######## cache_read_scheduler ########
cache_read_scheduler, wire density map:
Scale: 4 px per µm. The die is cut into 18 by 18 equal tiles; black is low, pale yellow is high, scaled to the fullest tile. Values are wire area over tile area, all layers added.
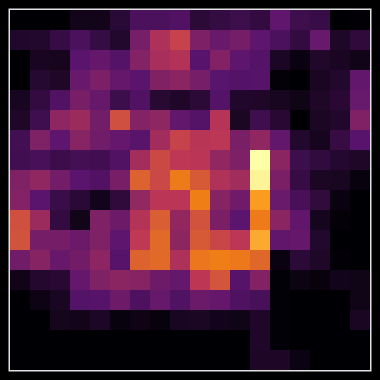
cache_read_scheduler, sizing map:
Scale: 6 px per µm.
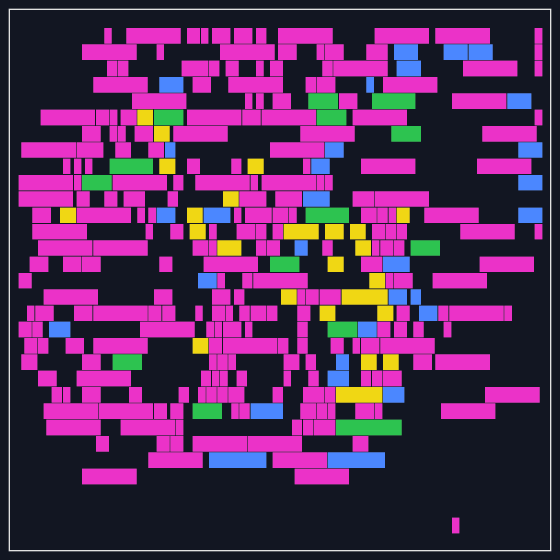
cache_read_scheduler, M3 wires:
Scale: 6 px per µm.
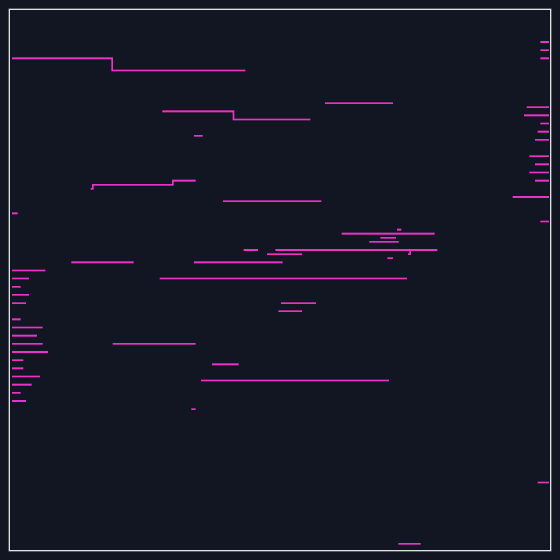
==> src/rtl/kg_sched_pkg.sv <==
// rtl/kg_sched_pkg.sv - shared state encoding and constants for the cache read scheduler
package kg_sched_pkg;
    typedef enum logic [2:0] {IDLE, ARB, READ, DRAIN, DONE} state_t;
    localparam int CH_ID_W      = 8;
    localparam int DRAIN_CYCLES = 2;
endpackage

==> src/rtl/cache_read_scheduler.sv <==
// rtl/cache_read_scheduler.sv - per-frame round-robin burst reader over the per-sensor cache FIFOs
module cache_read_scheduler
    import kg_sched_pkg::*;
#(
    parameter int SENSOR_NUM = 1,
    parameter int MAX_BURST  = 1024,
    parameter int CNT_W      = 16
) (
    input  logic                        sys_clk_i,
    input  logic                        rst_i,
    input  logic                        frame_start_pluse_i,
    input  logic [SENSOR_NUM-1:0]       empty_i,
    input  logic [SENSOR_NUM*CNT_W-1:0] data_count_i,
    input  logic [SENSOR_NUM*8-1:0]     din_i,
    output logic [SENSOR_NUM-1:0]       rd_en_o,
    input  logic                        prog_full_i,
    output logic [7:0]                  dout_o,
    output logic                        dout_valid_o,
    output logic                        sob_o,
    output logic                        eob_o,
    output logic [CH_ID_W-1:0]          ch_id_o,
    output logic                        busy_o,
    output logic                        frame_overrun_o,
    output logic                        underrun_o,
    output logic [7:0]                  overrun_cnt_o
);
    localparam int                CUR_W     = (SENSOR_NUM > 1) ? $clog2(SENSOR_NUM) : 1;
    localparam int                DRAIN_W   = $clog2(DRAIN_CYCLES + 1);
    localparam logic [CUR_W-1:0]  LAST_CH   = CUR_W'(SENSOR_NUM - 1);
    localparam logic [CNT_W-1:0]  BURST_CAP = CNT_W'(MAX_BURST);

    function automatic logic [CUR_W-1:0] next_ch(input logic [CUR_W-1:0] c);
        return (c == LAST_CH) ? '0 : c + 1'b1;
    endfunction

    function automatic logic [CNT_W-1:0] clamp(input logic [CNT_W-1:0] v);
        return (v > BURST_CAP) ? BURST_CAP : v;
    endfunction

    state_t                 state, state_nxt;
    logic [CNT_W-1:0]       snap [SENSOR_NUM];
    logic [SENSOR_NUM-1:0]  visited;
    logic [CUR_W-1:0]       cur, start_ptr;
    logic [CNT_W-1:0]       remaining;
    logic [DRAIN_W-1:0]     drain_cnt;
    logic                   first_pend;
    logic                   rd_d1, sob_d1;

    logic cur_empty, cur_eligible, rd_fire, drain_last, starved;

    assign cur_empty    = empty_i[cur];
    assign cur_eligible = (snap[cur] != '0) && !visited[cur];
    assign rd_fire      = (state == READ) && !prog_full_i && !cur_empty && (remaining != '0);
    assign starved      = (state == READ) && cur_empty && (remaining != '0);
    assign drain_last   = (drain_cnt == DRAIN_W'(DRAIN_CYCLES - 1));

    always_comb begin
        state_nxt = state;
        rd_en_o   = '0;
        case (state)
            IDLE:  if (frame_start_pluse_i) state_nxt = ARB;
            ARB: begin
                if (&visited)          state_nxt = DONE;
                else if (cur_eligible) state_nxt = READ;
            end
            READ: begin
                if (rd_fire) rd_en_o[cur] = 1'b1;
                if ((rd_fire && remaining == CNT_W'(1)) || starved) state_nxt = DRAIN;
            end
            DRAIN: if (drain_last) state_nxt = ARB;
            DONE:  state_nxt = IDLE;
            default: state_nxt = IDLE;
        endcase
    end

    always_ff @(posedge sys_clk_i or posedge rst_i) begin
        if (rst_i) begin
            state <= IDLE;
        end else begin
            state <= state_nxt;
        end
    end

    always_ff @(posedge sys_clk_i or posedge rst_i) begin
        if (rst_i) begin
            for (int k = 0; k < SENSOR_NUM; k++) snap[k] <= '0;
            visited         <= '0;
            cur             <= '0;
            start_ptr       <= '0;
            remaining       <= '0;
            drain_cnt       <= '0;
            first_pend      <= 1'b0;
            ch_id_o         <= '0;
            busy_o          <= 1'b0;
            eob_o           <= 1'b0;
            underrun_o      <= 1'b0;
            frame_overrun_o <= 1'b0;
            overrun_cnt_o   <= '0;
        end else begin
            eob_o     <= 1'b0;
            drain_cnt <= '0;
            case (state)
                IDLE: begin
                    if (frame_start_pluse_i) begin
                        for (int k = 0; k < SENSOR_NUM; k++)
                            snap[k] <= clamp(data_count_i[k*CNT_W +: CNT_W]);
                        visited <= '0;
                        cur     <= start_ptr;
                        busy_o  <= 1'b1;
                    end
                end
                ARB: begin
                    if (!(&visited)) begin
                        if (cur_eligible) begin
                            remaining  <= snap[cur];
                            ch_id_o    <= CH_ID_W'(cur);
                            first_pend <= 1'b1;
                        end else begin
                            visited[cur] <= 1'b1;
                            cur          <= next_ch(cur);
                        end
                    end
                end
                READ: begin
                    if (rd_fire) begin
                        remaining  <= remaining - CNT_W'(1);
                        first_pend <= 1'b0;
                    end
                    if (starved) underrun_o <= 1'b1;
                end
                DRAIN: begin
                    drain_cnt <= drain_cnt + 1'b1;
                    // eob lands one cycle after the last in-flight byte leaves the pipeline
                    if (drain_last) begin
                        eob_o        <= 1'b1;
                        visited[cur] <= 1'b1;
                        cur          <= next_ch(cur);
                    end
                end
                DONE: begin
                    start_ptr <= next_ch(start_ptr);
                    busy_o    <= 1'b0;
                end
                default: ;
            endcase
            if (frame_start_pluse_i && busy_o) begin
                frame_overrun_o <= 1'b1;
                if (overrun_cnt_o != 8'hFF) overrun_cnt_o <= overrun_cnt_o + 8'd1;
            end
        end
    end

    // Fixed two-stage byte path: FIFO read latency plus the output register.
    always_ff @(posedge sys_clk_i or posedge rst_i) begin
        if (rst_i) begin
            rd_d1        <= 1'b0;
            sob_d1       <= 1'b0;
            dout_valid_o <= 1'b0;
            sob_o        <= 1'b0;
            dout_o       <= '0;
        end else begin
            rd_d1        <= rd_fire;
            sob_d1       <= rd_fire && first_pend;
            dout_valid_o <= rd_d1;
            sob_o        <= sob_d1;
            if (rd_d1) dout_o <= din_i[int'(cur)*8 +: 8];
        end
    end
endmodule
==> config.mk <==
export PLATFORM = sky130hd
export DESIGN_NAME = cache_read_scheduler
export DESIGN_NICKNAME = d
export VERILOG_FILES = /design/src/rtl/kg_sched_pkg.sv /design/src/rtl/cache_read_scheduler.sv
export SDC_FILE = /design/constraint.sdc
export NUM_CORES = 1
export LEC_CHECK = 0
export CAP_MARGIN = 20
export CORE_UTILIZATION = 40
export CTS_CLUSTER_SIZE = 16
export DETAILED_ROUTE_END_ITERATION = 8
export DONT_BUFFER_PORTS = 1
export GPL_ROUTABILITY_DRIVEN = 1
export PLACE_DENSITY = 0.61
export SLEW_MARGIN = 20
export SYNTH_ARGS = -nofsm -noshare
export SYNTH_HDL_FRONTEND = slang
export SYNTH_SLANG_ARGS = --single-unit
==> constraint.sdc <==
create_clock -name sys_clk_i -period 2.15 [get_ports sys_clk_i]
set_input_delay 0.3225 -clock sys_clk_i [delete_from_list [all_inputs] [get_ports sys_clk_i]]
set_output_delay 0.3225 -clock sys_clk_i [all_outputs]
set_load 0.02 [all_outputs]
==> flow report <==
=====================================================================
Outcome ................................................ finished, final reports clean
Async S/R FF share, synth ..............................         100%
Final hold violation count .............................            0
CTS clk-pin slew, worst paths ..........................        70 ps
Number of hold buffers added after cts .................            1
Signal arrival time at the worst endpoint ..............      1790 ps
Power density cells ....................................  1400 nW/µm²
Unique masters post-synth ..............................           59
Final GP Congestion ....................................        0.812
Heaviest power group ...................................    registers
XOR/XNOR Area Share ....................................        1.98%
R2r setup slk ..........................................        70 ps
RSZ-0062 raised after global routing ...................          yes
Number of buffers added on ports .......................            0
Crit-path cells ........................................ or3_1 -> and4b_1 -> a2111o_2 -> inv_4
Critical-path top delay cell ...........................     a2111o_2
LEAKAGE ................................................      1.54 nW
Worst R2R Start ........................................ remaining[1]
Critical Path Source ................................... remaining[6]
Stages on the worst setup path .........................            4
Launch point of the worst hold path .................... data_count_i[5]
DR WL met2 .............................................      3150 µm
Insertion Delay late pin ...............................       340 ps
Total placed instance area .............................     3280 µm²
Proportion of layout cells with a drive suffix above 1 .        21.6%
Sequential cell fraction of total power ................        42.9%
Met1 Wirelength ........................................      3170 µm
Slowest stage delay, CP ................................       550 ps
Number of buffers inserted during clock tree synthesis .            9
Dominant logic cell types in the final layout .......... dfrtp_1, nor2_1, buf_4
Highest signal layer in the routed design ..............         met4
=====================================================================
Notes on 'wire density map' of cache_read_scheduler above:
mean over tiles: 0.14
emptiest ninth of the die: south-east
tiles over half the peak: 9.3%
vias: 2,336
Tot GR Track Use: 18.5%

Notes on 'sizing map' of cache_read_scheduler above:
[blue] drive 2 | cells: 30 | most used: mux2_2
[green] drive 6 and up | cells: 14 | most used: clkbuf_8
[yellow] drive 3 to 4 | cells: 24 | most used: buf_4
[magenta] drive 1 or less | cells: 247 | most used: dfrtp_1
Area Overhead vs Synth: 14.2%
Design Area, Final: 3540 µm²
number of buffers outside the clock class in the layout: 21

Notes on 'M3 wires' of cache_read_scheduler above:
longest straight run: 40.9 µm
main direction: horizontal
nets with wire on the layer: 44
overall routed net length: 6840 µm
GR Util met3: 6.09%

-- final cells by class --
type | count | area, µm²
flip-flops and latches | 63 | 1580
multi-input cells | 206 | 1400
repair buffers | 21 | 198
clock buffers | 10 | 138
fillers | 711 | 3830
clock inverters | 4 | 47.5
well taps | 99 | 124
inverters | 11 | 48.8
-- cell usage after synthesis (4+ instances only) --
| cell | number | area (µm²) |
|---|---|---|
| a21oi_1 | 13 | 65.1 |
| a22o_1 | 11 | 96.3 |
| nor4_1 | 10 | 62.6 |
| xor2_1 | 4 | 35.0 |
| buf_4 | 9 | 67.6 |
| o21ai_0 | 9 | 45.0 |
| nand2_1 | 13 | 48.8 |
| nor3_1 | 14 | 70.1 |
| inv_1 | 10 | 37.5 |
| a31oi_1 | 6 | 37.5 |
| mux2_2 | 9 | 101 |
| nand3_1 | 10 | 50.1 |
| nor2_1 | 27 | 101 |
| clkbuf_1 | 6 | 22.5 |
| dfrtp_1 | 63 | 1580 |
| and2_1 | 5 | 31.3 |
| o22a_1 | 4 | 35.0 |
| a21oi_2 | 4 | 35.0 |
| a211oi_1 | 5 | 37.5 |
| ha_1 | 5 | 62.6 |

######## uart_rx_fifo_flat ########
===== config.mk =====
export PLATFORM = sky130hd
export DESIGN_NAME = uart_rx_fifo_flat
export DESIGN_NICKNAME = d
export VERILOG_FILES = /design/src/rtl/uart_pkg.sv /design/src/rtl/uart_rx_fifo_if.sv /design/src/rtl/uart_sync_fifo.sv /design/src/rtl/uart_rx_fifo.sv /design/src/flat_wrapper.sv
export SDC_FILE = /design/constraint.sdc
export NUM_CORES = 1
export LEC_CHECK = 0
export CAP_MARGIN = 10
export CORE_ASPECT_RATIO = 1.75
export CORE_MARGIN = 2
export CORE_UTILIZATION = 30
export CTS_CLUSTER_DIAMETER = 100
export DETAILED_ROUTE_END_ITERATION = 10
export SYNTH_ARGS = -nofsm -noshare
export SYNTH_HDL_FRONTEND = slang
export SYNTH_SLANG_ARGS = --single-unit

===== constraint.sdc =====
create_clock -name clk100 -period 1.7 [get_ports clk100]
set_input_delay 0.17 -clock clk100 [delete_from_list [all_inputs] [get_ports clk100]]
set_output_delay 0.17 -clock clk100 [all_outputs]
set_load 0.05 [all_outputs]

===== src/rtl/uart_pkg.sv =====
// Shared definitions for the UART receive path.
// Holds the parity mode constants, the receiver FSM state encoding and the layout
// of a FIFO entry ({break, parity_err, frame_err, data[7:0]}).
package uart_pkg;

    localparam int unsigned PAR_NONE = 0;
    localparam int unsigned PAR_EVEN = 1;
    localparam int unsigned PAR_ODD  = 2;

    localparam int unsigned ENTRY_W = 11;

    typedef enum logic [2:0] {
        StIdle,
        StStart,
        StData,
        StParity,
        StStop,
        StBrkWait
    } rx_state_e;

    typedef struct packed {
        logic       brk;
        logic       parity_err;
        logic       frame_err;
        logic [7:0] data;
    } rx_entry_t;

endpackage


===== src/rtl/uart_rx_fifo_if.sv =====
// Read-side bundle of the UART receiver.
//   master : receiver side, drives the head entry, valid, overrun and line_busy,
//            takes rx_ready.
//   slave  : consumer side, the mirror image.
interface uart_rx_fifo_if;

    logic [7:0] rx_byte;
    logic       rx_frame_err;
    logic       rx_parity_err;
    logic       rx_break;
    logic       rx_valid;
    logic       rx_ready;
    logic       overrun;
    logic       line_busy;

    modport master (
        output rx_byte,
        output rx_frame_err,
        output rx_parity_err,
        output rx_break,
        output rx_valid,
        input  rx_ready,
        output overrun,
        output line_busy
    );

    modport slave (
        input  rx_byte,
        input  rx_frame_err,
        input  rx_parity_err,
        input  rx_break,
        input  rx_valid,
        output rx_ready,
        input  overrun,
        input  line_busy
    );

endinterface


===== src/rtl/uart_sync_fifo.sv =====
// Show-ahead synchronous FIFO with asynchronous active-high reset.
// Ports:
//   clk100, reset      : clock, async reset (empties the FIFO)
//   wr_en_i, wr_data_i : write request; accepted when not full or when a pop
//                        happens in the same cycle
//   full_o, empty_o    : occupancy flags
//   rd_en_i            : pop the head entry (ignored while empty)
//   rd_data_o          : head entry, reads 0 while empty
module uart_sync_fifo #(
    parameter int unsigned WIDTH = 8,
    parameter int unsigned DEPTH = 4
) (
    input  logic             clk100,
    input  logic             reset,
    input  logic             wr_en_i,
    input  logic [WIDTH-1:0] wr_data_i,
    output logic             full_o,
    input  logic             rd_en_i,
    output logic [WIDTH-1:0] rd_data_o,
    output logic             empty_o
);

    localparam int unsigned AW = $clog2(DEPTH);
    localparam logic [AW:0] PtrOne = {{AW{1'b0}}, 1'b1};

    // One extra pointer bit distinguishes full from empty when the indices match.
    logic [AW:0]      wr_ptr_q, wr_ptr_d;
    logic [AW:0]      rd_ptr_q, rd_ptr_d;
    logic [WIDTH-1:0] mem_q [DEPTH];
    logic [WIDTH-1:0] mem_d [DEPTH];
    logic             do_wr, do_rd;

    always_comb begin
        empty_o = (wr_ptr_q == rd_ptr_q);
        full_o  = (wr_ptr_q[AW] != rd_ptr_q[AW]) &&
                  (wr_ptr_q[AW-1:0] == rd_ptr_q[AW-1:0]);
        do_rd   = rd_en_i && !empty_o;
        // A simultaneous pop frees the slot, so a write into a full FIFO still lands.
        do_wr   = wr_en_i && (!full_o || do_rd);

        wr_ptr_d = do_wr ? wr_ptr_q + PtrOne : wr_ptr_q;
        rd_ptr_d = do_rd ? rd_ptr_q + PtrOne : rd_ptr_q;

        mem_d = mem_q;
        if (do_wr) begin
            mem_d[wr_ptr_q[AW-1:0]] = wr_data_i;
        end

        rd_data_o = empty_o ? '0 : mem_q[rd_ptr_q[AW-1:0]];
    end

    always_ff @(posedge clk100 or posedge reset) begin
        if (reset) begin
            wr_ptr_q <= '0;
            rd_ptr_q <= '0;
        end else begin
            wr_ptr_q <= wr_ptr_d;
            rd_ptr_q <= rd_ptr_d;
        end
    end

    // Storage needs no reset: it is only observed through a non-empty head.
    always_ff @(posedge clk100) begin
        mem_q <= mem_d;
    end

endmodule


===== src/rtl/uart_rx_fifo.sv =====
// Parametrised UART receiver with a buffered read side.
// Ports:
//   clk100 : system clock
//   reset  : asynchronous, active-high; abandons any frame and flushes the FIFO
//   rx     : asynchronous serial line, idle high
//   bus    : read side (head entry, valid/ready, overrun pulse, line_busy)
// Each bit is decided by a 3-sample majority vote around mid-bit; completed frames
// are pushed with framing/parity/break flags into a show-ahead FIFO.
module uart_rx_fifo
    import uart_pkg::*;
#(
    parameter int unsigned CLK_DIV    = 868,
    parameter int unsigned DATA_BITS  = 8,
    parameter int unsigned PARITY     = 0,
    parameter int unsigned STOP_BITS  = 1,
    parameter int unsigned FIFO_DEPTH = 4
) (
    input  logic           clk100,
    input  logic           reset,
    input  logic           rx,
    uart_rx_fifo_if.master bus
);

    localparam int unsigned HALF     = CLK_DIV / 2;
    localparam logic [15:0] CntLast  = 16'(CLK_DIV - 1);
    localparam logic [15:0] CntS0    = 16'(HALF - 1);
    localparam logic [15:0] CntS1    = 16'(HALF);
    localparam logic [15:0] CntVote  = 16'(HALF + 1);
    localparam logic [2:0]  DataLast = 3'(DATA_BITS - 1);

    logic        sync1_q, sync1_d;
    logic        rxs_q, rxs_d;
    logic        rxs_prev_q, rxs_prev_d;
    rx_state_e   state_q, state_d;
    logic [15:0] bit_cnt_q, bit_cnt_d;
    logic        s0_q, s0_d;
    logic        s1_q, s1_d;
    logic [2:0]  data_idx_q, data_idx_d;
    logic        stop_idx_q, stop_idx_d;
    logic [7:0]  shift_q, shift_d;
    logic        par_bit_q, par_bit_d;
    logic        ferr_q, ferr_d;
    logic        push_q, push_d;
    rx_entry_t   entry_q, entry_d;

    logic        fall, vote_tick, voted, par_exp, par_err, is_break;
    logic        fifo_full, fifo_empty, pop;
    rx_entry_t   head;

    always_comb begin
        sync1_d    = rx;
        rxs_d      = sync1_q;
        rxs_prev_d = rxs_q;

        fall      = rxs_prev_q && !rxs_q;
        vote_tick = (bit_cnt_q == CntVote);
        voted     = (s0_q & s1_q) | (s0_q & rxs_q) | (s1_q & rxs_q);

        par_exp  = (^shift_q) ^ (PARITY == PAR_ODD);
        par_err  = (PARITY != PAR_NONE) && (par_bit_q != par_exp);
        is_break = (shift_q == 8'h00) && ((PARITY == PAR_NONE) || !par_bit_q) && !voted;

        state_d    = state_q;
        bit_cnt_d  = (bit_cnt_q == CntLast) ? 16'd0 : bit_cnt_q + 16'd1;
        s0_d       = (bit_cnt_q == CntS0) ? rxs_q : s0_q;
        s1_d       = (bit_cnt_q == CntS1) ? rxs_q : s1_q;
        data_idx_d = data_idx_q;
        stop_idx_d = stop_idx_q;
        shift_d    = shift_q;
        par_bit_d  = par_bit_q;
        ferr_d     = ferr_q;
        push_d     = 1'b0;
        entry_d    = entry_q;

        unique case (state_q)
            StIdle: begin
                if (fall) begin
                    state_d   = StStart;
                    bit_cnt_d = 16'd0;
                end
            end
            StStart: begin
                if (vote_tick) begin
                    if (voted) begin
                        state_d = StIdle;
                    end else begin
                        state_d    = StData;
                        data_idx_d = 3'd0;
                        stop_idx_d = 1'b0;
                        shift_d    = 8'h00;
                        par_bit_d  = 1'b0;
                        ferr_d     = 1'b0;
                    end
                end
            end
            StData: begin
                if (vote_tick) begin
                    // Bits above DATA_BITS stay 0 because the register is cleared on start.
                    shift_d              = shift_q >> 1;
                    shift_d[DATA_BITS-1] = voted;
                    if (data_idx_q == DataLast) begin
                        state_d = (PARITY != PAR_NONE) ? StParity : StStop;
                    end else begin
                        data_idx_d = data_idx_q + 3'd1;
                    end
                end
            end
            StParity: begin
                if (vote_tick) begin
                    par_bit_d = voted;
                    state_d   = StStop;
                end
            end
            StStop: begin
                if (vote_tick) begin
                    ferr_d = ferr_q | !voted;
                    if (!stop_idx_q && is_break) begin
                        // Parity is meaningless on a break, so it is not flagged.
                        push_d             = 1'b1;
                        entry_d.brk        = 1'b1;
                        entry_d.parity_err = 1'b0;
                        entry_d.frame_err  = 1'b1;
                        entry_d.data       = shift_q;
                        state_d            = StBrkWait;
                    end else if (!stop_idx_q && (STOP_BITS == 2)) begin
                        stop_idx_d = 1'b1;
                    end else begin
                        // Back to idle mid stop bit so a following start edge is caught.
                        push_d             = 1'b1;
                        entry_d.brk        = 1'b0;
                        entry_d.parity_err = par_err;
                        entry_d.frame_err  = ferr_q | !voted;
                        entry_d.data       = shift_q;
                        state_d            = StIdle;
                    end
                end
            end
            StBrkWait: begin
                if (rxs_q) begin
                    state_d = StIdle;
                end
            end
            default: state_d = StIdle;
        endcase
    end

    always_ff @(posedge clk100 or posedge reset) begin
        if (reset) begin
            sync1_q    <= 1'b1;
            rxs_q      <= 1'b1;
            rxs_prev_q <= 1'b1;
            state_q    <= StIdle;
            bit_cnt_q  <= 16'd0;
            s0_q       <= 1'b1;
            s1_q       <= 1'b1;
            data_idx_q <= 3'd0;
            stop_idx_q <= 1'b0;
            shift_q    <= 8'h00;
            par_bit_q  <= 1'b0;
            ferr_q     <= 1'b0;
            push_q     <= 1'b0;
            entry_q    <= '0;
        end else begin
            sync1_q    <= sync1_d;
            rxs_q      <= rxs_d;
            rxs_prev_q <= rxs_prev_d;
            state_q    <= state_d;
            bit_cnt_q  <= bit_cnt_d;
            s0_q       <= s0_d;
            s1_q       <= s1_d;
            data_idx_q <= data_idx_d;
            stop_idx_q <= stop_idx_d;
            shift_q    <= shift_d;
            par_bit_q  <= par_bit_d;
            ferr_q     <= ferr_d;
            push_q     <= push_d;
            entry_q    <= entry_d;
        end
    end

    uart_sync_fifo #(
        .WIDTH (ENTRY_W),
        .DEPTH (FIFO_DEPTH)
    ) u_fifo (
        .clk100    (clk100),
        .reset     (reset),
        .wr_en_i   (push_q),
        .wr_data_i (entry_q),
        .full_o    (fifo_full),
        .rd_en_i   (pop),
        .rd_data_o (head),
        .empty_o   (fifo_empty)
    );

    assign pop               = !fifo_empty && bus.rx_ready;
    assign bus.rx_valid      = !fifo_empty;
    assign bus.rx_byte       = head.data;
    assign bus.rx_frame_err  = head.frame_err;
    assign bus.rx_parity_err = head.parity_err;
    assign bus.rx_break      = head.brk;
    assign bus.overrun       = push_q && fifo_full && !pop;
    assign bus.line_busy     = (state_q != StIdle);

endmodule

===== src/flat_wrapper.sv =====
// flat-port wrapper written by rule: the top's interface ports become plain ports
module uart_rx_fifo_flat import uart_pkg::*;
#(
    parameter int unsigned CLK_DIV    = 868,
    parameter int unsigned DATA_BITS  = 8,
    parameter int unsigned PARITY     = 0,
    parameter int unsigned STOP_BITS  = 1,
    parameter int unsigned FIFO_DEPTH = 4
)
  (clk100, reset, rx, bus_rx_byte, bus_rx_frame_err, bus_rx_parity_err, bus_rx_break, bus_rx_valid, bus_rx_ready, bus_overrun, bus_line_busy);
  uart_rx_fifo_if bus_i ();
  input  logic clk100;
  input  logic reset;
  input  logic rx;
  output wire logic [$bits(bus_i.rx_byte)-1:0] bus_rx_byte;
  output wire logic [$bits(bus_i.rx_frame_err)-1:0] bus_rx_frame_err;
  output wire logic [$bits(bus_i.rx_parity_err)-1:0] bus_rx_parity_err;
  output wire logic [$bits(bus_i.rx_break)-1:0] bus_rx_break;
  output wire logic [$bits(bus_i.rx_valid)-1:0] bus_rx_valid;
  input wire logic [$bits(bus_i.rx_ready)-1:0] bus_rx_ready;
  output wire logic [$bits(bus_i.overrun)-1:0] bus_overrun;
  output wire logic [$bits(bus_i.line_busy)-1:0] bus_line_busy;
  assign bus_rx_byte = bus_i.rx_byte;
  assign bus_rx_frame_err = bus_i.rx_frame_err;
  assign bus_rx_parity_err = bus_i.rx_parity_err;
  assign bus_rx_break = bus_i.rx_break;
  assign bus_rx_valid = bus_i.rx_valid;
  assign bus_i.rx_ready = bus_rx_ready;
  assign bus_overrun = bus_i.overrun;
  assign bus_line_busy = bus_i.line_busy;
  uart_rx_fifo #(.CLK_DIV(CLK_DIV), .DATA_BITS(DATA_BITS), .PARITY(PARITY), .STOP_BITS(STOP_BITS), .FIFO_DEPTH(FIFO_DEPTH)) u_core (.clk100(clk100), .reset(reset), .rx(rx), .bus(bus_i));
endmodule

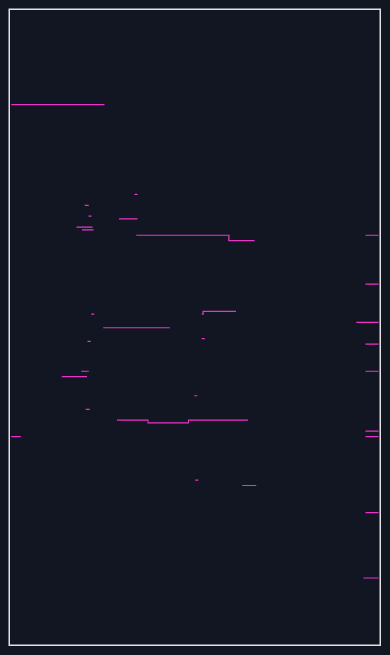
uart_rx_fifo_flat: M3 wires
Scale: 4 px per µm.
nets with wire on the layer: 18
main direction: horizontal
longest straight run: 23.0 µm
wire length on this layer: 169 µm
GR Util met3: 2.41%
vias: 2,533
overall routed net length: 8190 µm

==> flow report <==
=================================================================================
Post-synth net total ...............................................          302
Critical Path Sink Type ............................................   output pin
Internal ...........................................................    0.00374 W
Violated checks .................................................... negative setup slack
Critical path required time ........................................      1530 ps
Cell type contributing the most total cell area after synthesis ....      dfrtp_1
Most instantiated flip-flop cell in the synthesis netlist ..........      dfrtp_1
Combinational gate area ............................................     1700 µm²
Synthesized registers ..............................................           93
Total number of nets in the final design ...........................          377
Outcome ............................................................ finished, violations left
Dominant logic cell types in the final layout ...................... dfrtp_1, edfxtp_1, buf_4
LEAKAGE ............................................................      2.38 nW
DR WL met2 .........................................................      4930 µm
Insertion Delay late pin ...........................................       330 ps
Setup crit start kind ..............................................     register
Boundary Pins ......................................................           18
Sequential group power .............................................    0.00249 W
Power density cells ................................................   896 nW/µm²
Number of optimization iterations in the first detailed-route pass .            4
Diode insertion count for antenna repair ...........................            0
Heaviest power group ...............................................    registers
Post-layout worst setup margin .....................................      -214 ps
Violation count after the first detailed-routing iteration .........          124
Wire length on met3 ................................................       168 µm
Cell count after synthesis .........................................          288
CORE AREA ..........................................................   13,400 µm²
Number of synthesized flops with an enable pin .....................           40
Post-CTS Setup Repair Bufs .........................................            3
Tally of nets with antenna violations remaining after routing ......            0
Setup violators final ..............................................           63
Unique masters post-synth ..........................................           54
Clk root buf .......................................................    clkbuf_16
Routing layer with the top usage in global route ...................         met2
Largest register by flop count ..................................... u_core.u_fifo.mem_q
Area leader share ..................................................        29.3%
=================================================================================
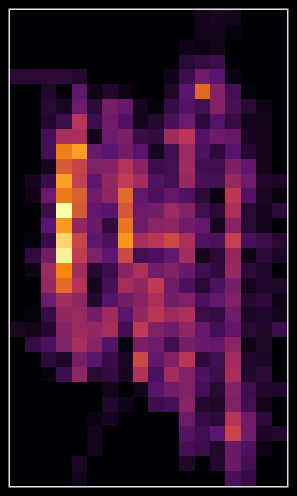
uart_rx_fifo_flat: wire density map
Scale: 3 px per µm. The die is cut into 18 by 32 equal tiles; black is low, pale yellow is high, scaled to the fullest tile. Values are wire area over tile area, all layers added.
densest ninth of the die: centre
emptiest ninth of the die: south-west
mean over tiles: 0.086
fullest tile: 0.52
routed wirelength normalized by instance count: 15.1 µm
Tot GR Track Use: 11.4%

[critical path, stage by stage, from the launching register on]
cell and delay [ps]:
dfrtp_2 470, buf_6 160, xnor2_4 190, nand3_4 120, buf_6 160, and2_4 160, buf_8 140
[path summary, 6_finish.rpt]
path	from	to	slack (ps)	cells past startpoint
max	u_core.u_fifo.rd_ptr_q[0]	bus_rx_byte[4]	-210	6
min	reset	u_core.state_q[0]	160	2
max reg2reg	u_core.u_fifo.rd_ptr_q[0]	u_core.u_fifo.mem_q[11]	-140	5
min reg2reg	u_core.rxs_d	u_core.rxs_prev_d	370	0
max in group asynchronous	reset	u_core.rxs_d	1010	3
min in group clk100	rx	u_core.rxs_d	240	1
[layout make-up]
type                    instances  share of cell area (%)
clock inverters                 7                    1.01
clock buffers                   9                    4.03
inverters                      10                   0.672
multi-input cells             179                    30.5
well taps                     174                    3.90
flip-flops and latches         93                    45.5
repair buffers                 70                    14.4
[kinds of logic (layout without fill, tap and decap cells)]
logic type	count (synthesis)	count (layout)	synth area share, %
simple gates	97	97	14.4
xor+xnor	20	20	4.27
compound gates	26	26	5.13
fa+ha+maj	11	11	3.30
flops	93	93	61.8
other cells	1	1	0.0915
buf+inv	16	96	1.71
mux	24	24	9.34

######## vga_path_plotter ########
vga_path_plotter, M3 wires:
Scale: 1 px per µm.
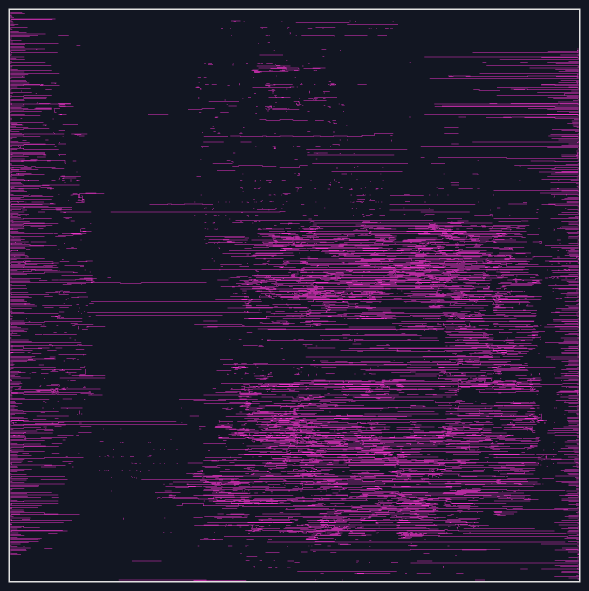
vga_path_plotter, clock nets:
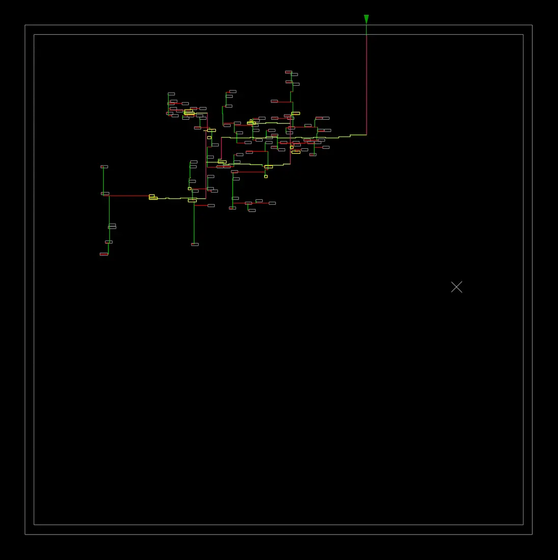
[src/rtl/vga_path_plotter.sv]
// Path rasteriser: optional framebuffer clear, Bresenham segments along an
// indexed node path, then a marker pixel per visited node, as a ready/valid write stream.
module vga_path_plotter #(
  parameter int N_NODES = 64,
  parameter int IDX_W   = 6,
  parameter int COORD_W = 8,
  parameter int PIX_W   = 3,
  parameter logic [PIX_W-1:0] LINE_COLOR = 3'b111,
  parameter logic [PIX_W-1:0] NODE_COLOR = 3'b100
) (
  input  logic                       clk,
  input  logic                       rst,
  input  logic [N_NODES*COORD_W-1:0] xs,
  input  logic [N_NODES*COORD_W-1:0] ys,
  input  logic [N_NODES*IDX_W-1:0]   path,
  input  logic [IDX_W:0]             path_len,
  input  logic                       closed,
  input  logic                       clear_en,
  input  logic                       start,
  output logic                       fb_we,
  input  logic                       fb_ready,
  output logic [COORD_W-1:0]         fb_x,
  output logic [COORD_W-1:0]         fb_y,
  output logic [PIX_W-1:0]           fb_data,
  output logic                       busy,
  output logic                       done
);

  localparam int SW = COORD_W + 2;
  localparam int EW = COORD_W + 3;
  localparam logic [IDX_W:0]     NMAX = (IDX_W+1)'(N_NODES);
  localparam logic [COORD_W-1:0] CMAX = '1;

  typedef enum logic [2:0] {IDLE, CLEAR, SEG_LOAD, SEG_DRAW, NODE, DONE} state_t;

  state_t              state_q, state_d;
  logic [IDX_W:0]      len_q, len_d;
  logic [IDX_W:0]      nseg_q, nseg_d;
  logic [IDX_W:0]      idx_q, idx_d;
  logic [COORD_W-1:0]  x_q, x_d, y_q, y_d;
  logic [COORD_W-1:0]  x1_q, x1_d, y1_q, y1_d;
  logic signed [SW-1:0] dx_q, dx_d, dy_q, dy_d, err_q, err_d;
  logic                sxn_q, sxn_d, syn_q, syn_d;

  // Entries past the table and node indices past N_NODES both fall back to 0.
  function automatic logic [IDX_W-1:0] pathAt(input logic [N_NODES*IDX_W-1:0] p,
                                               input logic [IDX_W:0] k);
    if (k >= NMAX) return '0;
    return p[k*IDX_W +: IDX_W];
  endfunction

  function automatic logic [COORD_W-1:0] nodeCoord(input logic [N_NODES*COORD_W-1:0] v,
                                                   input logic [IDX_W-1:0] i);
    if ({1'b0, i} >= NMAX) return v[COORD_W-1:0];
    return v[i*COORD_W +: COORD_W];
  endfunction

  logic [IDX_W:0]       lenIn, nsegIn, idxNext;
  logic [IDX_W-1:0]     segA, segB, nodeIdx;
  logic [COORD_W-1:0]   ax, ay, bx, by;
  logic signed [SW-1:0] diffX, diffY, absX, negAbsY;
  logic signed [EW-1:0] e2, dxExt, dyExt;
  logic                 stepX, stepY, atEnd, accept;

  assign lenIn   = (path_len > NMAX) ? NMAX : path_len;
  assign nsegIn  = (lenIn < 2) ? '0 : (closed ? lenIn : lenIn - 1'b1);
  assign idxNext = idx_q + 1'b1;

  // The closing segment wraps back to path[0]; open paths never reach it.
  assign segA    = pathAt(path, idx_q);
  assign segB    = (idxNext < len_q) ? pathAt(path, idxNext) : pathAt(path, '0);
  assign nodeIdx = segA;
  assign ax      = nodeCoord(xs, segA);
  assign ay      = nodeCoord(ys, segA);
  assign bx      = nodeCoord(xs, segB);
  assign by      = nodeCoord(ys, segB);
  assign diffX   = $signed({2'b00, bx}) - $signed({2'b00, ax});
  assign diffY   = $signed({2'b00, by}) - $signed({2'b00, ay});
  assign absX    = diffX[SW-1] ? -diffX : diffX;
  assign negAbsY = diffY[SW-1] ? diffY : -diffY;

  assign e2      = {err_q, 1'b0};
  assign dxExt   = {dx_q[SW-1], dx_q};
  assign dyExt   = {dy_q[SW-1], dy_q};
  assign stepX   = (e2 >= dyExt);
  assign stepY   = (e2 <= dxExt);
  assign atEnd   = (x_q == x1_q) && (y_q == y1_q);
  assign accept  = fb_we && fb_ready;

  always_ff @(posedge clk) begin
    if (rst) begin
      state_q <= IDLE;
      len_q   <= '0;
      nseg_q  <= '0;
      idx_q   <= '0;
      x_q     <= '0;
      y_q     <= '0;
      x1_q    <= '0;
      y1_q    <= '0;
      dx_q    <= '0;
      dy_q    <= '0;
      err_q   <= '0;
      sxn_q   <= 1'b0;
      syn_q   <= 1'b0;
    end else begin
      state_q <= state_d;
      len_q   <= len_d;
      nseg_q  <= nseg_d;
      idx_q   <= idx_d;
      x_q     <= x_d;
      y_q     <= y_d;
      x1_q    <= x1_d;
      y1_q    <= y1_d;
      dx_q    <= dx_d;
      dy_q    <= dy_d;
      err_q   <= err_d;
      sxn_q   <= sxn_d;
      syn_q   <= syn_d;
    end
  end

  always_comb begin
    state_d = state_q;
    len_d   = len_q;
    nseg_d  = nseg_q;
    idx_d   = idx_q;
    x_d     = x_q;
    y_d     = y_q;
    x1_d    = x1_q;
    y1_d    = y1_q;
    dx_d    = dx_q;
    dy_d    = dy_q;
    err_d   = err_q;
    sxn_d   = sxn_q;
    syn_d   = syn_q;
    unique case (state_q)
      IDLE: begin
        if (start) begin
          len_d  = lenIn;
          nseg_d = nsegIn;
          idx_d  = '0;
          x_d    = '0;
          y_d    = '0;
          if (clear_en)          state_d = CLEAR;
          else if (nsegIn != 0)  state_d = SEG_LOAD;
          else if (lenIn != 0)   state_d = NODE;
          else                   state_d = DONE;
        end
      end
      CLEAR: begin
        if (accept) begin
          if (x_q == CMAX) begin
            x_d = '0;
            if (y_q == CMAX) begin
              idx_d = '0;
              if (nseg_q != 0)     state_d = SEG_LOAD;
              else if (len_q != 0) state_d = NODE;
              else                 state_d = DONE;
            end else begin
              y_d = y_q + 1'b1;
            end
          end else begin
            x_d = x_q + 1'b1;
          end
        end
      end
      SEG_LOAD: begin
        x_d     = ax;
        y_d     = ay;
        x1_d    = bx;
        y1_d    = by;
        dx_d    = absX;
        dy_d    = negAbsY;
        err_d   = absX + negAbsY;
        sxn_d   = diffX[SW-1];
        syn_d   = diffY[SW-1];
        state_d = SEG_DRAW;
      end
      SEG_DRAW: begin
        if (accept) begin
          if (atEnd) begin
            if (idxNext < nseg_q) begin
              idx_d   = idxNext;
              state_d = SEG_LOAD;
            end else begin
              idx_d   = '0;
              state_d = NODE;
            end
          end else begin
            err_d = err_q + (stepX ? dy_q : '0) + (stepY ? dx_q : '0);
            if (stepX) x_d = sxn_q ? x_q - 1'b1 : x_q + 1'b1;
            if (stepY) y_d = syn_q ? y_q - 1'b1 : y_q + 1'b1;
          end
        end
      end
      NODE: begin
        if (accept) begin
          if (idxNext == len_q) state_d = DONE;
          else                  idx_d   = idxNext;
        end
      end
      DONE:    state_d = IDLE;
      default: state_d = IDLE;
    endcase
  end

  always_comb begin
    fb_we   = 1'b0;
    fb_x    = '0;
    fb_y    = '0;
    fb_data = '0;
    busy    = 1'b0;
    done    = 1'b0;
    unique case (state_q)
      CLEAR: begin
        fb_we = 1'b1;
        fb_x  = x_q;
        fb_y  = y_q;
        busy  = 1'b1;
      end
      SEG_LOAD: busy = 1'b1;
      SEG_DRAW: begin
        fb_we   = 1'b1;
        fb_x    = x_q;
        fb_y    = y_q;
        fb_data = LINE_COLOR;
        busy    = 1'b1;
      end
      NODE: begin
        fb_we   = 1'b1;
        fb_x    = nodeCoord(xs, nodeIdx);
        fb_y    = nodeCoord(ys, nodeIdx);
        fb_data = NODE_COLOR;
        busy    = 1'b1;
      end
      DONE:    done = 1'b1;
      default: ;
    endcase
  end

endmodule

[config.mk]
export PLATFORM = sky130hd
export DESIGN_NAME = vga_path_plotter
export DESIGN_NICKNAME = d
export VERILOG_FILES = /design/src/rtl/vga_path_plotter.sv
export SDC_FILE = /design/constraint.sdc
export NUM_CORES = 2
export LEC_CHECK = 0
export CORE_AREA = 10 10 559 561
export DETAILED_ROUTE_END_ITERATION = 7
export DIE_AREA = 0 0 569 571
export GPL_TIMING_DRIVEN = 0
export PLACE_DENSITY = 0.39
export SYNTH_ARGS = -nofsm -noshare
export SYNTH_HDL_FRONTEND = slang
export SYNTH_SLANG_ARGS = --single-unit
[constraint.sdc]
create_clock -name clk -period 9.55 [get_ports clk]
set_input_delay 1.91 -clock clk [delete_from_list [all_inputs] [get_ports clk]]
set_output_delay 1.91 -clock clk [all_outputs]
set_load 0.02 [all_outputs]
==> flow report <==
================================================================================
Outcome ........................................................... finished, violations left
Violated checks ................................................... design-rule violations, max-capacitance violations, max-slew violations
Wire length of the first global-routing pass ......................   714,000 µm
Slew at the pin closest to its max-slew limit .....................      1570 ps
Top cells by area ................................................. nand2_1, mux4_2, mux2i_1
Combinational gate area ...........................................   30,200 µm²
Unique masters post-synth .........................................          101
Synth mux share ...................................................        24.4%
Hold Path Cell Cnt ................................................            2
Most instantiated flip-flop cell in the synthesis netlist .........      dfxtp_1
Fraction of standard cell area in multi-input logic ...............        49.4%
DRC violation count after routing .................................            1
Final number of max-transition violations .........................            2
Highest ir drop seen on vdd .......................................       430 µV
Power, Total ......................................................     0.0184 W
Clock tree buffer count of the final layout .......................            9
Overall routed net length .........................................   598,000 µm
Sequential cell area fraction in the yosys report .................        5.48%
Comb gates ........................................................        4,025
Synth Warn # ......................................................            0
Diode insertion count for antenna repair ..........................          210
Max-cap viol count ................................................            1
Kind of cell with the highest combined delay on the critical path . AND-OR/OR-AND gates
Aoi/oai-family share of the synthesized area ......................        28.5%
Final hold violation count ........................................            0
Post-placement worst setup slack ..................................     -5650 ps
Y dimension of the die ............................................       571 µm
Top logic family .................................................. AND-OR/OR-AND gates
Via density per instance ..........................................         5.66
Worst reg2reg endpoint ............................................     err_q[9]
Signal arrival time at the worst endpoint .........................      9800 ps
RSZ-0062 raised after global routing ..............................          yes
Clock network area share ..........................................       0.513%
Registers with the highest flip-flop counts ....................... dx_q: 10 flops, dy_q: 10 flops, err_q: 10 flops
Number of placed instances with taps included .....................       10,131
Number of buffers inserted during clock tree synthesis ............            9
Violation count after the first detailed-routing iteration ........        9,814
================================================================================
## Picture notes: 'M3 wires' of vga_path_plotter
main direction: horizontal
wire length on this layer: 70.4 mm
longest straight run: 298 µm
GR Util met3: 14.1%
vias: 60,075

## Picture notes: 'clock nets' of vga_path_plotter
registers: 88
final setup skew: 25.6 ps
clock group total power: 0.000413 W

==> cell usage in the layout, fill, tap and decap left out, types with 32 or more instances in the layout <==
master / count
and3_1: 55
o21ai_0: 121
buf_8: 54
diode_2: 210
a32oi_1: 94
nor2_1: 160
clkbuf_1: 61
a221oi_1: 148
a211oi_1: 53
nor3_1: 65
a31oi_1: 153
a22oi_1: 73
buf_12: 89
o22ai_1: 49
buf_6: 85
ha_1: 64
buf_4: 311
mux4_2: 171
dlymetal6s2s_1: 147
nand4_1: 42
buf_16: 33
nand3_1: 306
clkbuf_4: 34
clkdlybuf4s50_1: 1270
xor2_1: 32
inv_1: 79
nand2_1: 1174
dfxtp_1: 82
a21oi_1: 176
mux2i_1: 340
==> metal layers <==
| metal | track usage, % | share of wire, % | routed length [µm] | vias up |
|---|---|---|---|---|
| met5 | 0.0145 | 0.18 | 1080 | - |
| met4 | 31.8 | 11 | 67600 | 132 |
| met3 | 14.1 | 12 | 70400 | 2307 |
| met2 | 53.6 | 44 | 261000 | 6495 |
| met1 | 35.2 | 33 | 198000 | 29542 |
| li1 | - | - | - | 21599 |

######## muldiv_ctl_flat ########
muldiv_ctl_flat, clock nets:
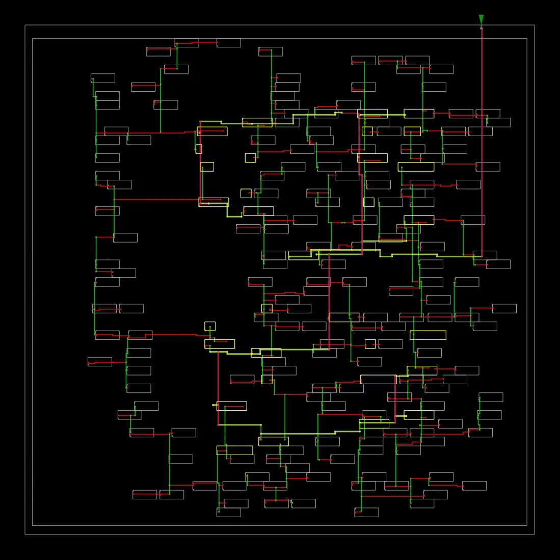
<file path="src/rtl/muldiv_pkg.sv">
// Shared encodings for the HI/LO multiply/divide controller.
package muldiv_pkg;
  typedef enum logic [1:0] {
    OP_MULTU = 2'b00,
    OP_DIVU  = 2'b01,
    OP_MTHI  = 2'b10,
    OP_MTLO  = 2'b11
  } op_e;

  typedef enum logic [1:0] {
    ST_IDLE = 2'b00,
    ST_RUN  = 2'b01,
    ST_DONE = 2'b10
  } state_e;
endpackage

</file>
<file path="src/rtl/muldiv_if.sv">
// Request/result bundle between the pipeline (master) and muldiv_ctl (slave).
interface muldiv_if #(parameter int WIDTH = 32);
  import muldiv_pkg::*;

  logic             start;
  op_e              op;
  logic [WIDTH-1:0] a;
  logic [WIDTH-1:0] b;
  logic             busy;
  logic             done;
  logic [WIDTH-1:0] hi;
  logic [WIDTH-1:0] lo;

  modport master (output start, op, a, b, input busy, done, hi, lo);
  modport slave  (input start, op, a, b, output busy, done, hi, lo);
endinterface

</file>
<file path="src/rtl/muldiv_dp.sv">
// One iteration of unsigned shift-add multiply or restoring divide.
// The divide path exists only when MULDIV_DIV_EN is defined.
module muldiv_dp
  import muldiv_pkg::*;
#(
  parameter int WIDTH = 32
) (
  input  logic             i_div,
  input  logic [WIDTH-1:0] i_hi,
  input  logic [WIDTH-1:0] i_lo,
  input  logic [WIDTH-1:0] i_b,
  output logic [WIDTH-1:0] o_hi,
  output logic [WIDTH-1:0] o_lo
);
  logic [WIDTH:0] w_sum;

  // Multiply step: add b when the current multiplier bit is set, then shift right.
  always_comb begin
    w_sum = {1'b0, i_hi} + (i_lo[0] ? {1'b0, i_b} : {(WIDTH+1){1'b0}});
  end

`ifdef MULDIV_DIV_EN
  logic [WIDTH:0] w_shift;
  logic [WIDTH:0] w_diff;
  logic           w_ge;

  // Divide step: shift the next dividend bit into the remainder and try to subtract b.
  // With b=0 the subtract always succeeds, leaving quotient all ones and remainder a.
  always_comb begin
    w_shift = {i_hi, i_lo[WIDTH-1]};
    w_diff  = w_shift - {1'b0, i_b};
    w_ge    = (w_shift >= {1'b0, i_b});
    if (i_div) begin
      o_hi = w_ge ? w_diff[WIDTH-1:0] : w_shift[WIDTH-1:0];
      o_lo = {i_lo[WIDTH-2:0], w_ge};
    end else begin
      o_hi = w_sum[WIDTH:1];
      o_lo = {w_sum[0], i_lo[WIDTH-1:1]};
    end
  end
`else
  // Multiply-only build; a divide request never reaches RUN, so i_div simply holds.
  always_comb begin
    if (i_div) begin
      o_hi = i_hi;
      o_lo = i_lo;
    end else begin
      o_hi = w_sum[WIDTH:1];
      o_lo = {w_sum[0], i_lo[WIDTH-1:1]};
    end
  end
`endif
endmodule

</file>
<file path="src/rtl/muldiv_ctl.sv">
// Multi-cycle MULTU/DIVU controller owning HI/LO, FSM and iteration counter.
// Define MULDIV_DIV_EN to build the divider; otherwise DIVU requests are ignored.
module muldiv_ctl
  import muldiv_pkg::*;
#(
  parameter int WIDTH = 32
) (
  input  logic     i_clk,
  input  logic     i_rst,
  muldiv_if.slave  bus
);
  localparam int                CNT_W = $clog2(WIDTH) + 1;
  localparam logic [CNT_W-1:0]  LAST  = CNT_W'(WIDTH - 1);

  state_e             r_state;
  state_e             w_next;
  logic               w_accept;
  logic               w_div_req;
  logic               w_last;
  logic [CNT_W-1:0]   r_cnt;
  logic               r_div;
  logic [WIDTH-1:0]   r_acc_hi;
  logic [WIDTH-1:0]   r_acc_lo;
  logic [WIDTH-1:0]   r_b;
  logic [WIDTH-1:0]   w_dp_hi;
  logic [WIDTH-1:0]   w_dp_lo;
  logic               r_busy;
  logic               r_done;
  logic [WIDTH-1:0]   r_hi;
  logic [WIDTH-1:0]   r_lo;

`ifdef MULDIV_DIV_EN
  assign w_div_req = (bus.op == OP_DIVU);
`else
  assign w_div_req = 1'b0;
`endif

  assign w_last = (r_cnt == LAST);

  // Next-state: only IDLE accepts work; DONE always falls back to IDLE.
  always_comb begin
    w_next   = r_state;
    w_accept = 1'b0;
    case (r_state)
      ST_IDLE: begin
        if (bus.start && ((bus.op == OP_MULTU) || w_div_req)) begin
          w_next   = ST_RUN;
          w_accept = 1'b1;
        end else begin
          w_next   = ST_IDLE;
        end
      end
      ST_RUN: begin
        if (w_last) begin
          w_next = ST_DONE;
        end else begin
          w_next = ST_RUN;
        end
      end
      ST_DONE: w_next = ST_IDLE;
      default: w_next = ST_IDLE;
    endcase
  end

  // State register with registered busy/done derived from the next state.
  always_ff @(posedge i_clk) begin
    if (i_rst) begin
      r_state <= ST_IDLE;
      r_busy  <= 1'b0;
      r_done  <= 1'b0;
    end else begin
      r_state <= w_next;
      r_busy  <= (w_next == ST_RUN);
      r_done  <= (w_next == ST_DONE);
    end
  end

  // Working registers: operands latched on accept, one iteration per RUN cycle.
  always_ff @(posedge i_clk) begin
    if (i_rst) begin
      r_cnt    <= '0;
      r_div    <= 1'b0;
      r_acc_hi <= '0;
      r_acc_lo <= '0;
      r_b      <= '0;
    end else if (w_accept) begin
      r_cnt    <= '0;
      r_div    <= (bus.op == OP_DIVU);
      r_acc_hi <= '0;
      r_acc_lo <= bus.a;
      r_b      <= bus.b;
    end else if (r_state == ST_RUN) begin
      r_cnt    <= r_cnt + CNT_W'(1);
      r_acc_hi <= w_dp_hi;
      r_acc_lo <= w_dp_lo;
    end
  end

  muldiv_dp #(.WIDTH(WIDTH)) u_dp (
    .i_div (r_div),
    .i_hi  (r_acc_hi),
    .i_lo  (r_acc_lo),
    .i_b   (r_b),
    .o_hi  (w_dp_hi),
    .o_lo  (w_dp_lo)
  );

  // HI/LO change only on the final iteration or on an MTHI/MTLO accepted in IDLE.
  always_ff @(posedge i_clk) begin
    if (i_rst) begin
      r_hi <= '0;
      r_lo <= '0;
    end else if ((r_state == ST_RUN) && w_last) begin
      r_hi <= w_dp_hi;
      r_lo <= w_dp_lo;
    end else if ((r_state == ST_IDLE) && bus.start && (bus.op == OP_MTHI)) begin
      r_hi <= bus.a;
    end else if ((r_state == ST_IDLE) && bus.start && (bus.op == OP_MTLO)) begin
      r_lo <= bus.a;
    end
  end

  assign bus.busy = r_busy;
  assign bus.done = r_done;
  assign bus.hi   = r_hi;
  assign bus.lo   = r_lo;
endmodule
</file>
<file path="src/flat_wrapper.sv">
// flat-port wrapper written by rule: the top's interface ports become plain ports
module muldiv_ctl_flat import muldiv_pkg::*;
#(
  parameter int WIDTH = 32
)
  (i_clk, i_rst, bus_start, bus_op, bus_a, bus_b, bus_busy, bus_done, bus_hi, bus_lo);
  muldiv_if #(.WIDTH(WIDTH)) bus_i ();
  input  logic i_clk;
  input  logic i_rst;
  input wire logic [$bits(bus_i.start)-1:0] bus_start;
  input wire logic [$bits(bus_i.op)-1:0] bus_op;
  input wire logic [$bits(bus_i.a)-1:0] bus_a;
  input wire logic [$bits(bus_i.b)-1:0] bus_b;
  output wire logic [$bits(bus_i.busy)-1:0] bus_busy;
  output wire logic [$bits(bus_i.done)-1:0] bus_done;
  output wire logic [$bits(bus_i.hi)-1:0] bus_hi;
  output wire logic [$bits(bus_i.lo)-1:0] bus_lo;
  assign bus_i.start = bus_start;
  assign bus_i.op = bus_op;
  assign bus_i.a = bus_a;
  assign bus_i.b = bus_b;
  assign bus_busy = bus_i.busy;
  assign bus_done = bus_i.done;
  assign bus_hi = bus_i.hi;
  assign bus_lo = bus_i.lo;
  muldiv_ctl #(.WIDTH(WIDTH)) u_core (.i_clk(i_clk), .i_rst(i_rst), .bus(bus_i));
endmodule
</file>
<file path="config.mk">
export PLATFORM = sky130hd
export DESIGN_NAME = muldiv_ctl_flat
export DESIGN_NICKNAME = d
export VERILOG_FILES = /design/src/rtl/muldiv_pkg.sv /design/src/rtl/muldiv_if.sv /design/src/rtl/muldiv_dp.sv /design/src/rtl/muldiv_ctl.sv /design/src/flat_wrapper.sv
export SDC_FILE = /design/constraint.sdc
export NUM_CORES = 1
export LEC_CHECK = 0
export CAP_MARGIN = 10
export CELL_PAD_IN_SITES_DETAIL_PLACEMENT = 1
export CELL_PAD_IN_SITES_GLOBAL_PLACEMENT = 1
export CORE_MARGIN = 2
export CORE_UTILIZATION = 41
export CTS_CLUSTER_DIAMETER = 40
export DETAILED_ROUTE_END_ITERATION = 16
export GPL_ROUTABILITY_DRIVEN = 1
export PLACE_DENSITY = 0.88
export SYNTH_ARGS = -nofsm -noshare
export SYNTH_HDL_FRONTEND = slang
export SYNTH_SLANG_ARGS = --single-unit
</file>
<file path="constraint.sdc">
create_clock -name i_clk -period 3.3 [get_ports i_clk]
set_input_delay 0.99 -clock i_clk [delete_from_list [all_inputs] [get_ports i_clk]]
set_output_delay 0.99 -clock i_clk [all_outputs]
set_load 0.01 [all_outputs]
</file>
==> flow report <==
============================================================================
Proportion of layout cells with a drive suffix above 1 ........        11.9%
Destination of the critical timing path ....................... u_core.bus.hi[29]
Unique masters post-synth .....................................           72
Y dimension of the die ........................................       156 µm
Share of the clock period used by the worst path after layout .        97.0%
Total tool warning count ......................................           28
Number of buffers inserted during clock tree synthesis ........           17
Setup violators final .........................................            0
Setup crit start kind .........................................     register
Post-Route Hold Slack .........................................       453 ps
Synth mux share ...............................................        11.8%
Worst R2R Start ............................................... u_core.r_acc_lo[0]
Critical Path Source .......................................... u_core.r_acc_lo[0]
Final setup skew ..............................................      13.6 ps
Critical path fanouts, max ....................................           13
GR Util met2 ..................................................        42.6%
Boundary Pins .................................................          135
Area Overhead vs Synth ........................................        23.8%
Final GP Congestion ...........................................        0.933
Pin count of the biggest net entering global routing ..........          101
Worst reg2reg endpoint ........................................ u_core.bus.hi[29]
Synth Area in Simple Gates ....................................        17.5%
Worst max-slew margin expressed relative to the limit .........        44.4%
Hold WC Path Type .............................................   reg -> reg
Most frequently used cell type in the post-synthesis netlist ..      nand2_1
Outcome ....................................................... finished, final reports clean
Post-route insts no fill ......................................        1,545
Most used cell, CP ............................................        buf_4
Yosys synthesis chip area .....................................     9530 µm²
R2r setup slk .................................................       100 ps
Highest ir drop seen on vdd ...................................       278 µV
Level count of the clock H-tree ...............................            4
Hold-critical path endpoint ................................... u_core.r_b[16]
Top cells by instance count after synthesis ................... nand2_1, dfxtp_1, a21oi_1
Number of hold buffers added after cts ........................            0
Area leader share .............................................        35.9%
Clk root buf ..................................................    clkbuf_16
Total placed instance area ....................................   11,100 µm²
Synth Area in Adders ..........................................        4.54%
Aoi/oai-family share of the synthesized area ..................        23.0%
Tot GR Track Use ..............................................        25.3%
Critical Path Sink Type .......................................     register
Async S/R FF share, synth .....................................           0%
============================================================================
Notes on 'clock nets' of muldiv_ctl_flat above:
CTS sink count: 171
registers: 171

sequential cells by signal (all words and copies together), names as in the netlist:
name             flops
u_core.bus.lo       32
u_core.bus.busy      1
u_core.r_state       2
u_core.r_b          32
u_core.r_cnt         6
u_core.r_acc_hi     32
u_core.bus.hi       32
u_core.r_acc_lo     32
u_core.bus.done      1
u_core.r_div         1
routing by layer:
metal  vias up  routed length, µm
met5         -                  0
met4         0                674
met3        50               1470
met2       246              14600
met1      4512              14300
li1       4305                  -
power breakdown:
group | internal, W | switching (W)
logic | 0.000276 | 0.000310
clock network | 0.00131 | 0.000925
registers | 0.00214 | 0.0000632
total | 0.00373 | 0.00130
worst max-delay path, delay by kind of cell (launching register included):
family / cells / cell delay [ps]
flops: 1 / 350
fa+ha+maj: 1 / 380
simple gates: 4 / 980
mux: 1 / 130
buf+inv: 2 / 330
compound gates: 4 / 940
layout make-up:
cell class | count | area [µm²]
inverter | 7 | 26.3
clock buffer | 18 | 439
sequential | 171 | 3420
fill | 2663 | 10900
clock inverter | 14 | 206
multi-input combinational | 884 | 5720
tap | 285 | 357
timing repair buffer | 166 | 1630

######## mem_port_arbiter ########
mem_port_arbiter, M3 wires:
Scale: 3 px per µm.
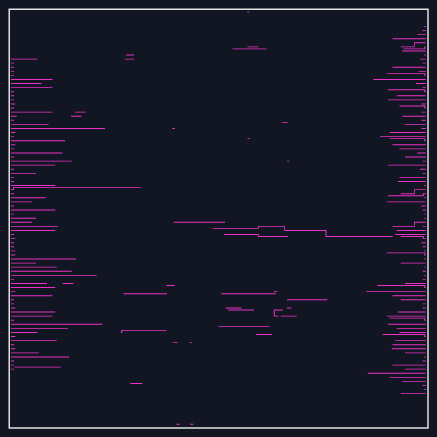
mem_port_arbiter, sequential cells coloured by netlist name:
Scale: 3 px per µm. Other sequential cells in the stronger grey, the rest of the logic in the fainter grey.
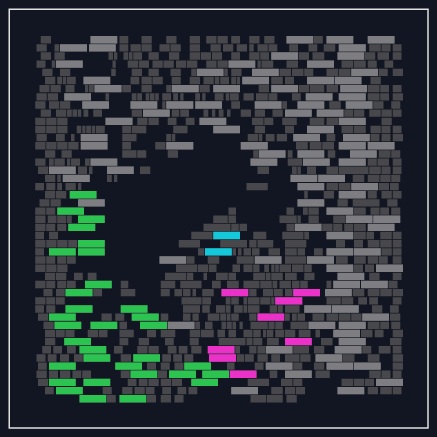
### config.mk
export PLATFORM = sky130hd
export DESIGN_NAME = mem_port_arbiter
export DESIGN_NICKNAME = d
export VERILOG_FILES = /design/src/rtl/mem_port_arbiter.sv
export SDC_FILE = /design/constraint.sdc
export NUM_CORES = 1
export LEC_CHECK = 0
export CAP_MARGIN = 5
export CORE_MARGIN = 8
export CORE_UTILIZATION = 39
export CTS_BUF_LIST = sky130_fd_sc_hd__clkbuf_2 sky130_fd_sc_hd__clkbuf_4 sky130_fd_sc_hd__clkbuf_8
export DETAILED_ROUTE_END_ITERATION = 8
export PLACE_DENSITY = 0.79
export SLEW_MARGIN = 30
export SYNTH_ARGS = -nofsm -noshare
export SYNTH_HDL_FRONTEND = slang
export SYNTH_SLANG_ARGS = --single-unit
### constraint.sdc
create_clock -name clk -period 1.6 [get_ports clk]
set_input_delay 0.32 -clock clk [delete_from_list [all_inputs] [get_ports clk]]
set_output_delay 0.32 -clock clk [all_outputs]
set_load 0.01 [all_outputs]
### src/rtl/mem_port_arbiter.sv
`default_nettype none
// ----------------------------------------------------------------------------
// mem_port_arbiter: shares one memory port between fetch and load/store ports
// Revision: 1.0
// ----------------------------------------------------------------------------
module mem_port_arbiter #(
  parameter int XLEN    = 32,
  parameter int TIMEOUT = 15
) (
  input  logic            clk,
  input  logic            rst,
  input  logic            imem_req,
  input  logic [XLEN-1:0] imem_addr,
  output logic [XLEN-1:0] imem_rd_data,
  output logic            imem_ready,
  input  logic            dmem_req,
  input  logic [XLEN-1:0] dmem_addr,
  input  logic [XLEN-1:0] dmem_wr_data,
  input  logic            dmem_wr_en,
  output logic [XLEN-1:0] dmem_rd_data,
  output logic            dmem_ready,
  output logic            mem_req,
  output logic [XLEN-1:0] mem_addr,
  output logic [XLEN-1:0] mem_wr_data,
  output logic            mem_wr_en,
  input  logic [XLEN-1:0] mem_rd_data,
  input  logic            mem_ack,
  output logic            bus_err
);

  typedef enum logic [1:0] {
    IDLE   = 2'd0,
    BUSY_I = 2'd1,
    BUSY_D = 2'd2,
    RESP   = 2'd3
  } state_t;

  // Abort fires on the TIMEOUT-th ack-less BUSY edge.
  localparam logic [7:0] TMO_LAST = 8'(TIMEOUT - 1);

  state_t          state_q, state_d;
  logic            last_d_q, last_d_d;
  logic [7:0]      tmo_q, tmo_d;
  logic            mem_req_q, mem_req_d;
  logic [XLEN-1:0] mem_addr_q, mem_addr_d;
  logic [XLEN-1:0] mem_wr_data_q, mem_wr_data_d;
  logic            mem_wr_en_q, mem_wr_en_d;
  logic [XLEN-1:0] imem_rd_data_q, imem_rd_data_d;
  logic [XLEN-1:0] dmem_rd_data_q, dmem_rd_data_d;
  logic            imem_ready_q, imem_ready_d;
  logic            dmem_ready_q, dmem_ready_d;
  logic            bus_err_q, bus_err_d;
  logic            grant_dmem;

  assign imem_rd_data = imem_rd_data_q;
  assign imem_ready   = imem_ready_q;
  assign dmem_rd_data = dmem_rd_data_q;
  assign dmem_ready   = dmem_ready_q;
  assign mem_req      = mem_req_q;
  assign mem_addr     = mem_addr_q;
  assign mem_wr_data  = mem_wr_data_q;
  assign mem_wr_en    = mem_wr_en_q;
  assign bus_err      = bus_err_q;

  // On contention the port that did not win last time gets the grant.
  assign grant_dmem = dmem_req && (!imem_req || !last_d_q);

  always_ff @(posedge clk or negedge rst) begin
    if (!rst) begin
      state_q        <= IDLE;
      last_d_q       <= 1'b0;
      tmo_q          <= '0;
      mem_req_q      <= 1'b0;
      mem_addr_q     <= '0;
      mem_wr_data_q  <= '0;
      mem_wr_en_q    <= 1'b0;
      imem_rd_data_q <= '0;
      dmem_rd_data_q <= '0;
      imem_ready_q   <= 1'b0;
      dmem_ready_q   <= 1'b0;
      bus_err_q      <= 1'b0;
    end else begin
      state_q        <= state_d;
      last_d_q       <= last_d_d;
      tmo_q          <= tmo_d;
      mem_req_q      <= mem_req_d;
      mem_addr_q     <= mem_addr_d;
      mem_wr_data_q  <= mem_wr_data_d;
      mem_wr_en_q    <= mem_wr_en_d;
      imem_rd_data_q <= imem_rd_data_d;
      dmem_rd_data_q <= dmem_rd_data_d;
      imem_ready_q   <= imem_ready_d;
      dmem_ready_q   <= dmem_ready_d;
      bus_err_q      <= bus_err_d;
    end
  end

  always_comb begin
    state_d        = state_q;
    last_d_d       = last_d_q;
    tmo_d          = tmo_q;
    mem_req_d      = mem_req_q;
    mem_addr_d     = mem_addr_q;
    mem_wr_data_d  = mem_wr_data_q;
    mem_wr_en_d    = mem_wr_en_q;
    imem_rd_data_d = imem_rd_data_q;
    dmem_rd_data_d = dmem_rd_data_q;
    imem_ready_d   = 1'b0;
    dmem_ready_d   = 1'b0;
    bus_err_d      = 1'b0;

    case (state_q)
      IDLE: begin
        if (imem_req || dmem_req) begin
          mem_req_d = 1'b1;
          tmo_d     = '0;
          last_d_d  = grant_dmem;
          if (grant_dmem) begin
            state_d       = BUSY_D;
            mem_addr_d    = dmem_addr;
            mem_wr_data_d = dmem_wr_data;
            mem_wr_en_d   = dmem_wr_en;
          end else begin
            state_d       = BUSY_I;
            mem_addr_d    = imem_addr;
            mem_wr_data_d = '0;
            mem_wr_en_d   = 1'b0;
          end
        end
      end
      BUSY_I, BUSY_D: begin
        if (mem_ack) begin
          mem_req_d   = 1'b0;
          mem_wr_en_d = 1'b0;
          state_d     = RESP;
          if (state_q == BUSY_I) begin
            imem_ready_d   = 1'b1;
            imem_rd_data_d = mem_rd_data;
          end else begin
            dmem_ready_d = 1'b1;
            if (!mem_wr_en_q) dmem_rd_data_d = mem_rd_data;
          end
        end else if (tmo_q == TMO_LAST) begin
          mem_req_d    = 1'b0;
          mem_wr_en_d  = 1'b0;
          state_d      = RESP;
          bus_err_d    = 1'b1;
          imem_ready_d = (state_q == BUSY_I);
          dmem_ready_d = (state_q == BUSY_D);
        end else begin
          tmo_d = tmo_q + 8'd1;
        end
      end
      RESP:    state_d = IDLE;
      default: state_d = IDLE;
    endcase
  end

endmodule
`default_nettype wire

==> flow report <==
==============================================================================
Most instantiated flip-flop cell in the synthesis netlist .......      dfrtp_1
Number of hold buffers added after cts ..........................            1
Setup violators final ...........................................           35
Power Combinational .............................................    0.00875 W
Max Fclk ........................................................    0.577 GHz
Area Overhead vs Synth ..........................................        62.2%
Tally of nets with antenna violations remaining after routing ...            0
Sequential cell area fraction in the yosys report ...............        61.0%
Post-route setup TNS ............................................     -3530 ps
Registers .......................................................          144
Top logic family ................................................ multiplexers
Top cells by area ............................................... dfrtp_1, mux2_2, mux2i_1
Worst max-slew margin expressed relative to the limit ...........        80.2%
Cell type contributing the most total cell area after synthesis .      dfrtp_1
Synth Area in Simple Gates ......................................        6.67%
Std cell rows ...................................................           45
Final GP Congestion .............................................        0.802
Synthesized area divided by synthesized cell count ..............     13.4 µm²
Clk root buf ....................................................     clkbuf_8
Power, Total ....................................................     0.0176 W
Power density cells .............................................  1830 nW/µm²
Post-layout worst setup margin ..................................      -132 ps
Number of synthesized flops with an enable pin ..................            0
Cell count after synthesis ......................................          442
# fillers .......................................................        1,160
Violated checks ................................................. negative setup slack
Wire length on met3 .............................................      1480 µm
Die width .......................................................       139 µm
Chip area .......................................................   19,400 µm²
LEAKAGE .........................................................      4.53 nW
Number of buffers on the longest clock path .....................            2
Via density per instance ........................................         5.03
Outcome ......................................................... finished, violations left
==============================================================================
## Picture notes: 'M3 wires' of mem_port_arbiter
nets with wire on the layer: 188
main direction: horizontal
longest straight run: 42.3 µm
wire length on this layer: 1,480 µm
GR Util met3: 7.16%
overall routed net length: 18,300 µm
vias: 4,797

## Picture notes: 'sequential cells coloured by netlist name' of mem_port_arbiter
[magenta] tmo_q | placed flops: 8 | where: south
[green] mem_wr_data | placed flops: 32
[cyan] state_q | placed flops: 2
not coloured: 102
combined flip-flop and latch cell area: 3600 µm²
sequential group power: 0.00634 W
share of the core filled with cells in the final layout: 63.8%

critical path: stages (launching register included):
cell     delay, ps
dfrtp_1        370
inv_2           60
ha_4           280
nand2_4         50
nor3_4         230
buf_12         240
mux2_2         370
path summary, 6_finish.rpt:
path	from	endpoint	slack, ps	depth (start not counted)
min in group clk	mem_addr[23]	mem_addr[23]	480	2
hold / removal	rst	imem_rd_data[4]	330	2
max in group asynchronous	rst	dmem_rd_data[8]	680	3
hold reg to reg	mem_addr[23]	mem_addr[23]	480	2
setup / recovery	state_q[1]	dmem_rd_data[6]	-130	6
setup reg to reg	state_q[1]	dmem_rd_data[6]	-130	6
layout by cell type, fill, tap and decap left out, types with 3 or more instances in the layout:
cell type	n
o21ai_0	32
clkbuf_8	17
inv_2	3
buf_4	30
mux2i_1	32
buf_6	11
ha_4	3
dlygate4sd2_1	133
dfrtp_1	144
clkinvlp_4	4
clkinv_2	5
buf_12	10
a22o_1	33
a21oi_2	3
mux2_2	61
clkdlybuf4s50_1	132
nand2_1	39
inv_6	3
nand3_1	10

######## spi_ram_arbiter_flat ########
$ cat config.mk
export PLATFORM = sky130hd
export DESIGN_NAME = spi_ram_arbiter_flat
export DESIGN_NICKNAME = d
export VERILOG_FILES = /design/src/rtl/spi_ram_arbiter_if.sv /design/src/rtl/spi_ram_arbiter.sv /design/src/flat_wrapper.sv
export SDC_FILE = /design/constraint.sdc
export NUM_CORES = 1
export LEC_CHECK = 0
export CORE_MARGIN = 2
export CORE_UTILIZATION = 50
export CTS_BUF_LIST = sky130_fd_sc_hd__clkbuf_4
export CTS_CLUSTER_SIZE = 30
export DETAILED_ROUTE_END_ITERATION = 10
export PLACE_DENSITY = 0.81
export SETUP_SLACK_MARGIN = 0.2
export SLEW_MARGIN = 10
export SYNTH_ARGS = -nofsm -noshare
export SYNTH_HDL_FRONTEND = slang
export SYNTH_SLANG_ARGS = --single-unit
$ cat constraint.sdc
create_clock -name clk -period 1.9 [get_ports clk]
set_input_delay 0.19 -clock clk [delete_from_list [all_inputs] [get_ports clk]]
set_output_delay 0.19 -clock clk [all_outputs]
set_load 0.02 [all_outputs]
$ cat src/rtl/spi_ram_arbiter_if.sv
// Bus bundle between the SPI slave, the local host, the shared RAM and the arbiter.
// The arbiter connects through the slave modport; the environment uses master.
interface spi_ram_arbiter_if #(
    parameter int ADDR_WIDTH = 8
);
    logic [ADDR_WIDTH+1:0] spi_rx_data;
    logic                  spi_rx_valid;
    logic [ADDR_WIDTH-1:0] spi_tx_data;
    logic                  spi_tx_valid;

    logic                  host_req;
    logic                  host_we;
    logic [ADDR_WIDTH-1:0] host_addr;
    logic [ADDR_WIDTH-1:0] host_wdata;
    logic                  host_gnt;
    logic [ADDR_WIDTH-1:0] host_rdata;
    logic                  host_rvalid;

    logic                  ram_en;
    logic                  ram_we;
    logic [ADDR_WIDTH-1:0] ram_addr;
    logic [ADDR_WIDTH-1:0] ram_wdata;
    logic [ADDR_WIDTH-1:0] ram_rdata;

    logic                  err_overflow;

    modport slave (
        input  spi_rx_data, spi_rx_valid, host_req, host_we, host_addr, host_wdata, ram_rdata,
        output spi_tx_data, spi_tx_valid, host_gnt, host_rdata, host_rvalid,
               ram_en, ram_we, ram_addr, ram_wdata, err_overflow
    );

    modport master (
        output spi_rx_data, spi_rx_valid, host_req, host_we, host_addr, host_wdata, ram_rdata,
        input  spi_tx_data, spi_tx_valid, host_gnt, host_rdata, host_rvalid,
               ram_en, ram_we, ram_addr, ram_wdata, err_overflow
    );
endinterface

$ cat src/rtl/spi_ram_arbiter.sv
// Shares one single-port RAM between an unstallable SPI command stream and a req/gnt host,
// round-robin on contention, routing read data back to whoever issued the read.
module spi_ram_arbiter #(
    parameter int ADDR_WIDTH = 8,
    parameter int MEM_DEPTH  = 256
) (
    input  logic                clk,
    input  logic                rst_n,
    spi_ram_arbiter_if.slave    bus
);
    localparam int RAM_AW = $clog2(MEM_DEPTH);

    typedef enum logic {OWN_SPI = 1'b0, OWN_HOST = 1'b1} owner_e;

    typedef struct packed {
        logic                  we;
        logic [RAM_AW-1:0]     addr;
        logic [ADDR_WIDTH-1:0] wdata;
    } ram_cmd_t;

    typedef struct packed {
        logic   vld;
        owner_e owner;
    } tag_t;

    logic [1:0]            op;
    logic [ADDR_WIDTH-1:0] payload;
    logic                  host_elig, spi_win, host_win;

    logic [RAM_AW-1:0]     wr_addr_q, wr_addr_d, rd_addr_q, rd_addr_d;
    logic                  spi_pend_q, spi_pend_d;
    ram_cmd_t              pend_cmd_q, pend_cmd_d;
    owner_e                last_grant_q, last_grant_d;
    tag_t [1:0]            tag_q, tag_d;

    logic                  ram_en_q, ram_en_d, ram_we_q, ram_we_d;
    logic [RAM_AW-1:0]     ram_addr_q, ram_addr_d;
    logic [ADDR_WIDTH-1:0] ram_wdata_q, ram_wdata_d;
    logic                  host_gnt_q, host_gnt_d;
    logic [ADDR_WIDTH-1:0] spi_tx_data_q, spi_tx_data_d, host_rdata_q, host_rdata_d;
    logic                  spi_tx_valid_q, spi_tx_valid_d, host_rvalid_q, host_rvalid_d;
    logic                  err_overflow_q, err_overflow_d;

    always_comb begin
        op       = bus.spi_rx_data[ADDR_WIDTH+1:ADDR_WIDTH];
        payload  = bus.spi_rx_data[ADDR_WIDTH-1:0];

        // The cycle after a grant the host is ignored, so it gets at most every other slot.
        host_elig = bus.host_req && !host_gnt_q;
        spi_win   = spi_pend_q && (!host_elig || last_grant_q == OWN_HOST);
        host_win  = host_elig && !spi_win;

        wr_addr_d      = wr_addr_q;
        rd_addr_d      = rd_addr_q;
        spi_pend_d     = spi_pend_q;
        pend_cmd_d     = pend_cmd_q;
        last_grant_d   = last_grant_q;
        ram_en_d       = 1'b0;
        ram_we_d       = 1'b0;
        ram_addr_d     = ram_addr_q;
        ram_wdata_d    = ram_wdata_q;
        host_gnt_d     = 1'b0;
        spi_tx_data_d  = spi_tx_data_q;
        spi_tx_valid_d = 1'b0;
        host_rdata_d   = host_rdata_q;
        host_rvalid_d  = 1'b0;
        err_overflow_d = err_overflow_q;
        tag_d[0]       = '{vld: 1'b0, owner: OWN_SPI};
        tag_d[1]       = tag_q[0];

        if (spi_win) begin
            ram_en_d     = 1'b1;
            ram_we_d     = pend_cmd_q.we;
            ram_addr_d   = pend_cmd_q.addr;
            ram_wdata_d  = pend_cmd_q.wdata;
            spi_pend_d   = 1'b0;
            last_grant_d = OWN_SPI;
            tag_d[0]     = '{vld: !pend_cmd_q.we, owner: OWN_SPI};
        end else if (host_win) begin
            ram_en_d     = 1'b1;
            ram_we_d     = bus.host_we;
            ram_addr_d   = bus.host_addr[RAM_AW-1:0];
            ram_wdata_d  = bus.host_wdata;
            host_gnt_d   = 1'b1;
            last_grant_d = OWN_HOST;
            tag_d[0]     = '{vld: !bus.host_we, owner: OWN_HOST};
        end

        // Addresses are sampled into the pending command now, so later updates cannot disturb it.
        if (bus.spi_rx_valid) begin
            case (op)
                2'b00: wr_addr_d = payload[RAM_AW-1:0];
                2'b10: rd_addr_d = payload[RAM_AW-1:0];
                default: begin
                    if (spi_pend_q && !spi_win) begin
                        err_overflow_d = 1'b1;
                    end else begin
                        spi_pend_d = 1'b1;
                        if (op == 2'b01) pend_cmd_d = '{we: 1'b1, addr: wr_addr_q, wdata: payload};
                        else             pend_cmd_d = '{we: 1'b0, addr: rd_addr_q, wdata: '0};
                    end
                end
            endcase
        end

        if (tag_q[1].vld) begin
            if (tag_q[1].owner == OWN_SPI) begin
                spi_tx_data_d  = bus.ram_rdata;
                spi_tx_valid_d = 1'b1;
            end else begin
                host_rdata_d   = bus.ram_rdata;
                host_rvalid_d  = 1'b1;
            end
        end
    end

    always_ff @(posedge clk) begin
        if (!rst_n) begin
            wr_addr_q      <= '0;
            rd_addr_q      <= '0;
            spi_pend_q     <= 1'b0;
            pend_cmd_q     <= '0;
            last_grant_q   <= OWN_SPI;
            tag_q          <= '0;
            ram_en_q       <= 1'b0;
            ram_we_q       <= 1'b0;
            ram_addr_q     <= '0;
            ram_wdata_q    <= '0;
            host_gnt_q     <= 1'b0;
            spi_tx_data_q  <= '0;
            spi_tx_valid_q <= 1'b0;
            host_rdata_q   <= '0;
            host_rvalid_q  <= 1'b0;
            err_overflow_q <= 1'b0;
        end else begin
            wr_addr_q      <= wr_addr_d;
            rd_addr_q      <= rd_addr_d;
            spi_pend_q     <= spi_pend_d;
            pend_cmd_q     <= pend_cmd_d;
            last_grant_q   <= last_grant_d;
            tag_q          <= tag_d;
            ram_en_q       <= ram_en_d;
            ram_we_q       <= ram_we_d;
            ram_addr_q     <= ram_addr_d;
            ram_wdata_q    <= ram_wdata_d;
            host_gnt_q     <= host_gnt_d;
            spi_tx_data_q  <= spi_tx_data_d;
            spi_tx_valid_q <= spi_tx_valid_d;
            host_rdata_q   <= host_rdata_d;
            host_rvalid_q  <= host_rvalid_d;
            err_overflow_q <= err_overflow_d;
        end
    end

    assign bus.ram_en       = ram_en_q;
    assign bus.ram_we       = ram_we_q;
    assign bus.ram_addr     = ram_addr_q;
    assign bus.ram_wdata    = ram_wdata_q;
    assign bus.host_gnt     = host_gnt_q;
    assign bus.host_rdata   = host_rdata_q;
    assign bus.host_rvalid  = host_rvalid_q;
    assign bus.spi_tx_data  = spi_tx_data_q;
    assign bus.spi_tx_valid = spi_tx_valid_q;
    assign bus.err_overflow = err_overflow_q;
endmodule
$ cat src/flat_wrapper.sv
// flat-port wrapper written by rule: the top's interface ports become plain ports
module spi_ram_arbiter_flat 
#(
    parameter int ADDR_WIDTH = 8,
    parameter int MEM_DEPTH  = 256
)
  (clk, rst_n, bus_spi_rx_data, bus_spi_rx_valid, bus_host_req, bus_host_we, bus_host_addr, bus_host_wdata, bus_ram_rdata, bus_spi_tx_data, bus_spi_tx_valid, bus_host_gnt, bus_host_rdata, bus_host_rvalid, bus_ram_en, bus_ram_we, bus_ram_addr, bus_ram_wdata, bus_err_overflow);
  spi_ram_arbiter_if #(.ADDR_WIDTH(ADDR_WIDTH)) bus_i ();
  input  logic clk;
  input  logic rst_n;
  input wire logic [$bits(bus_i.spi_rx_data)-1:0] bus_spi_rx_data;
  input wire logic [$bits(bus_i.spi_rx_valid)-1:0] bus_spi_rx_valid;
  input wire logic [$bits(bus_i.host_req)-1:0] bus_host_req;
  input wire logic [$bits(bus_i.host_we)-1:0] bus_host_we;
  input wire logic [$bits(bus_i.host_addr)-1:0] bus_host_addr;
  input wire logic [$bits(bus_i.host_wdata)-1:0] bus_host_wdata;
  input wire logic [$bits(bus_i.ram_rdata)-1:0] bus_ram_rdata;
  output wire logic [$bits(bus_i.spi_tx_data)-1:0] bus_spi_tx_data;
  output wire logic [$bits(bus_i.spi_tx_valid)-1:0] bus_spi_tx_valid;
  output wire logic [$bits(bus_i.host_gnt)-1:0] bus_host_gnt;
  output wire logic [$bits(bus_i.host_rdata)-1:0] bus_host_rdata;
  output wire logic [$bits(bus_i.host_rvalid)-1:0] bus_host_rvalid;
  output wire logic [$bits(bus_i.ram_en)-1:0] bus_ram_en;
  output wire logic [$bits(bus_i.ram_we)-1:0] bus_ram_we;
  output wire logic [$bits(bus_i.ram_addr)-1:0] bus_ram_addr;
  output wire logic [$bits(bus_i.ram_wdata)-1:0] bus_ram_wdata;
  output wire logic [$bits(bus_i.err_overflow)-1:0] bus_err_overflow;
  assign bus_i.spi_rx_data = bus_spi_rx_data;
  assign bus_i.spi_rx_valid = bus_spi_rx_valid;
  assign bus_i.host_req = bus_host_req;
  assign bus_i.host_we = bus_host_we;
  assign bus_i.host_addr = bus_host_addr;
  assign bus_i.host_wdata = bus_host_wdata;
  assign bus_i.ram_rdata = bus_ram_rdata;
  assign bus_spi_tx_data = bus_i.spi_tx_data;
  assign bus_spi_tx_valid = bus_i.spi_tx_valid;
  assign bus_host_gnt = bus_i.host_gnt;
  assign bus_host_rdata = bus_i.host_rdata;
  assign bus_host_rvalid = bus_i.host_rvalid;
  assign bus_ram_en = bus_i.ram_en;
  assign bus_ram_we = bus_i.ram_we;
  assign bus_ram_addr = bus_i.ram_addr;
  assign bus_ram_wdata = bus_i.ram_wdata;
  assign bus_err_overflow = bus_i.err_overflow;
  spi_ram_arbiter #(.ADDR_WIDTH(ADDR_WIDTH), .MEM_DEPTH(MEM_DEPTH)) u_core (.clk(clk), .rst_n(rst_n), .bus(bus_i));
endmodule
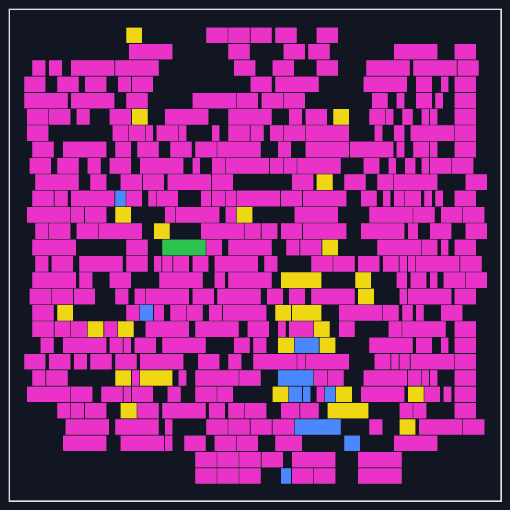
spi_ram_arbiter_flat: sizing map
Scale: 6 px per µm.
[blue] drive 2 | cells: 10 | most used: clkinv_2
[magenta] drive 1 or less | cells: 334 | most used: dfxtp_1
[green] drive 6 and up | cells: 1 | most used: nor2_8
[yellow] drive 3 to 4 | cells: 27 | most used: clkbuf_4
number of buffers outside the clock class in the layout: 86
Area Overhead vs Synth: 31.2%
Design Area, Final: 3960 µm²
post-layout worst setup margin: 309 ps

==> flow report <==
==============================================================================
Final number of max-transition violations .......................            0
DP HPWL .........................................................      4840 µm
Cell type contributing the most total cell area after synthesis .      dfxtp_1
Number of hold buffers added after cts ..........................            0
Critical Path Sink Type .........................................   output pin
Post-Route Hold Slack ...........................................       271 ps
Tot GR Track Use ................................................        20.8%
Most instantiated flip-flop cell in the synthesis netlist .......      dfxtp_1
CTS sink count ..................................................           76
Routed wirelength normalized by instance count ..................      14.7 µm
Tally of nets with antenna violations remaining after routing ...            0
Number of buffers added on ports ................................           76
Hold WC Path Type ...............................................    in -> reg
Largest register by flop count .................................. u_core.pend_cmd_q
Outcome ......................................................... finished, final reports clean
Post-synth net total ............................................          330
Sequential cell fraction of total power .........................        57.6%
Max-cap viol count ..............................................            0
Signal arrival time at the worst endpoint .......................      1400 ps
Synthesized registers ...........................................           76
Setup crit start kind ...........................................     register
Max FFs per register ............................................           17
Number of placed instances with taps included ...................          431
Std cell rows ...................................................           28
Share of the core filled with cells in the final layout .........        67.3%
DRC violation count after routing ...............................            0
Cell count after synthesis ......................................          291
Number of buffers on the longest clock path .....................            2
Most frequently used cell type in the post-synthesis netlist ....      dfxtp_1
==============================================================================
## final cells by class
cell class              count  area share, %
clock inverters             3          0.347
inverters                   1         0.0947
multi-input cells         193           35.3
clock buffers              13           2.46
flip-flops and latches     76           38.4
well taps                  75           2.37
repair buffers             86           21.0
## per-layer routing
metal	up-vias	global-route usage [%]	wire (µm)
met5	-	0	0
met4	0	11.2	136
met3	12	3.63	352
met2	79	34.0	3150
met1	1116	26.2	2910
li1	1193	-	-
## worst paths after layout
check / to / slack (ps) / depth (start not counted)
min reg2reg: u_core.tag_q[3] / 450 / 1
max reg2reg: u_core.bus.ram_addr[1] / 430 / 3
max: bus_ram_addr[1] / 310 / 1
min: u_core.bus.spi_tx_data[7] / 270 / 3
## layout by cell type, fill, tap and decap left out, types with 2 or more instances in the layout
cell type	count
a221o_1	16
clkinv_2	2
dfxtp_1	75
a21boi_0	17
nor3b_1	4
mux2i_1	32
o21a_1	3
nor2b_1	19
and2_1	3
o21ai_1	8
buf_4	10
nand3b_1	6
clkdlybuf4s50_1	74
nand2_1	38
and3_1	14
nor3b_4	2
nand2b_1	2
o211ai_1	8
nand3_1	8
clkbuf_4	13

######## alu_issue_ctrl ########
alu_issue_ctrl, sizing map:
Scale: 3 px per µm.
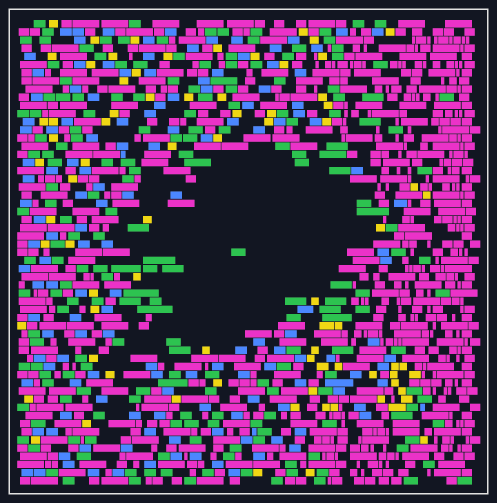
alu_issue_ctrl, M3 wires:
Scale: 3 px per µm.
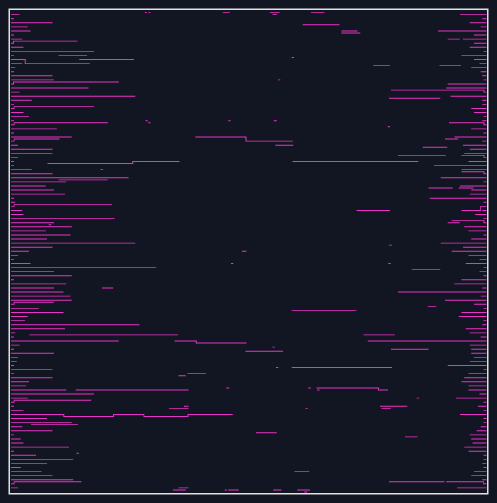
alu_issue_ctrl, clock nets:
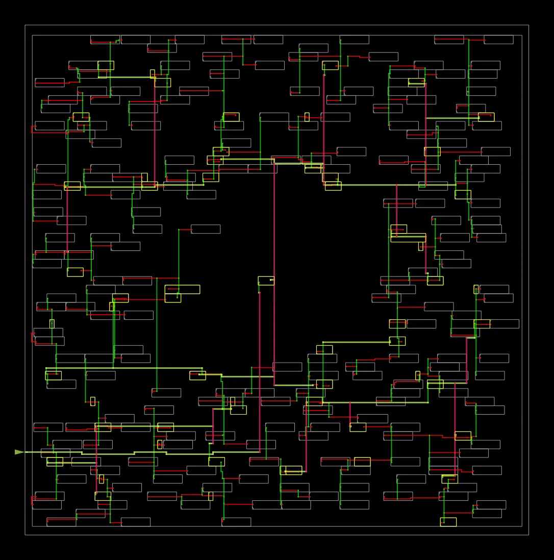
==> src/rtl/alu_pkg.sv <==
// alu_pkg -- shared constants for the ALU issue controller.
// Holds ALU control codes, LEGv8 opcode constants and the FSM state enum.
// Optional feature macro used by the including files: ALU_ISSUE_CBZ_EN.
package alu_pkg;

  // ALU control codes
  localparam logic [3:0] CTRL_AND   = 4'b0000;
  localparam logic [3:0] CTRL_OR    = 4'b0001;
  localparam logic [3:0] CTRL_ADD   = 4'b0010;
  localparam logic [3:0] CTRL_SUB   = 4'b0110;
  localparam logic [3:0] CTRL_PASSB = 4'b0111;
  localparam logic [3:0] CTRL_NONE  = 4'b1111;

  // LEGv8 opcode field values (instr[31:21])
  localparam logic [10:0] OP_ADD  = 11'b10001011000;
  localparam logic [10:0] OP_SUB  = 11'b11001011000;
  localparam logic [10:0] OP_AND  = 11'b10001010000;
  localparam logic [10:0] OP_ORR  = 11'b10101010000;
  localparam logic [10:0] OP_LDUR = 11'b11111000010;
  localparam logic [10:0] OP_STUR = 11'b11111000000;
  // CBZ only fixes the top 8 bits; the low 3 bits belong to the immediate
  localparam logic [7:0]  OP_CBZ_HI = 8'b10110100;

  typedef enum logic [1:0] {
    ST_IDLE = 2'd0,
    ST_EXEC = 2'd1,
    ST_RESP = 2'd2
  } state_e;

  function automatic logic is_cbz_op(input logic [10:0] op);
    return op[10:3] == OP_CBZ_HI;
  endfunction

endpackage

==> src/rtl/alu_op_decode.sv <==
// alu_op_decode -- combinational LEGv8 opcode decode into ALU control.
// CBZ is recognised only when ALU_ISSUE_CBZ_EN is defined; otherwise it
// falls through to the illegal-opcode path.
module alu_op_decode
  import alu_pkg::*;
(
  input  logic [10:0] i_opcode,
  output logic [3:0]  o_alu_ctrl,
  output logic        o_illegal,
  output logic        o_is_cbz
);

  // Map the opcode to an ALU control code, flagging anything unrecognised
  always_comb begin
    // NOTE: every output gets a default first so no path leaves it unassigned (no latch).
    o_alu_ctrl = CTRL_NONE;
    o_illegal  = 1'b1;
    o_is_cbz   = 1'b0;
    case (i_opcode)
      OP_ADD, OP_LDUR, OP_STUR: begin
        o_alu_ctrl = CTRL_ADD;
        o_illegal  = 1'b0;
      end
      OP_SUB: begin
        o_alu_ctrl = CTRL_SUB;
        o_illegal  = 1'b0;
      end
      OP_AND: begin
        o_alu_ctrl = CTRL_AND;
        o_illegal  = 1'b0;
      end
      OP_ORR: begin
        o_alu_ctrl = CTRL_OR;
        o_illegal  = 1'b0;
      end
      default: begin
`ifdef ALU_ISSUE_CBZ_EN
        if (is_cbz_op(i_opcode)) begin
          o_alu_ctrl = CTRL_PASSB;
          o_illegal  = 1'b0;
          o_is_cbz   = 1'b1;
        end
`endif
      end
    endcase
  end

endmodule

==> src/rtl/alu_issue_ctrl.sv <==
// alu_issue_ctrl -- single-outstanding issue controller in front of an
// external LEGv8 ALU. IDLE accepts a request, EXEC drives the ALU buses and
// captures the result, RESP holds the response until it is consumed.
// Optional feature: ALU_ISSUE_CBZ_EN enables CBZ branch resolution
// (BranchTaken); when undefined CBZ is illegal and BranchTaken is tied 0.
module alu_issue_ctrl
  import alu_pkg::*;
#(
  parameter int DATA_W = 64
) (
  input  logic              CLK,
  input  logic              Reset_L,
  input  logic              InValid,
  output logic              InReady,
  input  logic [10:0]       Opcode,
  input  logic [DATA_W-1:0] OpA,
  input  logic [DATA_W-1:0] OpB,
  output logic [3:0]        ALUCtrl,
  output logic [DATA_W-1:0] BusA,
  output logic [DATA_W-1:0] BusB,
  input  logic [DATA_W-1:0] BusW,
  input  logic              Zero,
  output logic              OutValid,
  input  logic              OutReady,
  output logic [DATA_W-1:0] Result,
  output logic              ZeroOut,
  output logic              IllegalOp,
  output logic              BranchTaken
);

  state_e              r_state;
  state_e              w_next_state;
  logic                w_accept;
  logic [10:0]         r_opcode;
  logic [DATA_W-1:0]   r_opa;
  logic [DATA_W-1:0]   r_opb;
  logic [3:0]          w_dec_ctrl;
  logic                w_dec_illegal;
  logic                w_dec_is_cbz;
  logic [DATA_W-1:0]   r_result;
  logic                r_zero;
  logic                r_illegal;
  logic                r_branch_taken;

  // Accept only in IDLE; InReady itself is decoded from state alone
  assign w_accept = (r_state == ST_IDLE) && InValid;

  // Decode the registered opcode so ALU controls come from stored state only
  alu_op_decode u_decode (
    .i_opcode   (r_opcode),
    .o_alu_ctrl (w_dec_ctrl),
    .o_illegal  (w_dec_illegal),
    .o_is_cbz   (w_dec_is_cbz)
  );

  // State register
  always_ff @(posedge CLK or negedge Reset_L) begin
    if (!Reset_L) begin
      r_state <= ST_IDLE;
    end else begin
      // NOTE: sequential state always uses non-blocking assignment to avoid update-order races.
      r_state <= w_next_state;
    end
  end

  // Next-state logic
  always_comb begin
    w_next_state = r_state;
    case (r_state)
      ST_IDLE: if (InValid) w_next_state = ST_EXEC;
      ST_EXEC: w_next_state = ST_RESP;
      ST_RESP: if (OutReady) w_next_state = ST_IDLE;
      default: w_next_state = ST_IDLE;
    endcase
  end

  // Outputs decoded from state and registered request only
  always_comb begin
    InReady  = 1'b0;
    OutValid = 1'b0;
    ALUCtrl  = CTRL_NONE;
    BusA     = '0;
    BusB     = '0;
    case (r_state)
      ST_IDLE: InReady = 1'b1;
      ST_EXEC: begin
        ALUCtrl = w_dec_ctrl;
        BusA    = r_opa;
        BusB    = r_opb;
      end
      ST_RESP: OutValid = 1'b1;
      default: InReady = 1'b0;
    endcase
  end

  // Request capture on the accept edge
  always_ff @(posedge CLK or negedge Reset_L) begin
    if (!Reset_L) begin
      // NOTE: datapath registers are reset as well, since response fields must read 0 out of reset.
      r_opcode <= '0;
      r_opa    <= '0;
      r_opb    <= '0;
    end else if (w_accept) begin
      r_opcode <= Opcode;
      r_opa    <= OpA;
      r_opb    <= OpB;
    end
  end

  // Response capture at the end of EXEC; held through RESP until the next EXEC
  always_ff @(posedge CLK or negedge Reset_L) begin
    if (!Reset_L) begin
      r_result       <= '0;
      r_zero         <= 1'b0;
      r_illegal      <= 1'b0;
      r_branch_taken <= 1'b0;
    end else if (r_state == ST_EXEC) begin
      // An undecoded opcode returns 0 whatever the ALU produced
      r_result  <= w_dec_illegal ? '0 : BusW;
      r_zero    <= Zero;
      r_illegal <= w_dec_illegal;
`ifdef ALU_ISSUE_CBZ_EN
      r_branch_taken <= w_dec_is_cbz && Zero;
`else
      r_branch_taken <= 1'b0;
`endif
    end
  end

`ifndef ALU_ISSUE_CBZ_EN
  // CBZ is never decoded in this build, so the flag has no consumer
  logic w_unused_is_cbz;
  assign w_unused_is_cbz = w_dec_is_cbz;
`endif

  assign Result      = r_result;
  assign ZeroOut     = r_zero;
  assign IllegalOp   = r_illegal;
  assign BranchTaken = r_branch_taken;

endmodule

==> config.mk <==
export PLATFORM = sky130hd
export DESIGN_NAME = alu_issue_ctrl
export DESIGN_NICKNAME = d
export VERILOG_FILES = /design/src/rtl/alu_pkg.sv /design/src/rtl/alu_op_decode.sv /design/src/rtl/alu_issue_ctrl.sv
export SDC_FILE = /design/constraint.sdc
export NUM_CORES = 1
export LEC_CHECK = 0
export CORE_AREA = 2 2 157 159
export CTS_BUF_LIST = sky130_fd_sc_hd__clkbuf_8
export DETAILED_ROUTE_END_ITERATION = 7
export DIE_AREA = 0 0 159 161
export PLACE_DENSITY = 0.74
export SLEW_MARGIN = 15
export SYNTH_ARGS = -nofsm -noshare
export SYNTH_HDL_FRONTEND = slang
export SYNTH_SLANG_ARGS = --single-unit
export TNS_END_PERCENT = 5
==> constraint.sdc <==
create_clock -name CLK -period 2.5 [get_ports CLK]
set_clock_uncertainty 0.05 [all_clocks]
set_input_delay 0.75 -clock CLK [delete_from_list [all_inputs] [get_ports CLK]]
set_output_delay 0.75 -clock CLK [all_outputs]
set_load 0.03 [all_outputs]
==> flow report <==
================================================================================
Internal ..........................................................     0.0101 W
Number of synthesized flops with an enable pin ....................            0
Portion of total power attributed to combinational logic ..........        47.1%
Level count of the clock H-tree ...................................            2
Slew at the pin closest to its max-slew limit .....................       628 ps
Number of antenna violations at the first check in global routing .            0
Cell type contributing the most total cell area after synthesis ...      dfrtp_1
Number of buffers on the longest clock path .......................            3
Total placed instance area ........................................   13,100 µm²
Tot GR Track Use ..................................................        21.2%
Post-layout worst setup margin ....................................      -458 ps
Area leader share .................................................        57.8%
Share of the core filled with cells in the final layout ...........        62.1%
Netlist Area Pre-Place ............................................     8960 µm²
Outcome ........................................................... finished, violations left
Share of the clock period used by the worst path after layout .....         118%
Hold WC Path Type .................................................  in -> async
Violated checks ................................................... negative setup slack
Aggregate global routing overflow .................................            0
Highest ir drop seen on vdd .......................................       640 µV
Y dimension of the die ............................................       161 µm
Most instantiated logic cell after routing ........................ clkdlybuf4s50_1
Max-cap viol count ................................................            0
Dominant logic cell types in the final layout ..................... clkdlybuf4s50_1, dfrtp_1, mux2_2
Die width .........................................................       159 µm
Worst max-slew margin expressed relative to the limit .............        58.1%
Post-route setup TNS ..............................................   -18,030 ps
Sw Share ..........................................................        35.6%
Synth mux share ...................................................        17.6%
Critical path required time .......................................      1700 ps
CTS sink count ....................................................          207
Reported net switching power ......................................    0.00560 W
Async S/R FF share, synth .........................................         100%
Setup violators final .............................................          132
Wire length on met3 ...............................................      2830 µm
Number of buffers added on ports ..................................          407
================================================================================
About 'sizing map' of alu_issue_ctrl:
[yellow] drive 3 to 4 | cells: 78 | most used: and2_4
[green] drive 6 and up | cells: 201 | most used: buf_6
[blue] drive 2 | cells: 148 | most used: mux2_2
[magenta] drive 1 or less | cells: 773 | most used: clkdlybuf4s50_1
Area Overhead vs Synth: 65.9%
number of buffers outside the clock class in the layout: 448

About 'M3 wires' of alu_issue_ctrl:
nets with wire on the layer: 271
share of all routed wire: 9.9%
longest straight run: 49.2 µm
wire length on this layer: 2,830 µm
main direction: horizontal
overall routed net length: 28,600 µm
vias: 7,396
GR Util met3: 8.47%

About 'clock nets' of alu_issue_ctrl:
number of buffers inserted during clock tree synthesis: 38
registers: 207

## final timing paths
path                              from         end  slack [ps]  cells after the start
max                        r_opcode[1]  ALUCtrl[2]        -460                      4
min                            Reset_L  Result[20]         120                      1
max reg2reg                 r_state[1]  Result[30]         490                      7
min reg2reg                 Result[29]  Result[29]         420                      2
max in group asynchronous      Reset_L   r_opb[61]        1570                      2
min in group CLK            Result[29]  Result[29]         420                      2
## final cells by class
class                      instances  area (µm²)
fill                            1940        9090
inverter                           1        3.75
clock inverter                    16         115
multi-input combinational        484        3670
timing repair buffer             448        4890
clock buffer                      44         606
sequential                       207        5180
tap                              324         405
## repair_timing
action,CTS,global route
setup endpoints to repair,134,133
resized,128,75
buffers inserted,4,9
cloned,4,3
hold endpoints to repair,0,0
pin swaps,10,40
## worst reg2reg max path, stage by stage (launching register included)
cell and delay [ps]:
dfrtp_1 430, nor2b_4 150, buf_12 150, buf_12 130
clkbuf_16 220, buf_4 390, nand2_1 170, o31ai_1 230
## flip-flops by register name, indices dropped and copies added (netlist names)
signal     flops
ZeroOut        1
r_opcode      11
Result        64
IllegalOp      1
r_opa         64
r_opb         64
r_state        2

######## sfp_sc_register_port_flat ########
`config.mk`:
```
export PLATFORM = sky130hd
export DESIGN_NAME = sfp_sc_register_port_flat
export DESIGN_NICKNAME = d
export VERILOG_FILES = /design/src/rtl/sfp_sc_register_port_pkg.sv /design/src/rtl/sfp_sc_register_port_if.sv /design/src/rtl/sfp_sc_register_port_serializer.sv /design/src/rtl/sfp_sc_register_port.sv /design/src/flat_wrapper.sv
export SDC_FILE = /design/constraint.sdc
export NUM_CORES = 1
export LEC_CHECK = 0
export ABC_AREA = 1
export CAP_MARGIN = 15
export CORE_UTILIZATION = 45
export CTS_CLUSTER_DIAMETER = 50
export DETAILED_ROUTE_END_ITERATION = 16
export GPL_ROUTABILITY_DRIVEN = 0
export HOLD_SLACK_MARGIN = 0.06
export PLACE_DENSITY_LB_ADDON = 0.2
export SLEW_MARGIN = 20
export SYNTH_ARGS = -nofsm -noshare
export SYNTH_HDL_FRONTEND = slang
export SYNTH_SLANG_ARGS = --single-unit
```
`constraint.sdc`:
```
create_clock -name clk -period 8.7 [get_ports clk]
set_input_delay 2.61 -clock clk [delete_from_list [all_inputs] [get_ports clk]]
set_output_delay 2.61 -clock clk [all_outputs]
set_load 0.05 [all_outputs]
```
`src/rtl/sfp_sc_register_port_pkg.sv`:
```
// Shared types and constants for the SFP slow-control register port.
// Optional feature macro: SC_PARITY_EN. When it is defined, an even-parity
// bit follows the data field of every frame, in both directions.
package sfp_sc_register_port_pkg;

    typedef enum logic [2:0] {
        IDLE,
        SHIFT,
        CHECK,
        WAIT_RD,
        TX
    } sc_state_t;

`ifdef SC_PARITY_EN
    localparam int unsigned SC_PAR_BITS = 1;
`else
    localparam int unsigned SC_PAR_BITS = 0;
`endif

    localparam int unsigned SC_FRAME_LEN    = 1 + 7 + 32 + SC_PAR_BITS;
    localparam logic [31:0] SC_TIMEOUT_DATA = 32'hDEAD_BEEF;
    localparam logic        SC_RW_READ      = 1'b1;

    // Serial frame length for a given address/data width.
    function automatic int unsigned sc_frame_len(input int unsigned aw, input int unsigned dw);
        return 1 + aw + dw + SC_PAR_BITS;
    endfunction

endpackage

```
`src/rtl/sfp_sc_register_port_if.sv`:
```
// Local register-bank access bus driven by the slow-control register port.
// master: wr_o/rd_o strobes, addr_o, wdata_o out; rdata_i, rack_i in.
// slave : the register bank side of the same signals.
interface sfp_sc_register_port_if #(
    parameter int unsigned ADDR_W = 7,
    parameter int unsigned DATA_W = 32
) ();

    logic              wr_o;
    logic              rd_o;
    logic [ADDR_W-1:0] addr_o;
    logic [DATA_W-1:0] wdata_o;
    logic [DATA_W-1:0] rdata_i;
    logic              rack_i;

    modport master (
        output wr_o, rd_o, addr_o, wdata_o,
        input  rdata_i, rack_i
    );

    modport slave (
        input  wr_o, rd_o, addr_o, wdata_o,
        output rdata_i, rack_i
    );

endinterface

```
`src/rtl/sfp_sc_register_port_serializer.sv`:
```
// sc_frame_serializer: shifts an N-bit response word out on the SC field,
// one bit per tx_valid_i, MSB first, as {1, bit}; then presents 2'b00 and
// pulses done_o when that idle symbol is consumed.
// Ports: clk, rst (async, active-high), load_i/word_i (start a response),
//        tx_valid_i (packer consume strobe), tx_sc_o (SC field out),
//        done_o (one-cycle, trailing 2'b00 consumed).
// The SC_PARITY_EN macro only changes N, which the parent supplies.
module sc_frame_serializer #(
    parameter int unsigned N = 40
) (
    input  logic         clk,
    input  logic         rst,
    input  logic         load_i,
    input  logic [N-1:0] word_i,
    input  logic         tx_valid_i,
    output logic [1:0]   tx_sc_o,
    output logic         done_o
);

    localparam int unsigned LW = $clog2(N + 1);

    logic [N-1:0]  sh_q, sh_d;
    logic [LW-1:0] left_q, left_d;
    logic          active_q, active_d;

    always_comb begin
        sh_d     = sh_q;
        left_d   = left_q;
        active_d = active_q;
        done_o   = 1'b0;
        if (load_i) begin
            sh_d     = word_i;
            left_d   = LW'(N);
            active_d = 1'b1;
        end else if (active_q && tx_valid_i) begin
            if (left_q != '0) begin
                sh_d   = {sh_q[N-2:0], 1'b0};
                left_d = left_q - LW'(1);
            end else begin
                active_d = 1'b0;
                done_o   = 1'b1;
            end
        end
    end

    // Current symbol is held until the packer consumes it.
    assign tx_sc_o = (left_q != '0) ? {1'b1, sh_q[N-1]} : 2'b00;

    always_ff @(posedge clk or posedge rst) begin
        if (rst) begin
            sh_q     <= '0;
            left_q   <= '0;
            active_q <= 1'b0;
        end else begin
            sh_q     <= sh_d;
            left_q   <= left_d;
            active_q <= active_d;
        end
    end

endmodule

```
`src/rtl/sfp_sc_register_port.sv`:
```
// sfp_sc_register_port: reassembles serial register-access frames from the
// SC field of received GBT frames, issues write/read strobes to the local
// register bank, and serialises read responses onto the outgoing SC field.
// Optional feature macro: SC_PARITY_EN (even parity after the data field).
// Ports: clk, rst (async, active-high); rx_valid_i/rx_sc_i (RX SC samples);
//        tx_valid_i/tx_sc_o (TX SC symbols); reg_bus (register bank master);
//        busy_o, frame_err_o (one-cycle pulse), err_cnt_o (saturating).
module sfp_sc_register_port
    import sfp_sc_register_port_pkg::*;
#(
    parameter int unsigned ADDR_W     = 7,
    parameter int unsigned DATA_W     = 32,
    parameter int unsigned RD_TIMEOUT = 1024,
    parameter int unsigned ERR_CNT_W  = 16
) (
    input  logic                    clk,
    input  logic                    rst,
    input  logic                    rx_valid_i,
    input  logic [1:0]              rx_sc_i,
    input  logic                    tx_valid_i,
    output logic [1:0]              tx_sc_o,
    sfp_sc_register_port_if.master  reg_bus,
    output logic                    busy_o,
    output logic                    frame_err_o,
    output logic [ERR_CNT_W-1:0]    err_cnt_o
);

    localparam int unsigned N     = sc_frame_len(ADDR_W, DATA_W);
    localparam int unsigned PAY_W = 1 + ADDR_W + DATA_W;
    localparam int unsigned CNT_W = $clog2(N + 2);
    localparam int unsigned TMR_W = $clog2(RD_TIMEOUT + 1);

    sc_state_t state_q, state_d;
    logic [N-1:0]         shreg_q, shreg_d;
    logic [CNT_W-1:0]     cnt_q, cnt_d;
    logic [ADDR_W-1:0]    addr_q, addr_d;
    logic [DATA_W-1:0]    wdata_q, wdata_d;
    logic [TMR_W-1:0]     tmr_q, tmr_d;
    logic                 drop_q, drop_d;
    logic [ERR_CNT_W-1:0] err_cnt_q, err_cnt_d;

    logic              frm_rw;
    logic [ADDR_W-1:0] frm_addr;
    logic [DATA_W-1:0] frm_data;
    logic              frm_ok;
    logic              busy;
    logic              wr, rd, chk_err, to_err, drop_err, load, tx_done;
    logic [ADDR_W-1:0] addr_mux;
    logic [DATA_W-1:0] wdata_mux;
    logic [DATA_W-1:0] rsp_data;
    logic [PAY_W-1:0]  resp_payload;
    logic [N-1:0]      resp_word;

    assign frm_rw   = shreg_q[N-1];
    assign frm_addr = shreg_q[N-2 -: ADDR_W];
    assign frm_data = shreg_q[N-2-ADDR_W -: DATA_W];

    assign resp_payload = {SC_RW_READ, addr_mux, rsp_data};

`ifdef SC_PARITY_EN
    assign frm_ok    = (cnt_q == CNT_W'(N)) && !(^shreg_q);
    assign resp_word = {resp_payload, ^resp_payload};
`else
    assign frm_ok    = (cnt_q == CNT_W'(N));
    assign resp_word = resp_payload;
`endif

    assign busy = (state_q == CHECK) || (state_q == WAIT_RD) || (state_q == TX);

    always_comb begin
        state_d   = state_q;
        shreg_d   = shreg_q;
        cnt_d     = cnt_q;
        addr_d    = addr_q;
        wdata_d   = wdata_q;
        tmr_d     = tmr_q;
        drop_d    = drop_q;
        wr        = 1'b0;
        rd        = 1'b0;
        chk_err   = 1'b0;
        to_err    = 1'b0;
        drop_err  = 1'b0;
        load      = 1'b0;
        addr_mux  = addr_q;
        wdata_mux = wdata_q;
        rsp_data  = reg_bus.rdata_i;

        // A frame starting while busy is swallowed up to its terminator,
        // even if the port goes idle before that terminator arrives.
        if (rx_valid_i) begin
            if (!rx_sc_i[1]) begin
                drop_d = 1'b0;
            end else if (!drop_q && busy) begin
                drop_d   = 1'b1;
                drop_err = 1'b1;
            end
        end

        case (state_q)
            IDLE: begin
                if (rx_valid_i && rx_sc_i[1] && !drop_q) begin
                    shreg_d = {{(N-1){1'b0}}, rx_sc_i[0]};
                    cnt_d   = CNT_W'(1);
                    state_d = SHIFT;
                end
            end
            SHIFT: begin
                if (rx_valid_i) begin
                    if (rx_sc_i[1]) begin
                        shreg_d = {shreg_q[N-2:0], rx_sc_i[0]};
                        if (cnt_q != CNT_W'(N + 1)) begin
                            cnt_d = cnt_q + CNT_W'(1);
                        end
                    end else begin
                        state_d = CHECK;
                    end
                end
            end
            CHECK: begin
                state_d = IDLE;
                cnt_d   = '0;
                if (!frm_ok) begin
                    chk_err = 1'b1;
                end else if (frm_rw != SC_RW_READ) begin
                    wr        = 1'b1;
                    addr_mux  = frm_addr;
                    wdata_mux = frm_data;
                    addr_d    = frm_addr;
                    wdata_d   = frm_data;
                end else begin
                    rd       = 1'b1;
                    addr_mux = frm_addr;
                    addr_d   = frm_addr;
                    tmr_d    = TMR_W'(1);
                    if (reg_bus.rack_i) begin
                        load    = 1'b1;
                        state_d = TX;
                    end else begin
                        state_d = WAIT_RD;
                    end
                end
            end
            WAIT_RD: begin
                if (reg_bus.rack_i) begin
                    load    = 1'b1;
                    state_d = TX;
                end else if (tmr_q == TMR_W'(RD_TIMEOUT)) begin
                    to_err   = 1'b1;
                    rsp_data = DATA_W'(SC_TIMEOUT_DATA);
                    load     = 1'b1;
                    state_d  = TX;
                end else begin
                    tmr_d = tmr_q + TMR_W'(1);
                end
            end
            TX: begin
                if (tx_done) begin
                    state_d = IDLE;
                end
            end
            default: state_d = IDLE;
        endcase

        // Coincident error sources collapse into a single pulse and count.
        frame_err_o = chk_err || to_err || drop_err;
        err_cnt_d   = err_cnt_q;
        if (frame_err_o && (err_cnt_q != '1)) begin
            err_cnt_d = err_cnt_q + ERR_CNT_W'(1);
        end
    end

    always_ff @(posedge clk or posedge rst) begin
        if (rst) begin
            state_q   <= IDLE;
            shreg_q   <= '0;
            cnt_q     <= '0;
            addr_q    <= '0;
            wdata_q   <= '0;
            tmr_q     <= '0;
            drop_q    <= 1'b0;
            err_cnt_q <= '0;
        end else begin
            state_q   <= state_d;
            shreg_q   <= shreg_d;
            cnt_q     <= cnt_d;
            addr_q    <= addr_d;
            wdata_q   <= wdata_d;
            tmr_q     <= tmr_d;
            drop_q    <= drop_d;
            err_cnt_q <= err_cnt_d;
        end
    end

    sc_frame_serializer #(.N(N)) u_ser (
        .clk        (clk),
        .rst        (rst),
        .load_i     (load),
        .word_i     (resp_word),
        .tx_valid_i (tx_valid_i),
        .tx_sc_o    (tx_sc_o),
        .done_o     (tx_done)
    );

    assign reg_bus.wr_o    = wr;
    assign reg_bus.rd_o    = rd;
    assign reg_bus.addr_o  = addr_mux;
    assign reg_bus.wdata_o = wdata_mux;
    assign busy_o          = busy;
    assign err_cnt_o       = err_cnt_q;

endmodule

```
`src/flat_wrapper.sv`:
```
// flat-port wrapper written by rule: the top's interface ports become plain ports
module sfp_sc_register_port_flat import sfp_sc_register_port_pkg::*;
#(
    parameter int unsigned ADDR_W     = 7,
    parameter int unsigned DATA_W     = 32,
    parameter int unsigned RD_TIMEOUT = 1024,
    parameter int unsigned ERR_CNT_W  = 16
)
  (clk, rst, rx_valid_i, rx_sc_i, tx_valid_i, tx_sc_o, busy_o, frame_err_o, err_cnt_o, reg_bus_wr_o, reg_bus_rd_o, reg_bus_addr_o, reg_bus_wdata_o, reg_bus_rdata_i, reg_bus_rack_i);
  sfp_sc_register_port_if #(.ADDR_W(ADDR_W), .DATA_W(DATA_W)) reg_bus_i ();
  input  logic clk;
  input  logic rst;
  input  logic rx_valid_i;
  input  logic [1:0] rx_sc_i;
  input  logic tx_valid_i;
  output logic [1:0] tx_sc_o;
  output logic busy_o;
  output logic frame_err_o;
  output logic [ERR_CNT_W-1:0] err_cnt_o;
  output wire logic [$bits(reg_bus_i.wr_o)-1:0] reg_bus_wr_o;
  output wire logic [$bits(reg_bus_i.rd_o)-1:0] reg_bus_rd_o;
  output wire logic [$bits(reg_bus_i.addr_o)-1:0] reg_bus_addr_o;
  output wire logic [$bits(reg_bus_i.wdata_o)-1:0] reg_bus_wdata_o;
  input wire logic [$bits(reg_bus_i.rdata_i)-1:0] reg_bus_rdata_i;
  input wire logic [$bits(reg_bus_i.rack_i)-1:0] reg_bus_rack_i;
  assign reg_bus_wr_o = reg_bus_i.wr_o;
  assign reg_bus_rd_o = reg_bus_i.rd_o;
  assign reg_bus_addr_o = reg_bus_i.addr_o;
  assign reg_bus_wdata_o = reg_bus_i.wdata_o;
  assign reg_bus_i.rdata_i = reg_bus_rdata_i;
  assign reg_bus_i.rack_i = reg_bus_rack_i;
  sfp_sc_register_port #(.ADDR_W(ADDR_W), .DATA_W(DATA_W), .RD_TIMEOUT(RD_TIMEOUT), .ERR_CNT_W(ERR_CNT_W)) u_core (.clk(clk), .rst(rst), .rx_valid_i(rx_valid_i), .rx_sc_i(rx_sc_i), .tx_valid_i(tx_valid_i), .tx_sc_o(tx_sc_o), .reg_bus(reg_bus_i), .busy_o(busy_o), .frame_err_o(frame_err_o), .err_cnt_o(err_cnt_o));
endmodule
```
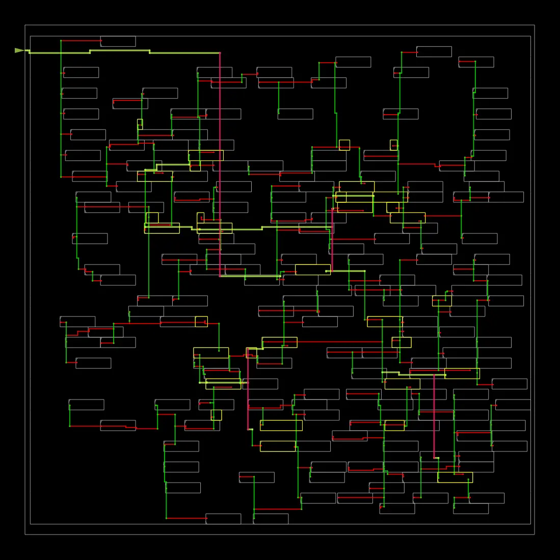
sfp_sc_register_port_flat: clock nets
registers: 163
clock tree buffer count of the final layout: 21

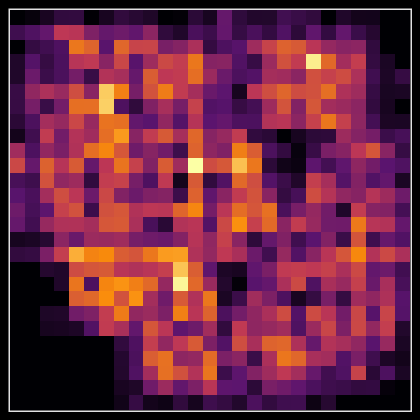
sfp_sc_register_port_flat: wire density map
Scale: 3 px per µm. The die is cut into 27 by 27 equal tiles; black is low, pale yellow is high, scaled to the fullest tile. Values are wire area over tile area, all layers added.
nearly empty tiles: 9.9%
emptiest ninth of the die: south-west
mean over tiles: 0.14
tiles over half the peak: 24%
densest ninth of the die: centre
overall routed net length: 15,800 µm
Tot GR Track Use: 19.0%
vias: 6,093
routed wirelength normalized by instance count: 12.8 µm

==> flow report <==
===========================================================================
Outcome ...................................................... finished, final reports clean
Post-synth net total .........................................          962
Most frequently used cell type in the post-synthesis netlist .      nand2_1
Critical path fanouts, max ...................................           32
Synth Area in Adders .........................................        1.29%
Number of tap cells added at floorplan .......................          220
Slew at the pin closest to its max-slew limit ................       922 ps
Power, Total .................................................    0.00267 W
Total number of nets in the final design .....................        1,046
Sequential cell area fraction in the yosys report ............        52.4%
Hold-critical path endpoint .................................. u_core.u_ser.sh_q[0]
Final hold violation count ...................................            0
Post-CTS Setup Repair Bufs ...................................            0
Fraction of standard cell area in multi-input logic ..........        30.7%
Setup violators final ........................................            0
Chip area ....................................................   17,800 µm²
Most used cell, CP ........................................... clkdlybuf4s50_1
Post-route setup TNS .........................................         0 ps
DR WL met2 ...................................................      7460 µm
Critical-path top delay cell ................................. clkdlybuf4s50_1
Violation count after the first detailed-routing iteration ...          348
Worst reg2reg endpoint ....................................... u_core.u_ser.sh_q[7]
Post-placement worst setup slack .............................      1420 ps
Number of buffers added on ports .............................           99
Std cell rows ................................................           47
Number of buffers inserted during clock tree synthesis .......           17
Level count of the clock H-tree ..............................            4
R2r setup slk ................................................      6250 ps
Critical path required time ..................................      6090 ps
Most instantiated flip-flop cell in the synthesis netlist ....      dfrtp_1
Hold WC Path Type ............................................   reg -> reg
Met1 Track Usage GR ..........................................        25.8%
Stages on the worst setup path ...............................            6
Total placed instance area ...................................     8860 µm²
===========================================================================
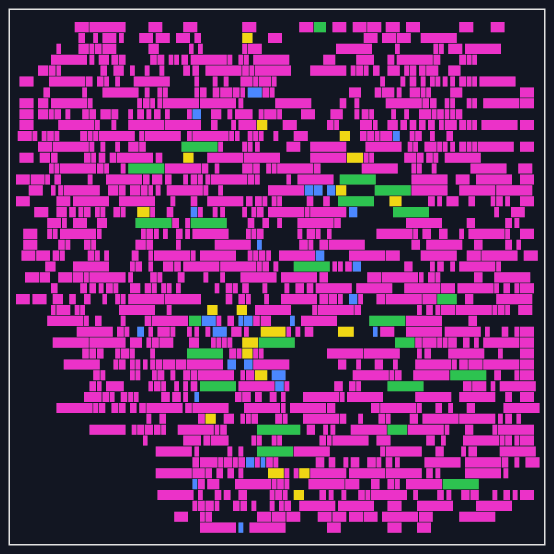
sfp_sc_register_port_flat: sizing map
Scale: 4 px per µm.
[green] drive 6 and up | cells: 23 | most used: clkbuf_16
[magenta] drive 1 or less | cells: 942 | most used: nand2_1
[yellow] drive 3 to 4 | cells: 19 | most used: buf_4
[blue] drive 2 | cells: 28
Area Overhead vs Synth: 21.3%
post-layout worst setup margin: 1440 ps
Design Area, Final: 9430 µm²
number of buffers outside the clock class in the layout: 105

==> report_power, final <==
group          switching, W  leakage, nW  internal, W  total, W
Combinational      0.000561         1.94     0.000294  0.000855
Clock              0.000301        0.268     0.000417  0.000718
Sequential         0.000116         2.17     0.000984   0.00110
==> sequential cells by signal, summed over array words and instances, names as in the netlist <==
name and count:
u_core.tmr_q 11, u_core.shreg_q 40, u_core.cnt_q 6, u_core.u_ser.sh_q 40, u_core.u_ser.left_q 6, u_core.state_q 3
u_core.err_cnt_o 16, u_core.addr_q 7, u_core.u_ser.active_q 1, u_core.drop_q 1, u_core.wdata_q 32
==> placed cells by master (no fill, tap or decap), types with 4 or more instances in the layout <==
master,synthesis,layout
nand3_1,45,45
inv_1,142,141
nand3b_1,24,24
a21oi_1,9,9
nand2_1,186,186
nand3_2,4,4
dfrtp_1,163,163
inv_2,8,8
ha_1,8,8
or2_2,8,8
nor2_1,35,35
buf_4,4,6
o21ai_0,106,106
o21ai_1,33,33
xor2_1,14,14
o22ai_1,39,39
xnor2_1,10,10
clkbuf_16,0,17
clkinvlp_4,0,5
nor3_1,13,13
nand4_1,9,9
clkdlybuf4s50_1,0,99

######## cellar_zone_thermostat ########
## src/rtl/cellar_zone_thermostat.sv

```systemverilog
// cellar_zone_thermostat: N_ZONES independent heat/cool/pause thermostats, each with a stepped temperature model
// Ports: clk, rst (sync, active-high); conf/conf_zone/conf_dt load a zone's desired temperature;
//   en, window_open, restart are per-zone controls; rtr/dtf are per-zone temperature buses (zone i at [i*TW +: TW]);
//   led is the per-zone state code (00 off/idle, 01 heat, 10 cool, 11 pause); ws flags pause.
// Macro CELLAR_AUTO_RESUME_EN: leave pause as soon as the window closes; restart is then unused.
module cellar_zone_thermostat #(
  parameter int N_ZONES = 2,
  parameter int TW = 6,
  parameter int HYST = 1,
  parameter int STEP_CYC = 10,
  parameter int T_INIT = 20
)(
  input  logic                                   clk,
  input  logic                                   rst,
  input  logic                                   conf,
  input  logic [$clog2(N_ZONES > 1 ? N_ZONES : 2)-1:0] conf_zone,
  input  logic [TW-1:0]                          conf_dt,
  input  logic [N_ZONES-1:0]                     en,
  input  logic [N_ZONES-1:0]                     window_open,
  input  logic [N_ZONES-1:0]                     restart,
  output logic [N_ZONES*TW-1:0]                  rtr,
  output logic [N_ZONES*TW-1:0]                  dtf,
  output logic [2*N_ZONES-1:0]                   led,
  output logic [N_ZONES-1:0]                     ws
);
  localparam int SW = $clog2(STEP_CYC);
  localparam logic signed [TW+1:0] H = (TW+2)'(HYST);
  typedef enum logic [2:0] {OFF, IDLE, HEAT, COOL, PAUSE} state_t;
  for (genvar g = 0; g < N_ZONES; g++) begin : z
    state_t st, st_n;
    logic [TW-1:0] r, r_n, d;
    logic [SW-1:0] t, t_n;
    logic signed [TW+1:0] rs, ds;
    logic lo, hi, step, resume;
    // band limits computed two bits wider and signed so dtf-HYST and dtf+HYST never wrap
    assign rs = $signed({2'b00, r});
    assign ds = $signed({2'b00, d});
    assign lo = rs < ds - H;
    assign hi = rs > ds + H;
    assign step = t == SW'(STEP_CYC - 1);
`ifdef CELLAR_AUTO_RESUME_EN
    assign resume = !window_open[g];
`else
    assign resume = !window_open[g] && restart[g];
`endif
    always_comb begin
      st_n = st;
      t_n = '0;
      r_n = r;
      if (!en[g]) st_n = OFF;
      else if (window_open[g] && (st == IDLE || st == HEAT || st == COOL)) st_n = PAUSE;
      else if (st == PAUSE) st_n = resume ? IDLE : PAUSE;
      else if (st == OFF) st_n = IDLE;
      else if (st == IDLE) st_n = lo ? HEAT : hi ? COOL : IDLE;
      else if (st == HEAT ? r >= d : r <= d) st_n = IDLE;
      else begin
        t_n = step ? '0 : t + 1'b1;
        r_n = !step ? r : st == HEAT ? (&r ? r : r + 1'b1) : (|r ? r - 1'b1 : r);
      end
    end
    always_ff @(posedge clk) begin
      if (rst) begin
        st <= OFF;
        t <= '0;
        r <= TW'(T_INIT);
        d <= TW'(T_INIT);
      end else begin
        st <= st_n;
        t <= t_n;
        r <= r_n;
        if (conf && int'(conf_zone) == g) d <= conf_dt;
      end
    end
    assign rtr[g*TW +: TW] = r;
    assign dtf[g*TW +: TW] = d;
    assign led[2*g +: 2] = st == HEAT ? 2'b01 : st == COOL ? 2'b10 : st == PAUSE ? 2'b11 : 2'b00;
    assign ws[g] = st == PAUSE;
  end
endmodule
```

## config.mk

```make
export PLATFORM = sky130hd
export DESIGN_NAME = cellar_zone_thermostat
export DESIGN_NICKNAME = d
export VERILOG_FILES = /design/src/rtl/cellar_zone_thermostat.sv
export SDC_FILE = /design/constraint.sdc
export NUM_CORES = 1
export LEC_CHECK = 0
export CORE_ASPECT_RATIO = 0.5
export CORE_MARGIN = 2
export CORE_UTILIZATION = 45
export CTS_CLUSTER_DIAMETER = 80
export CTS_CLUSTER_SIZE = 16
export DETAILED_ROUTE_END_ITERATION = 8
export PLACE_DENSITY_LB_ADDON = 0.08
export SLEW_MARGIN = 20
export SYNTH_ARGS = -nofsm -noshare
export SYNTH_HDL_FRONTEND = slang
export SYNTH_SLANG_ARGS = --single-unit
```

## constraint.sdc

```tcl
create_clock -name clk -period 6.2 [get_ports clk]
set_input_delay 1.24 -clock clk [delete_from_list [all_inputs] [get_ports clk]]
set_output_delay 1.24 -clock clk [all_outputs]
set_load 0.05 [all_outputs]
```

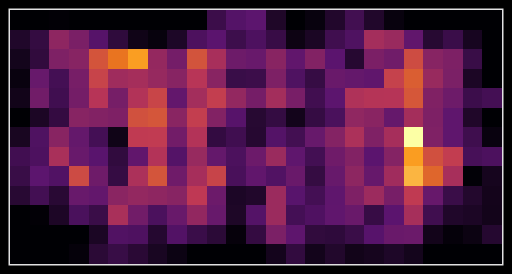
cellar_zone_thermostat: wire density map
Scale: 4 px per µm. The die is cut into 25 by 13 equal tiles; black is low, pale yellow is high, scaled to the fullest tile. Values are wire area over tile area, all layers added.
mean over tiles: 0.16
tiles over half the peak: 8.3%
nearly empty tiles: 13%
routed wirelength normalized by instance count: 14.8 µm
Tot GR Track Use: 21.4%

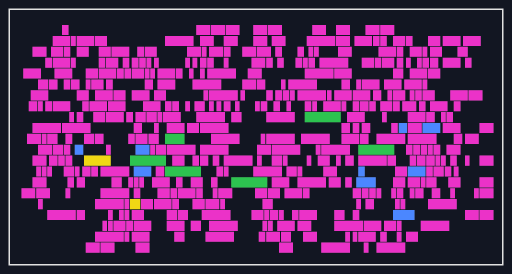
cellar_zone_thermostat: sizing map
Scale: 4 px per µm.
[green] drive 6 and up | cells: 6 | most used: clkbuf_16
[magenta] drive 1 or less | cells: 420 | most used: ha_1
[blue] drive 2 | cells: 9 | most used: or2_2
[yellow] drive 3 to 4 | cells: 2
Design Area, Final: 3850 µm²
number of buffers outside the clock class in the layout: 45
Area Overhead vs Synth: 20.9%
post-layout worst setup margin: 2620 ps

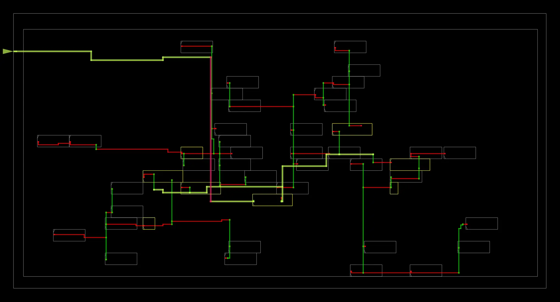
cellar_zone_thermostat: clock nets
CTS sink count: 38
registers: 38
final setup skew: 4.48 ps
number of buffers inserted during clock tree synthesis: 5

==> flow report <==
================================================================================
Number of buffers on the longest clock path .......................            2
Outcome ........................................................... finished, final reports clean
Critical-path top delay cell ...................................... clkdlybuf4s50_1
Launch point of the worst hold path ...............................    z[1].t[0]
Routing layer with the top usage in global route ..................         met2
Flop share of the area ............................................        19.7%
Worst reg2reg endpoint ............................................    z[1].r[5]
Hold WC Path Type .................................................   reg -> reg
Async S/R FF share, synth .........................................           0%
Area leader share .................................................        23.9%
Diode insertion count for antenna repair ..........................            0
GR Util met3 ......................................................        4.35%
Clock group total power ...........................................   0.000259 W
Combinational gate area ...........................................     2260 µm²
Std cell rows .....................................................           21
Number of buffers added on ports ..................................           45
Total placed instance area ........................................     3700 µm²
Wire length on met3 ...............................................       274 µm
Clock group share of total power ..................................        38.3%
DRC violation count after routing .................................            0
Power Combinational ...............................................   0.000155 W
Top cells by instance count after synthesis ....................... ha_1, dfxtp_1, nand2_1
Setup violators final .............................................            0
Highest signal layer in the routed design .........................         met4
Y dimension of the die ............................................      63.5 µm
Kind of cell with the highest combined delay on the critical path . buffers and inverters
Number of placed instances with taps included .....................          521
Violation count after the first detailed-routing iteration ........          202
Sequential cell area fraction in the yosys report .................        23.9%
================================================================================
worst max path at each step:
stage               start         to  slack [ps]  cells past startpoint
2_1_floorplan   z[1].d[2]  z[1].r[1]        3480                      9
3_3_place_gp          rst  z[0].t[3]        2940                      5
3_5_place_dp          rst  z[0].t[1]        2870                      5
4_1_cts        z[1].st[1]     led[2]        2620                      4
5_1_grt        z[1].st[1]     led[2]        2460                      4
6_report       z[1].st[1]     led[2]        2620                      4
placed cells by master (no fill, tap or decap), types with 2 or more instances in the layout:
cell              n
a21o_1            4
a21oi_1          30
a31oi_1           3
and3_1            2
and4_1            2
clkbuf_16         5
clkdlybuf4s50_1  45
dfxtp_1          38
fa_1              2
ha_1             50
inv_1            29
mux2i_1           4
nand2_1          33
nand2b_1          6
nand3_1          25
nand3b_1          2
nand4_1           5
nand4b_1          2
nor2_1           31
nor2b_1           9
nor3_1           12
nor4_1            2
o211ai_1          8
o21a_1            3
o21ai_0          18
o21bai_1          2
or2_2             2
or3_1             3
or4_1             3
xnor2_1          26
xor2_1            5
flip-flops by register name (all words and copies together), names as in the netlist:
signal  count
z.d        12
z.r        12
z.t         8
z.st        6


==> gallery <==
Wire density map.
(a)
Scale: 3 px per µm. The die is cut into 28 by 28 equal tiles; black is low, pale yellow is high, scaled to the fullest tile. Values are wire area over tile area, all layers added.
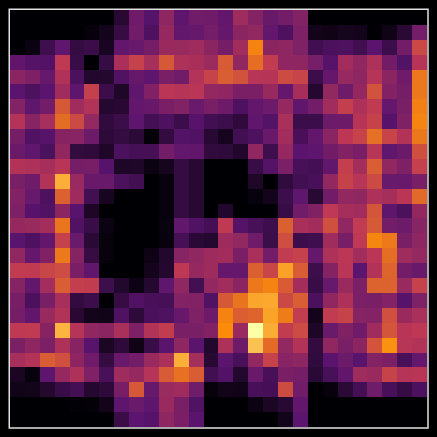
(b)
Scale: 0.5 px per µm. The die is cut into 28 by 29 equal tiles; black is low, pale yellow is high, scaled to the fullest tile. Values are wire area over tile area, all layers added.
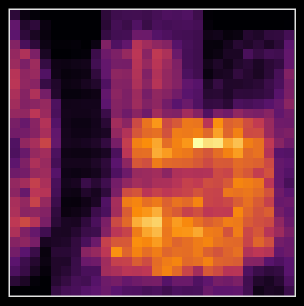
(c)
Scale: 2 px per µm. The die is cut into 32 by 32 equal tiles; black is low, pale yellow is high, scaled to the fullest tile. Values are wire area over tile area, all layers added.
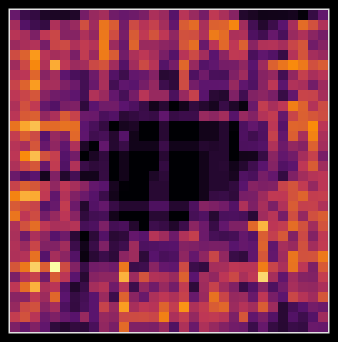
(d)
Scale: 4 px per µm. The die is cut into 16 by 16 equal tiles; black is low, pale yellow is high, scaled to the fullest tile. Values are wire area over tile area, all layers added.
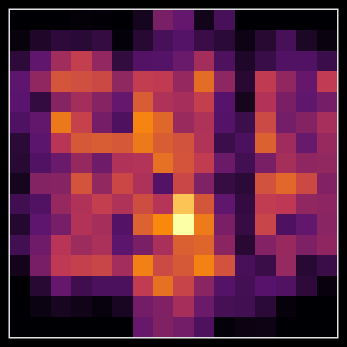
(e)
Scale: 2 px per µm. The die is cut into 31 by 31 equal tiles; black is low, pale yellow is high, scaled to the fullest tile. Values are wire area over tile area, all layers added.
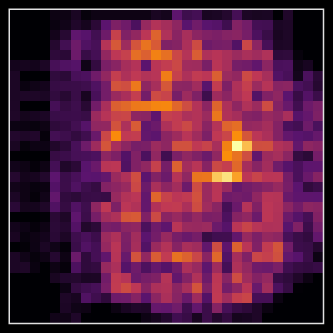
(c) comes from alu_issue_ctrl.
(e) comes from muldiv_ctl_flat.
(d) comes from spi_ram_arbiter_flat.
(a) comes from mem_port_arbiter.
(b) comes from vga_path_plotter.
- largest die: (b)
- smallest die: (d)


==> gallery <==
Sequential cells coloured by netlist name.
Plate I
Scale: 1 px per µm. Other sequential cells in the stronger grey, the rest of the logic in the fainter grey.
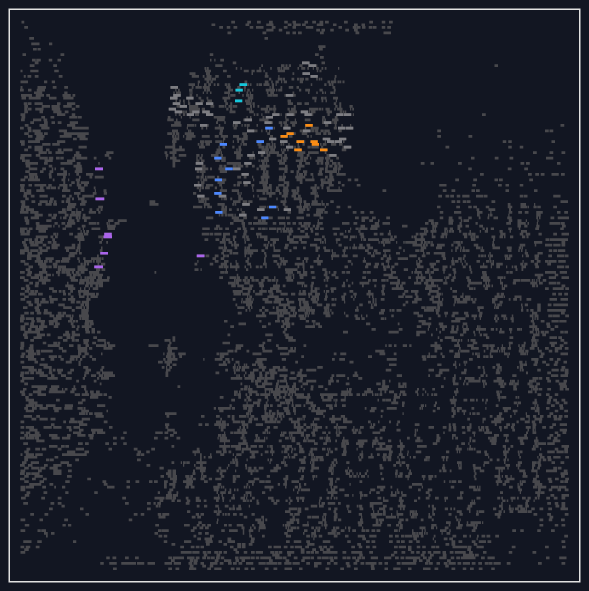
Plate II
Scale: 4 px per µm. Other sequential cells in the stronger grey, the rest of the logic in the fainter grey.
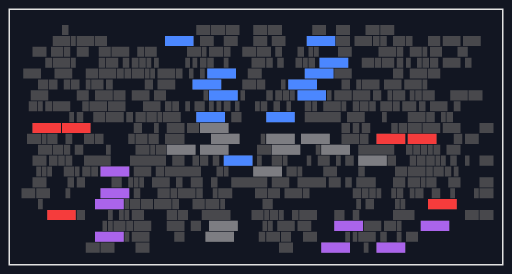
Plate III
Scale: 2 px per µm. Other sequential cells in the stronger grey, the rest of the logic in the fainter grey.
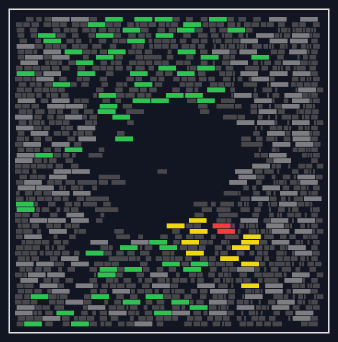
Plate IV
Scale: 3 px per µm. Other sequential cells in the stronger grey, the rest of the logic in the fainter grey.
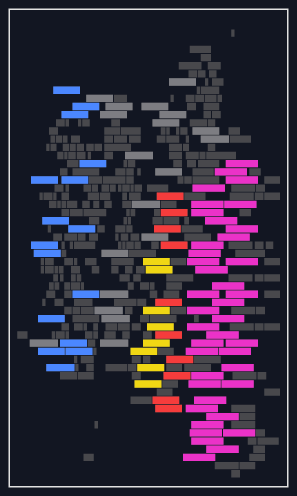
Plate V
Scale: 4 px per µm. Other sequential cells in the stronger grey, the rest of the logic in the fainter grey.
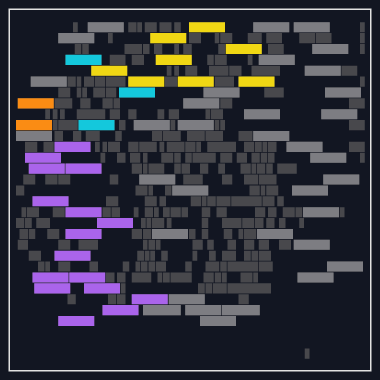
Plate VI
Scale: 3 px per µm. Other sequential cells in the stronger grey, the rest of the logic in the fainter grey.
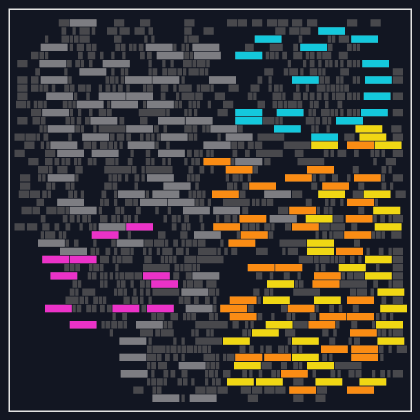
- cache_read_scheduler = Plate V
- uart_rx_fifo_flat = Plate IV
- sfp_sc_register_port_flat = Plate VI
- vga_path_plotter = Plate I
- alu_issue_ctrl = Plate III
- cellar_zone_thermostat = Plate II
- fewest cells: Plate V

Power is estimated from default activity; no workload was simulated.
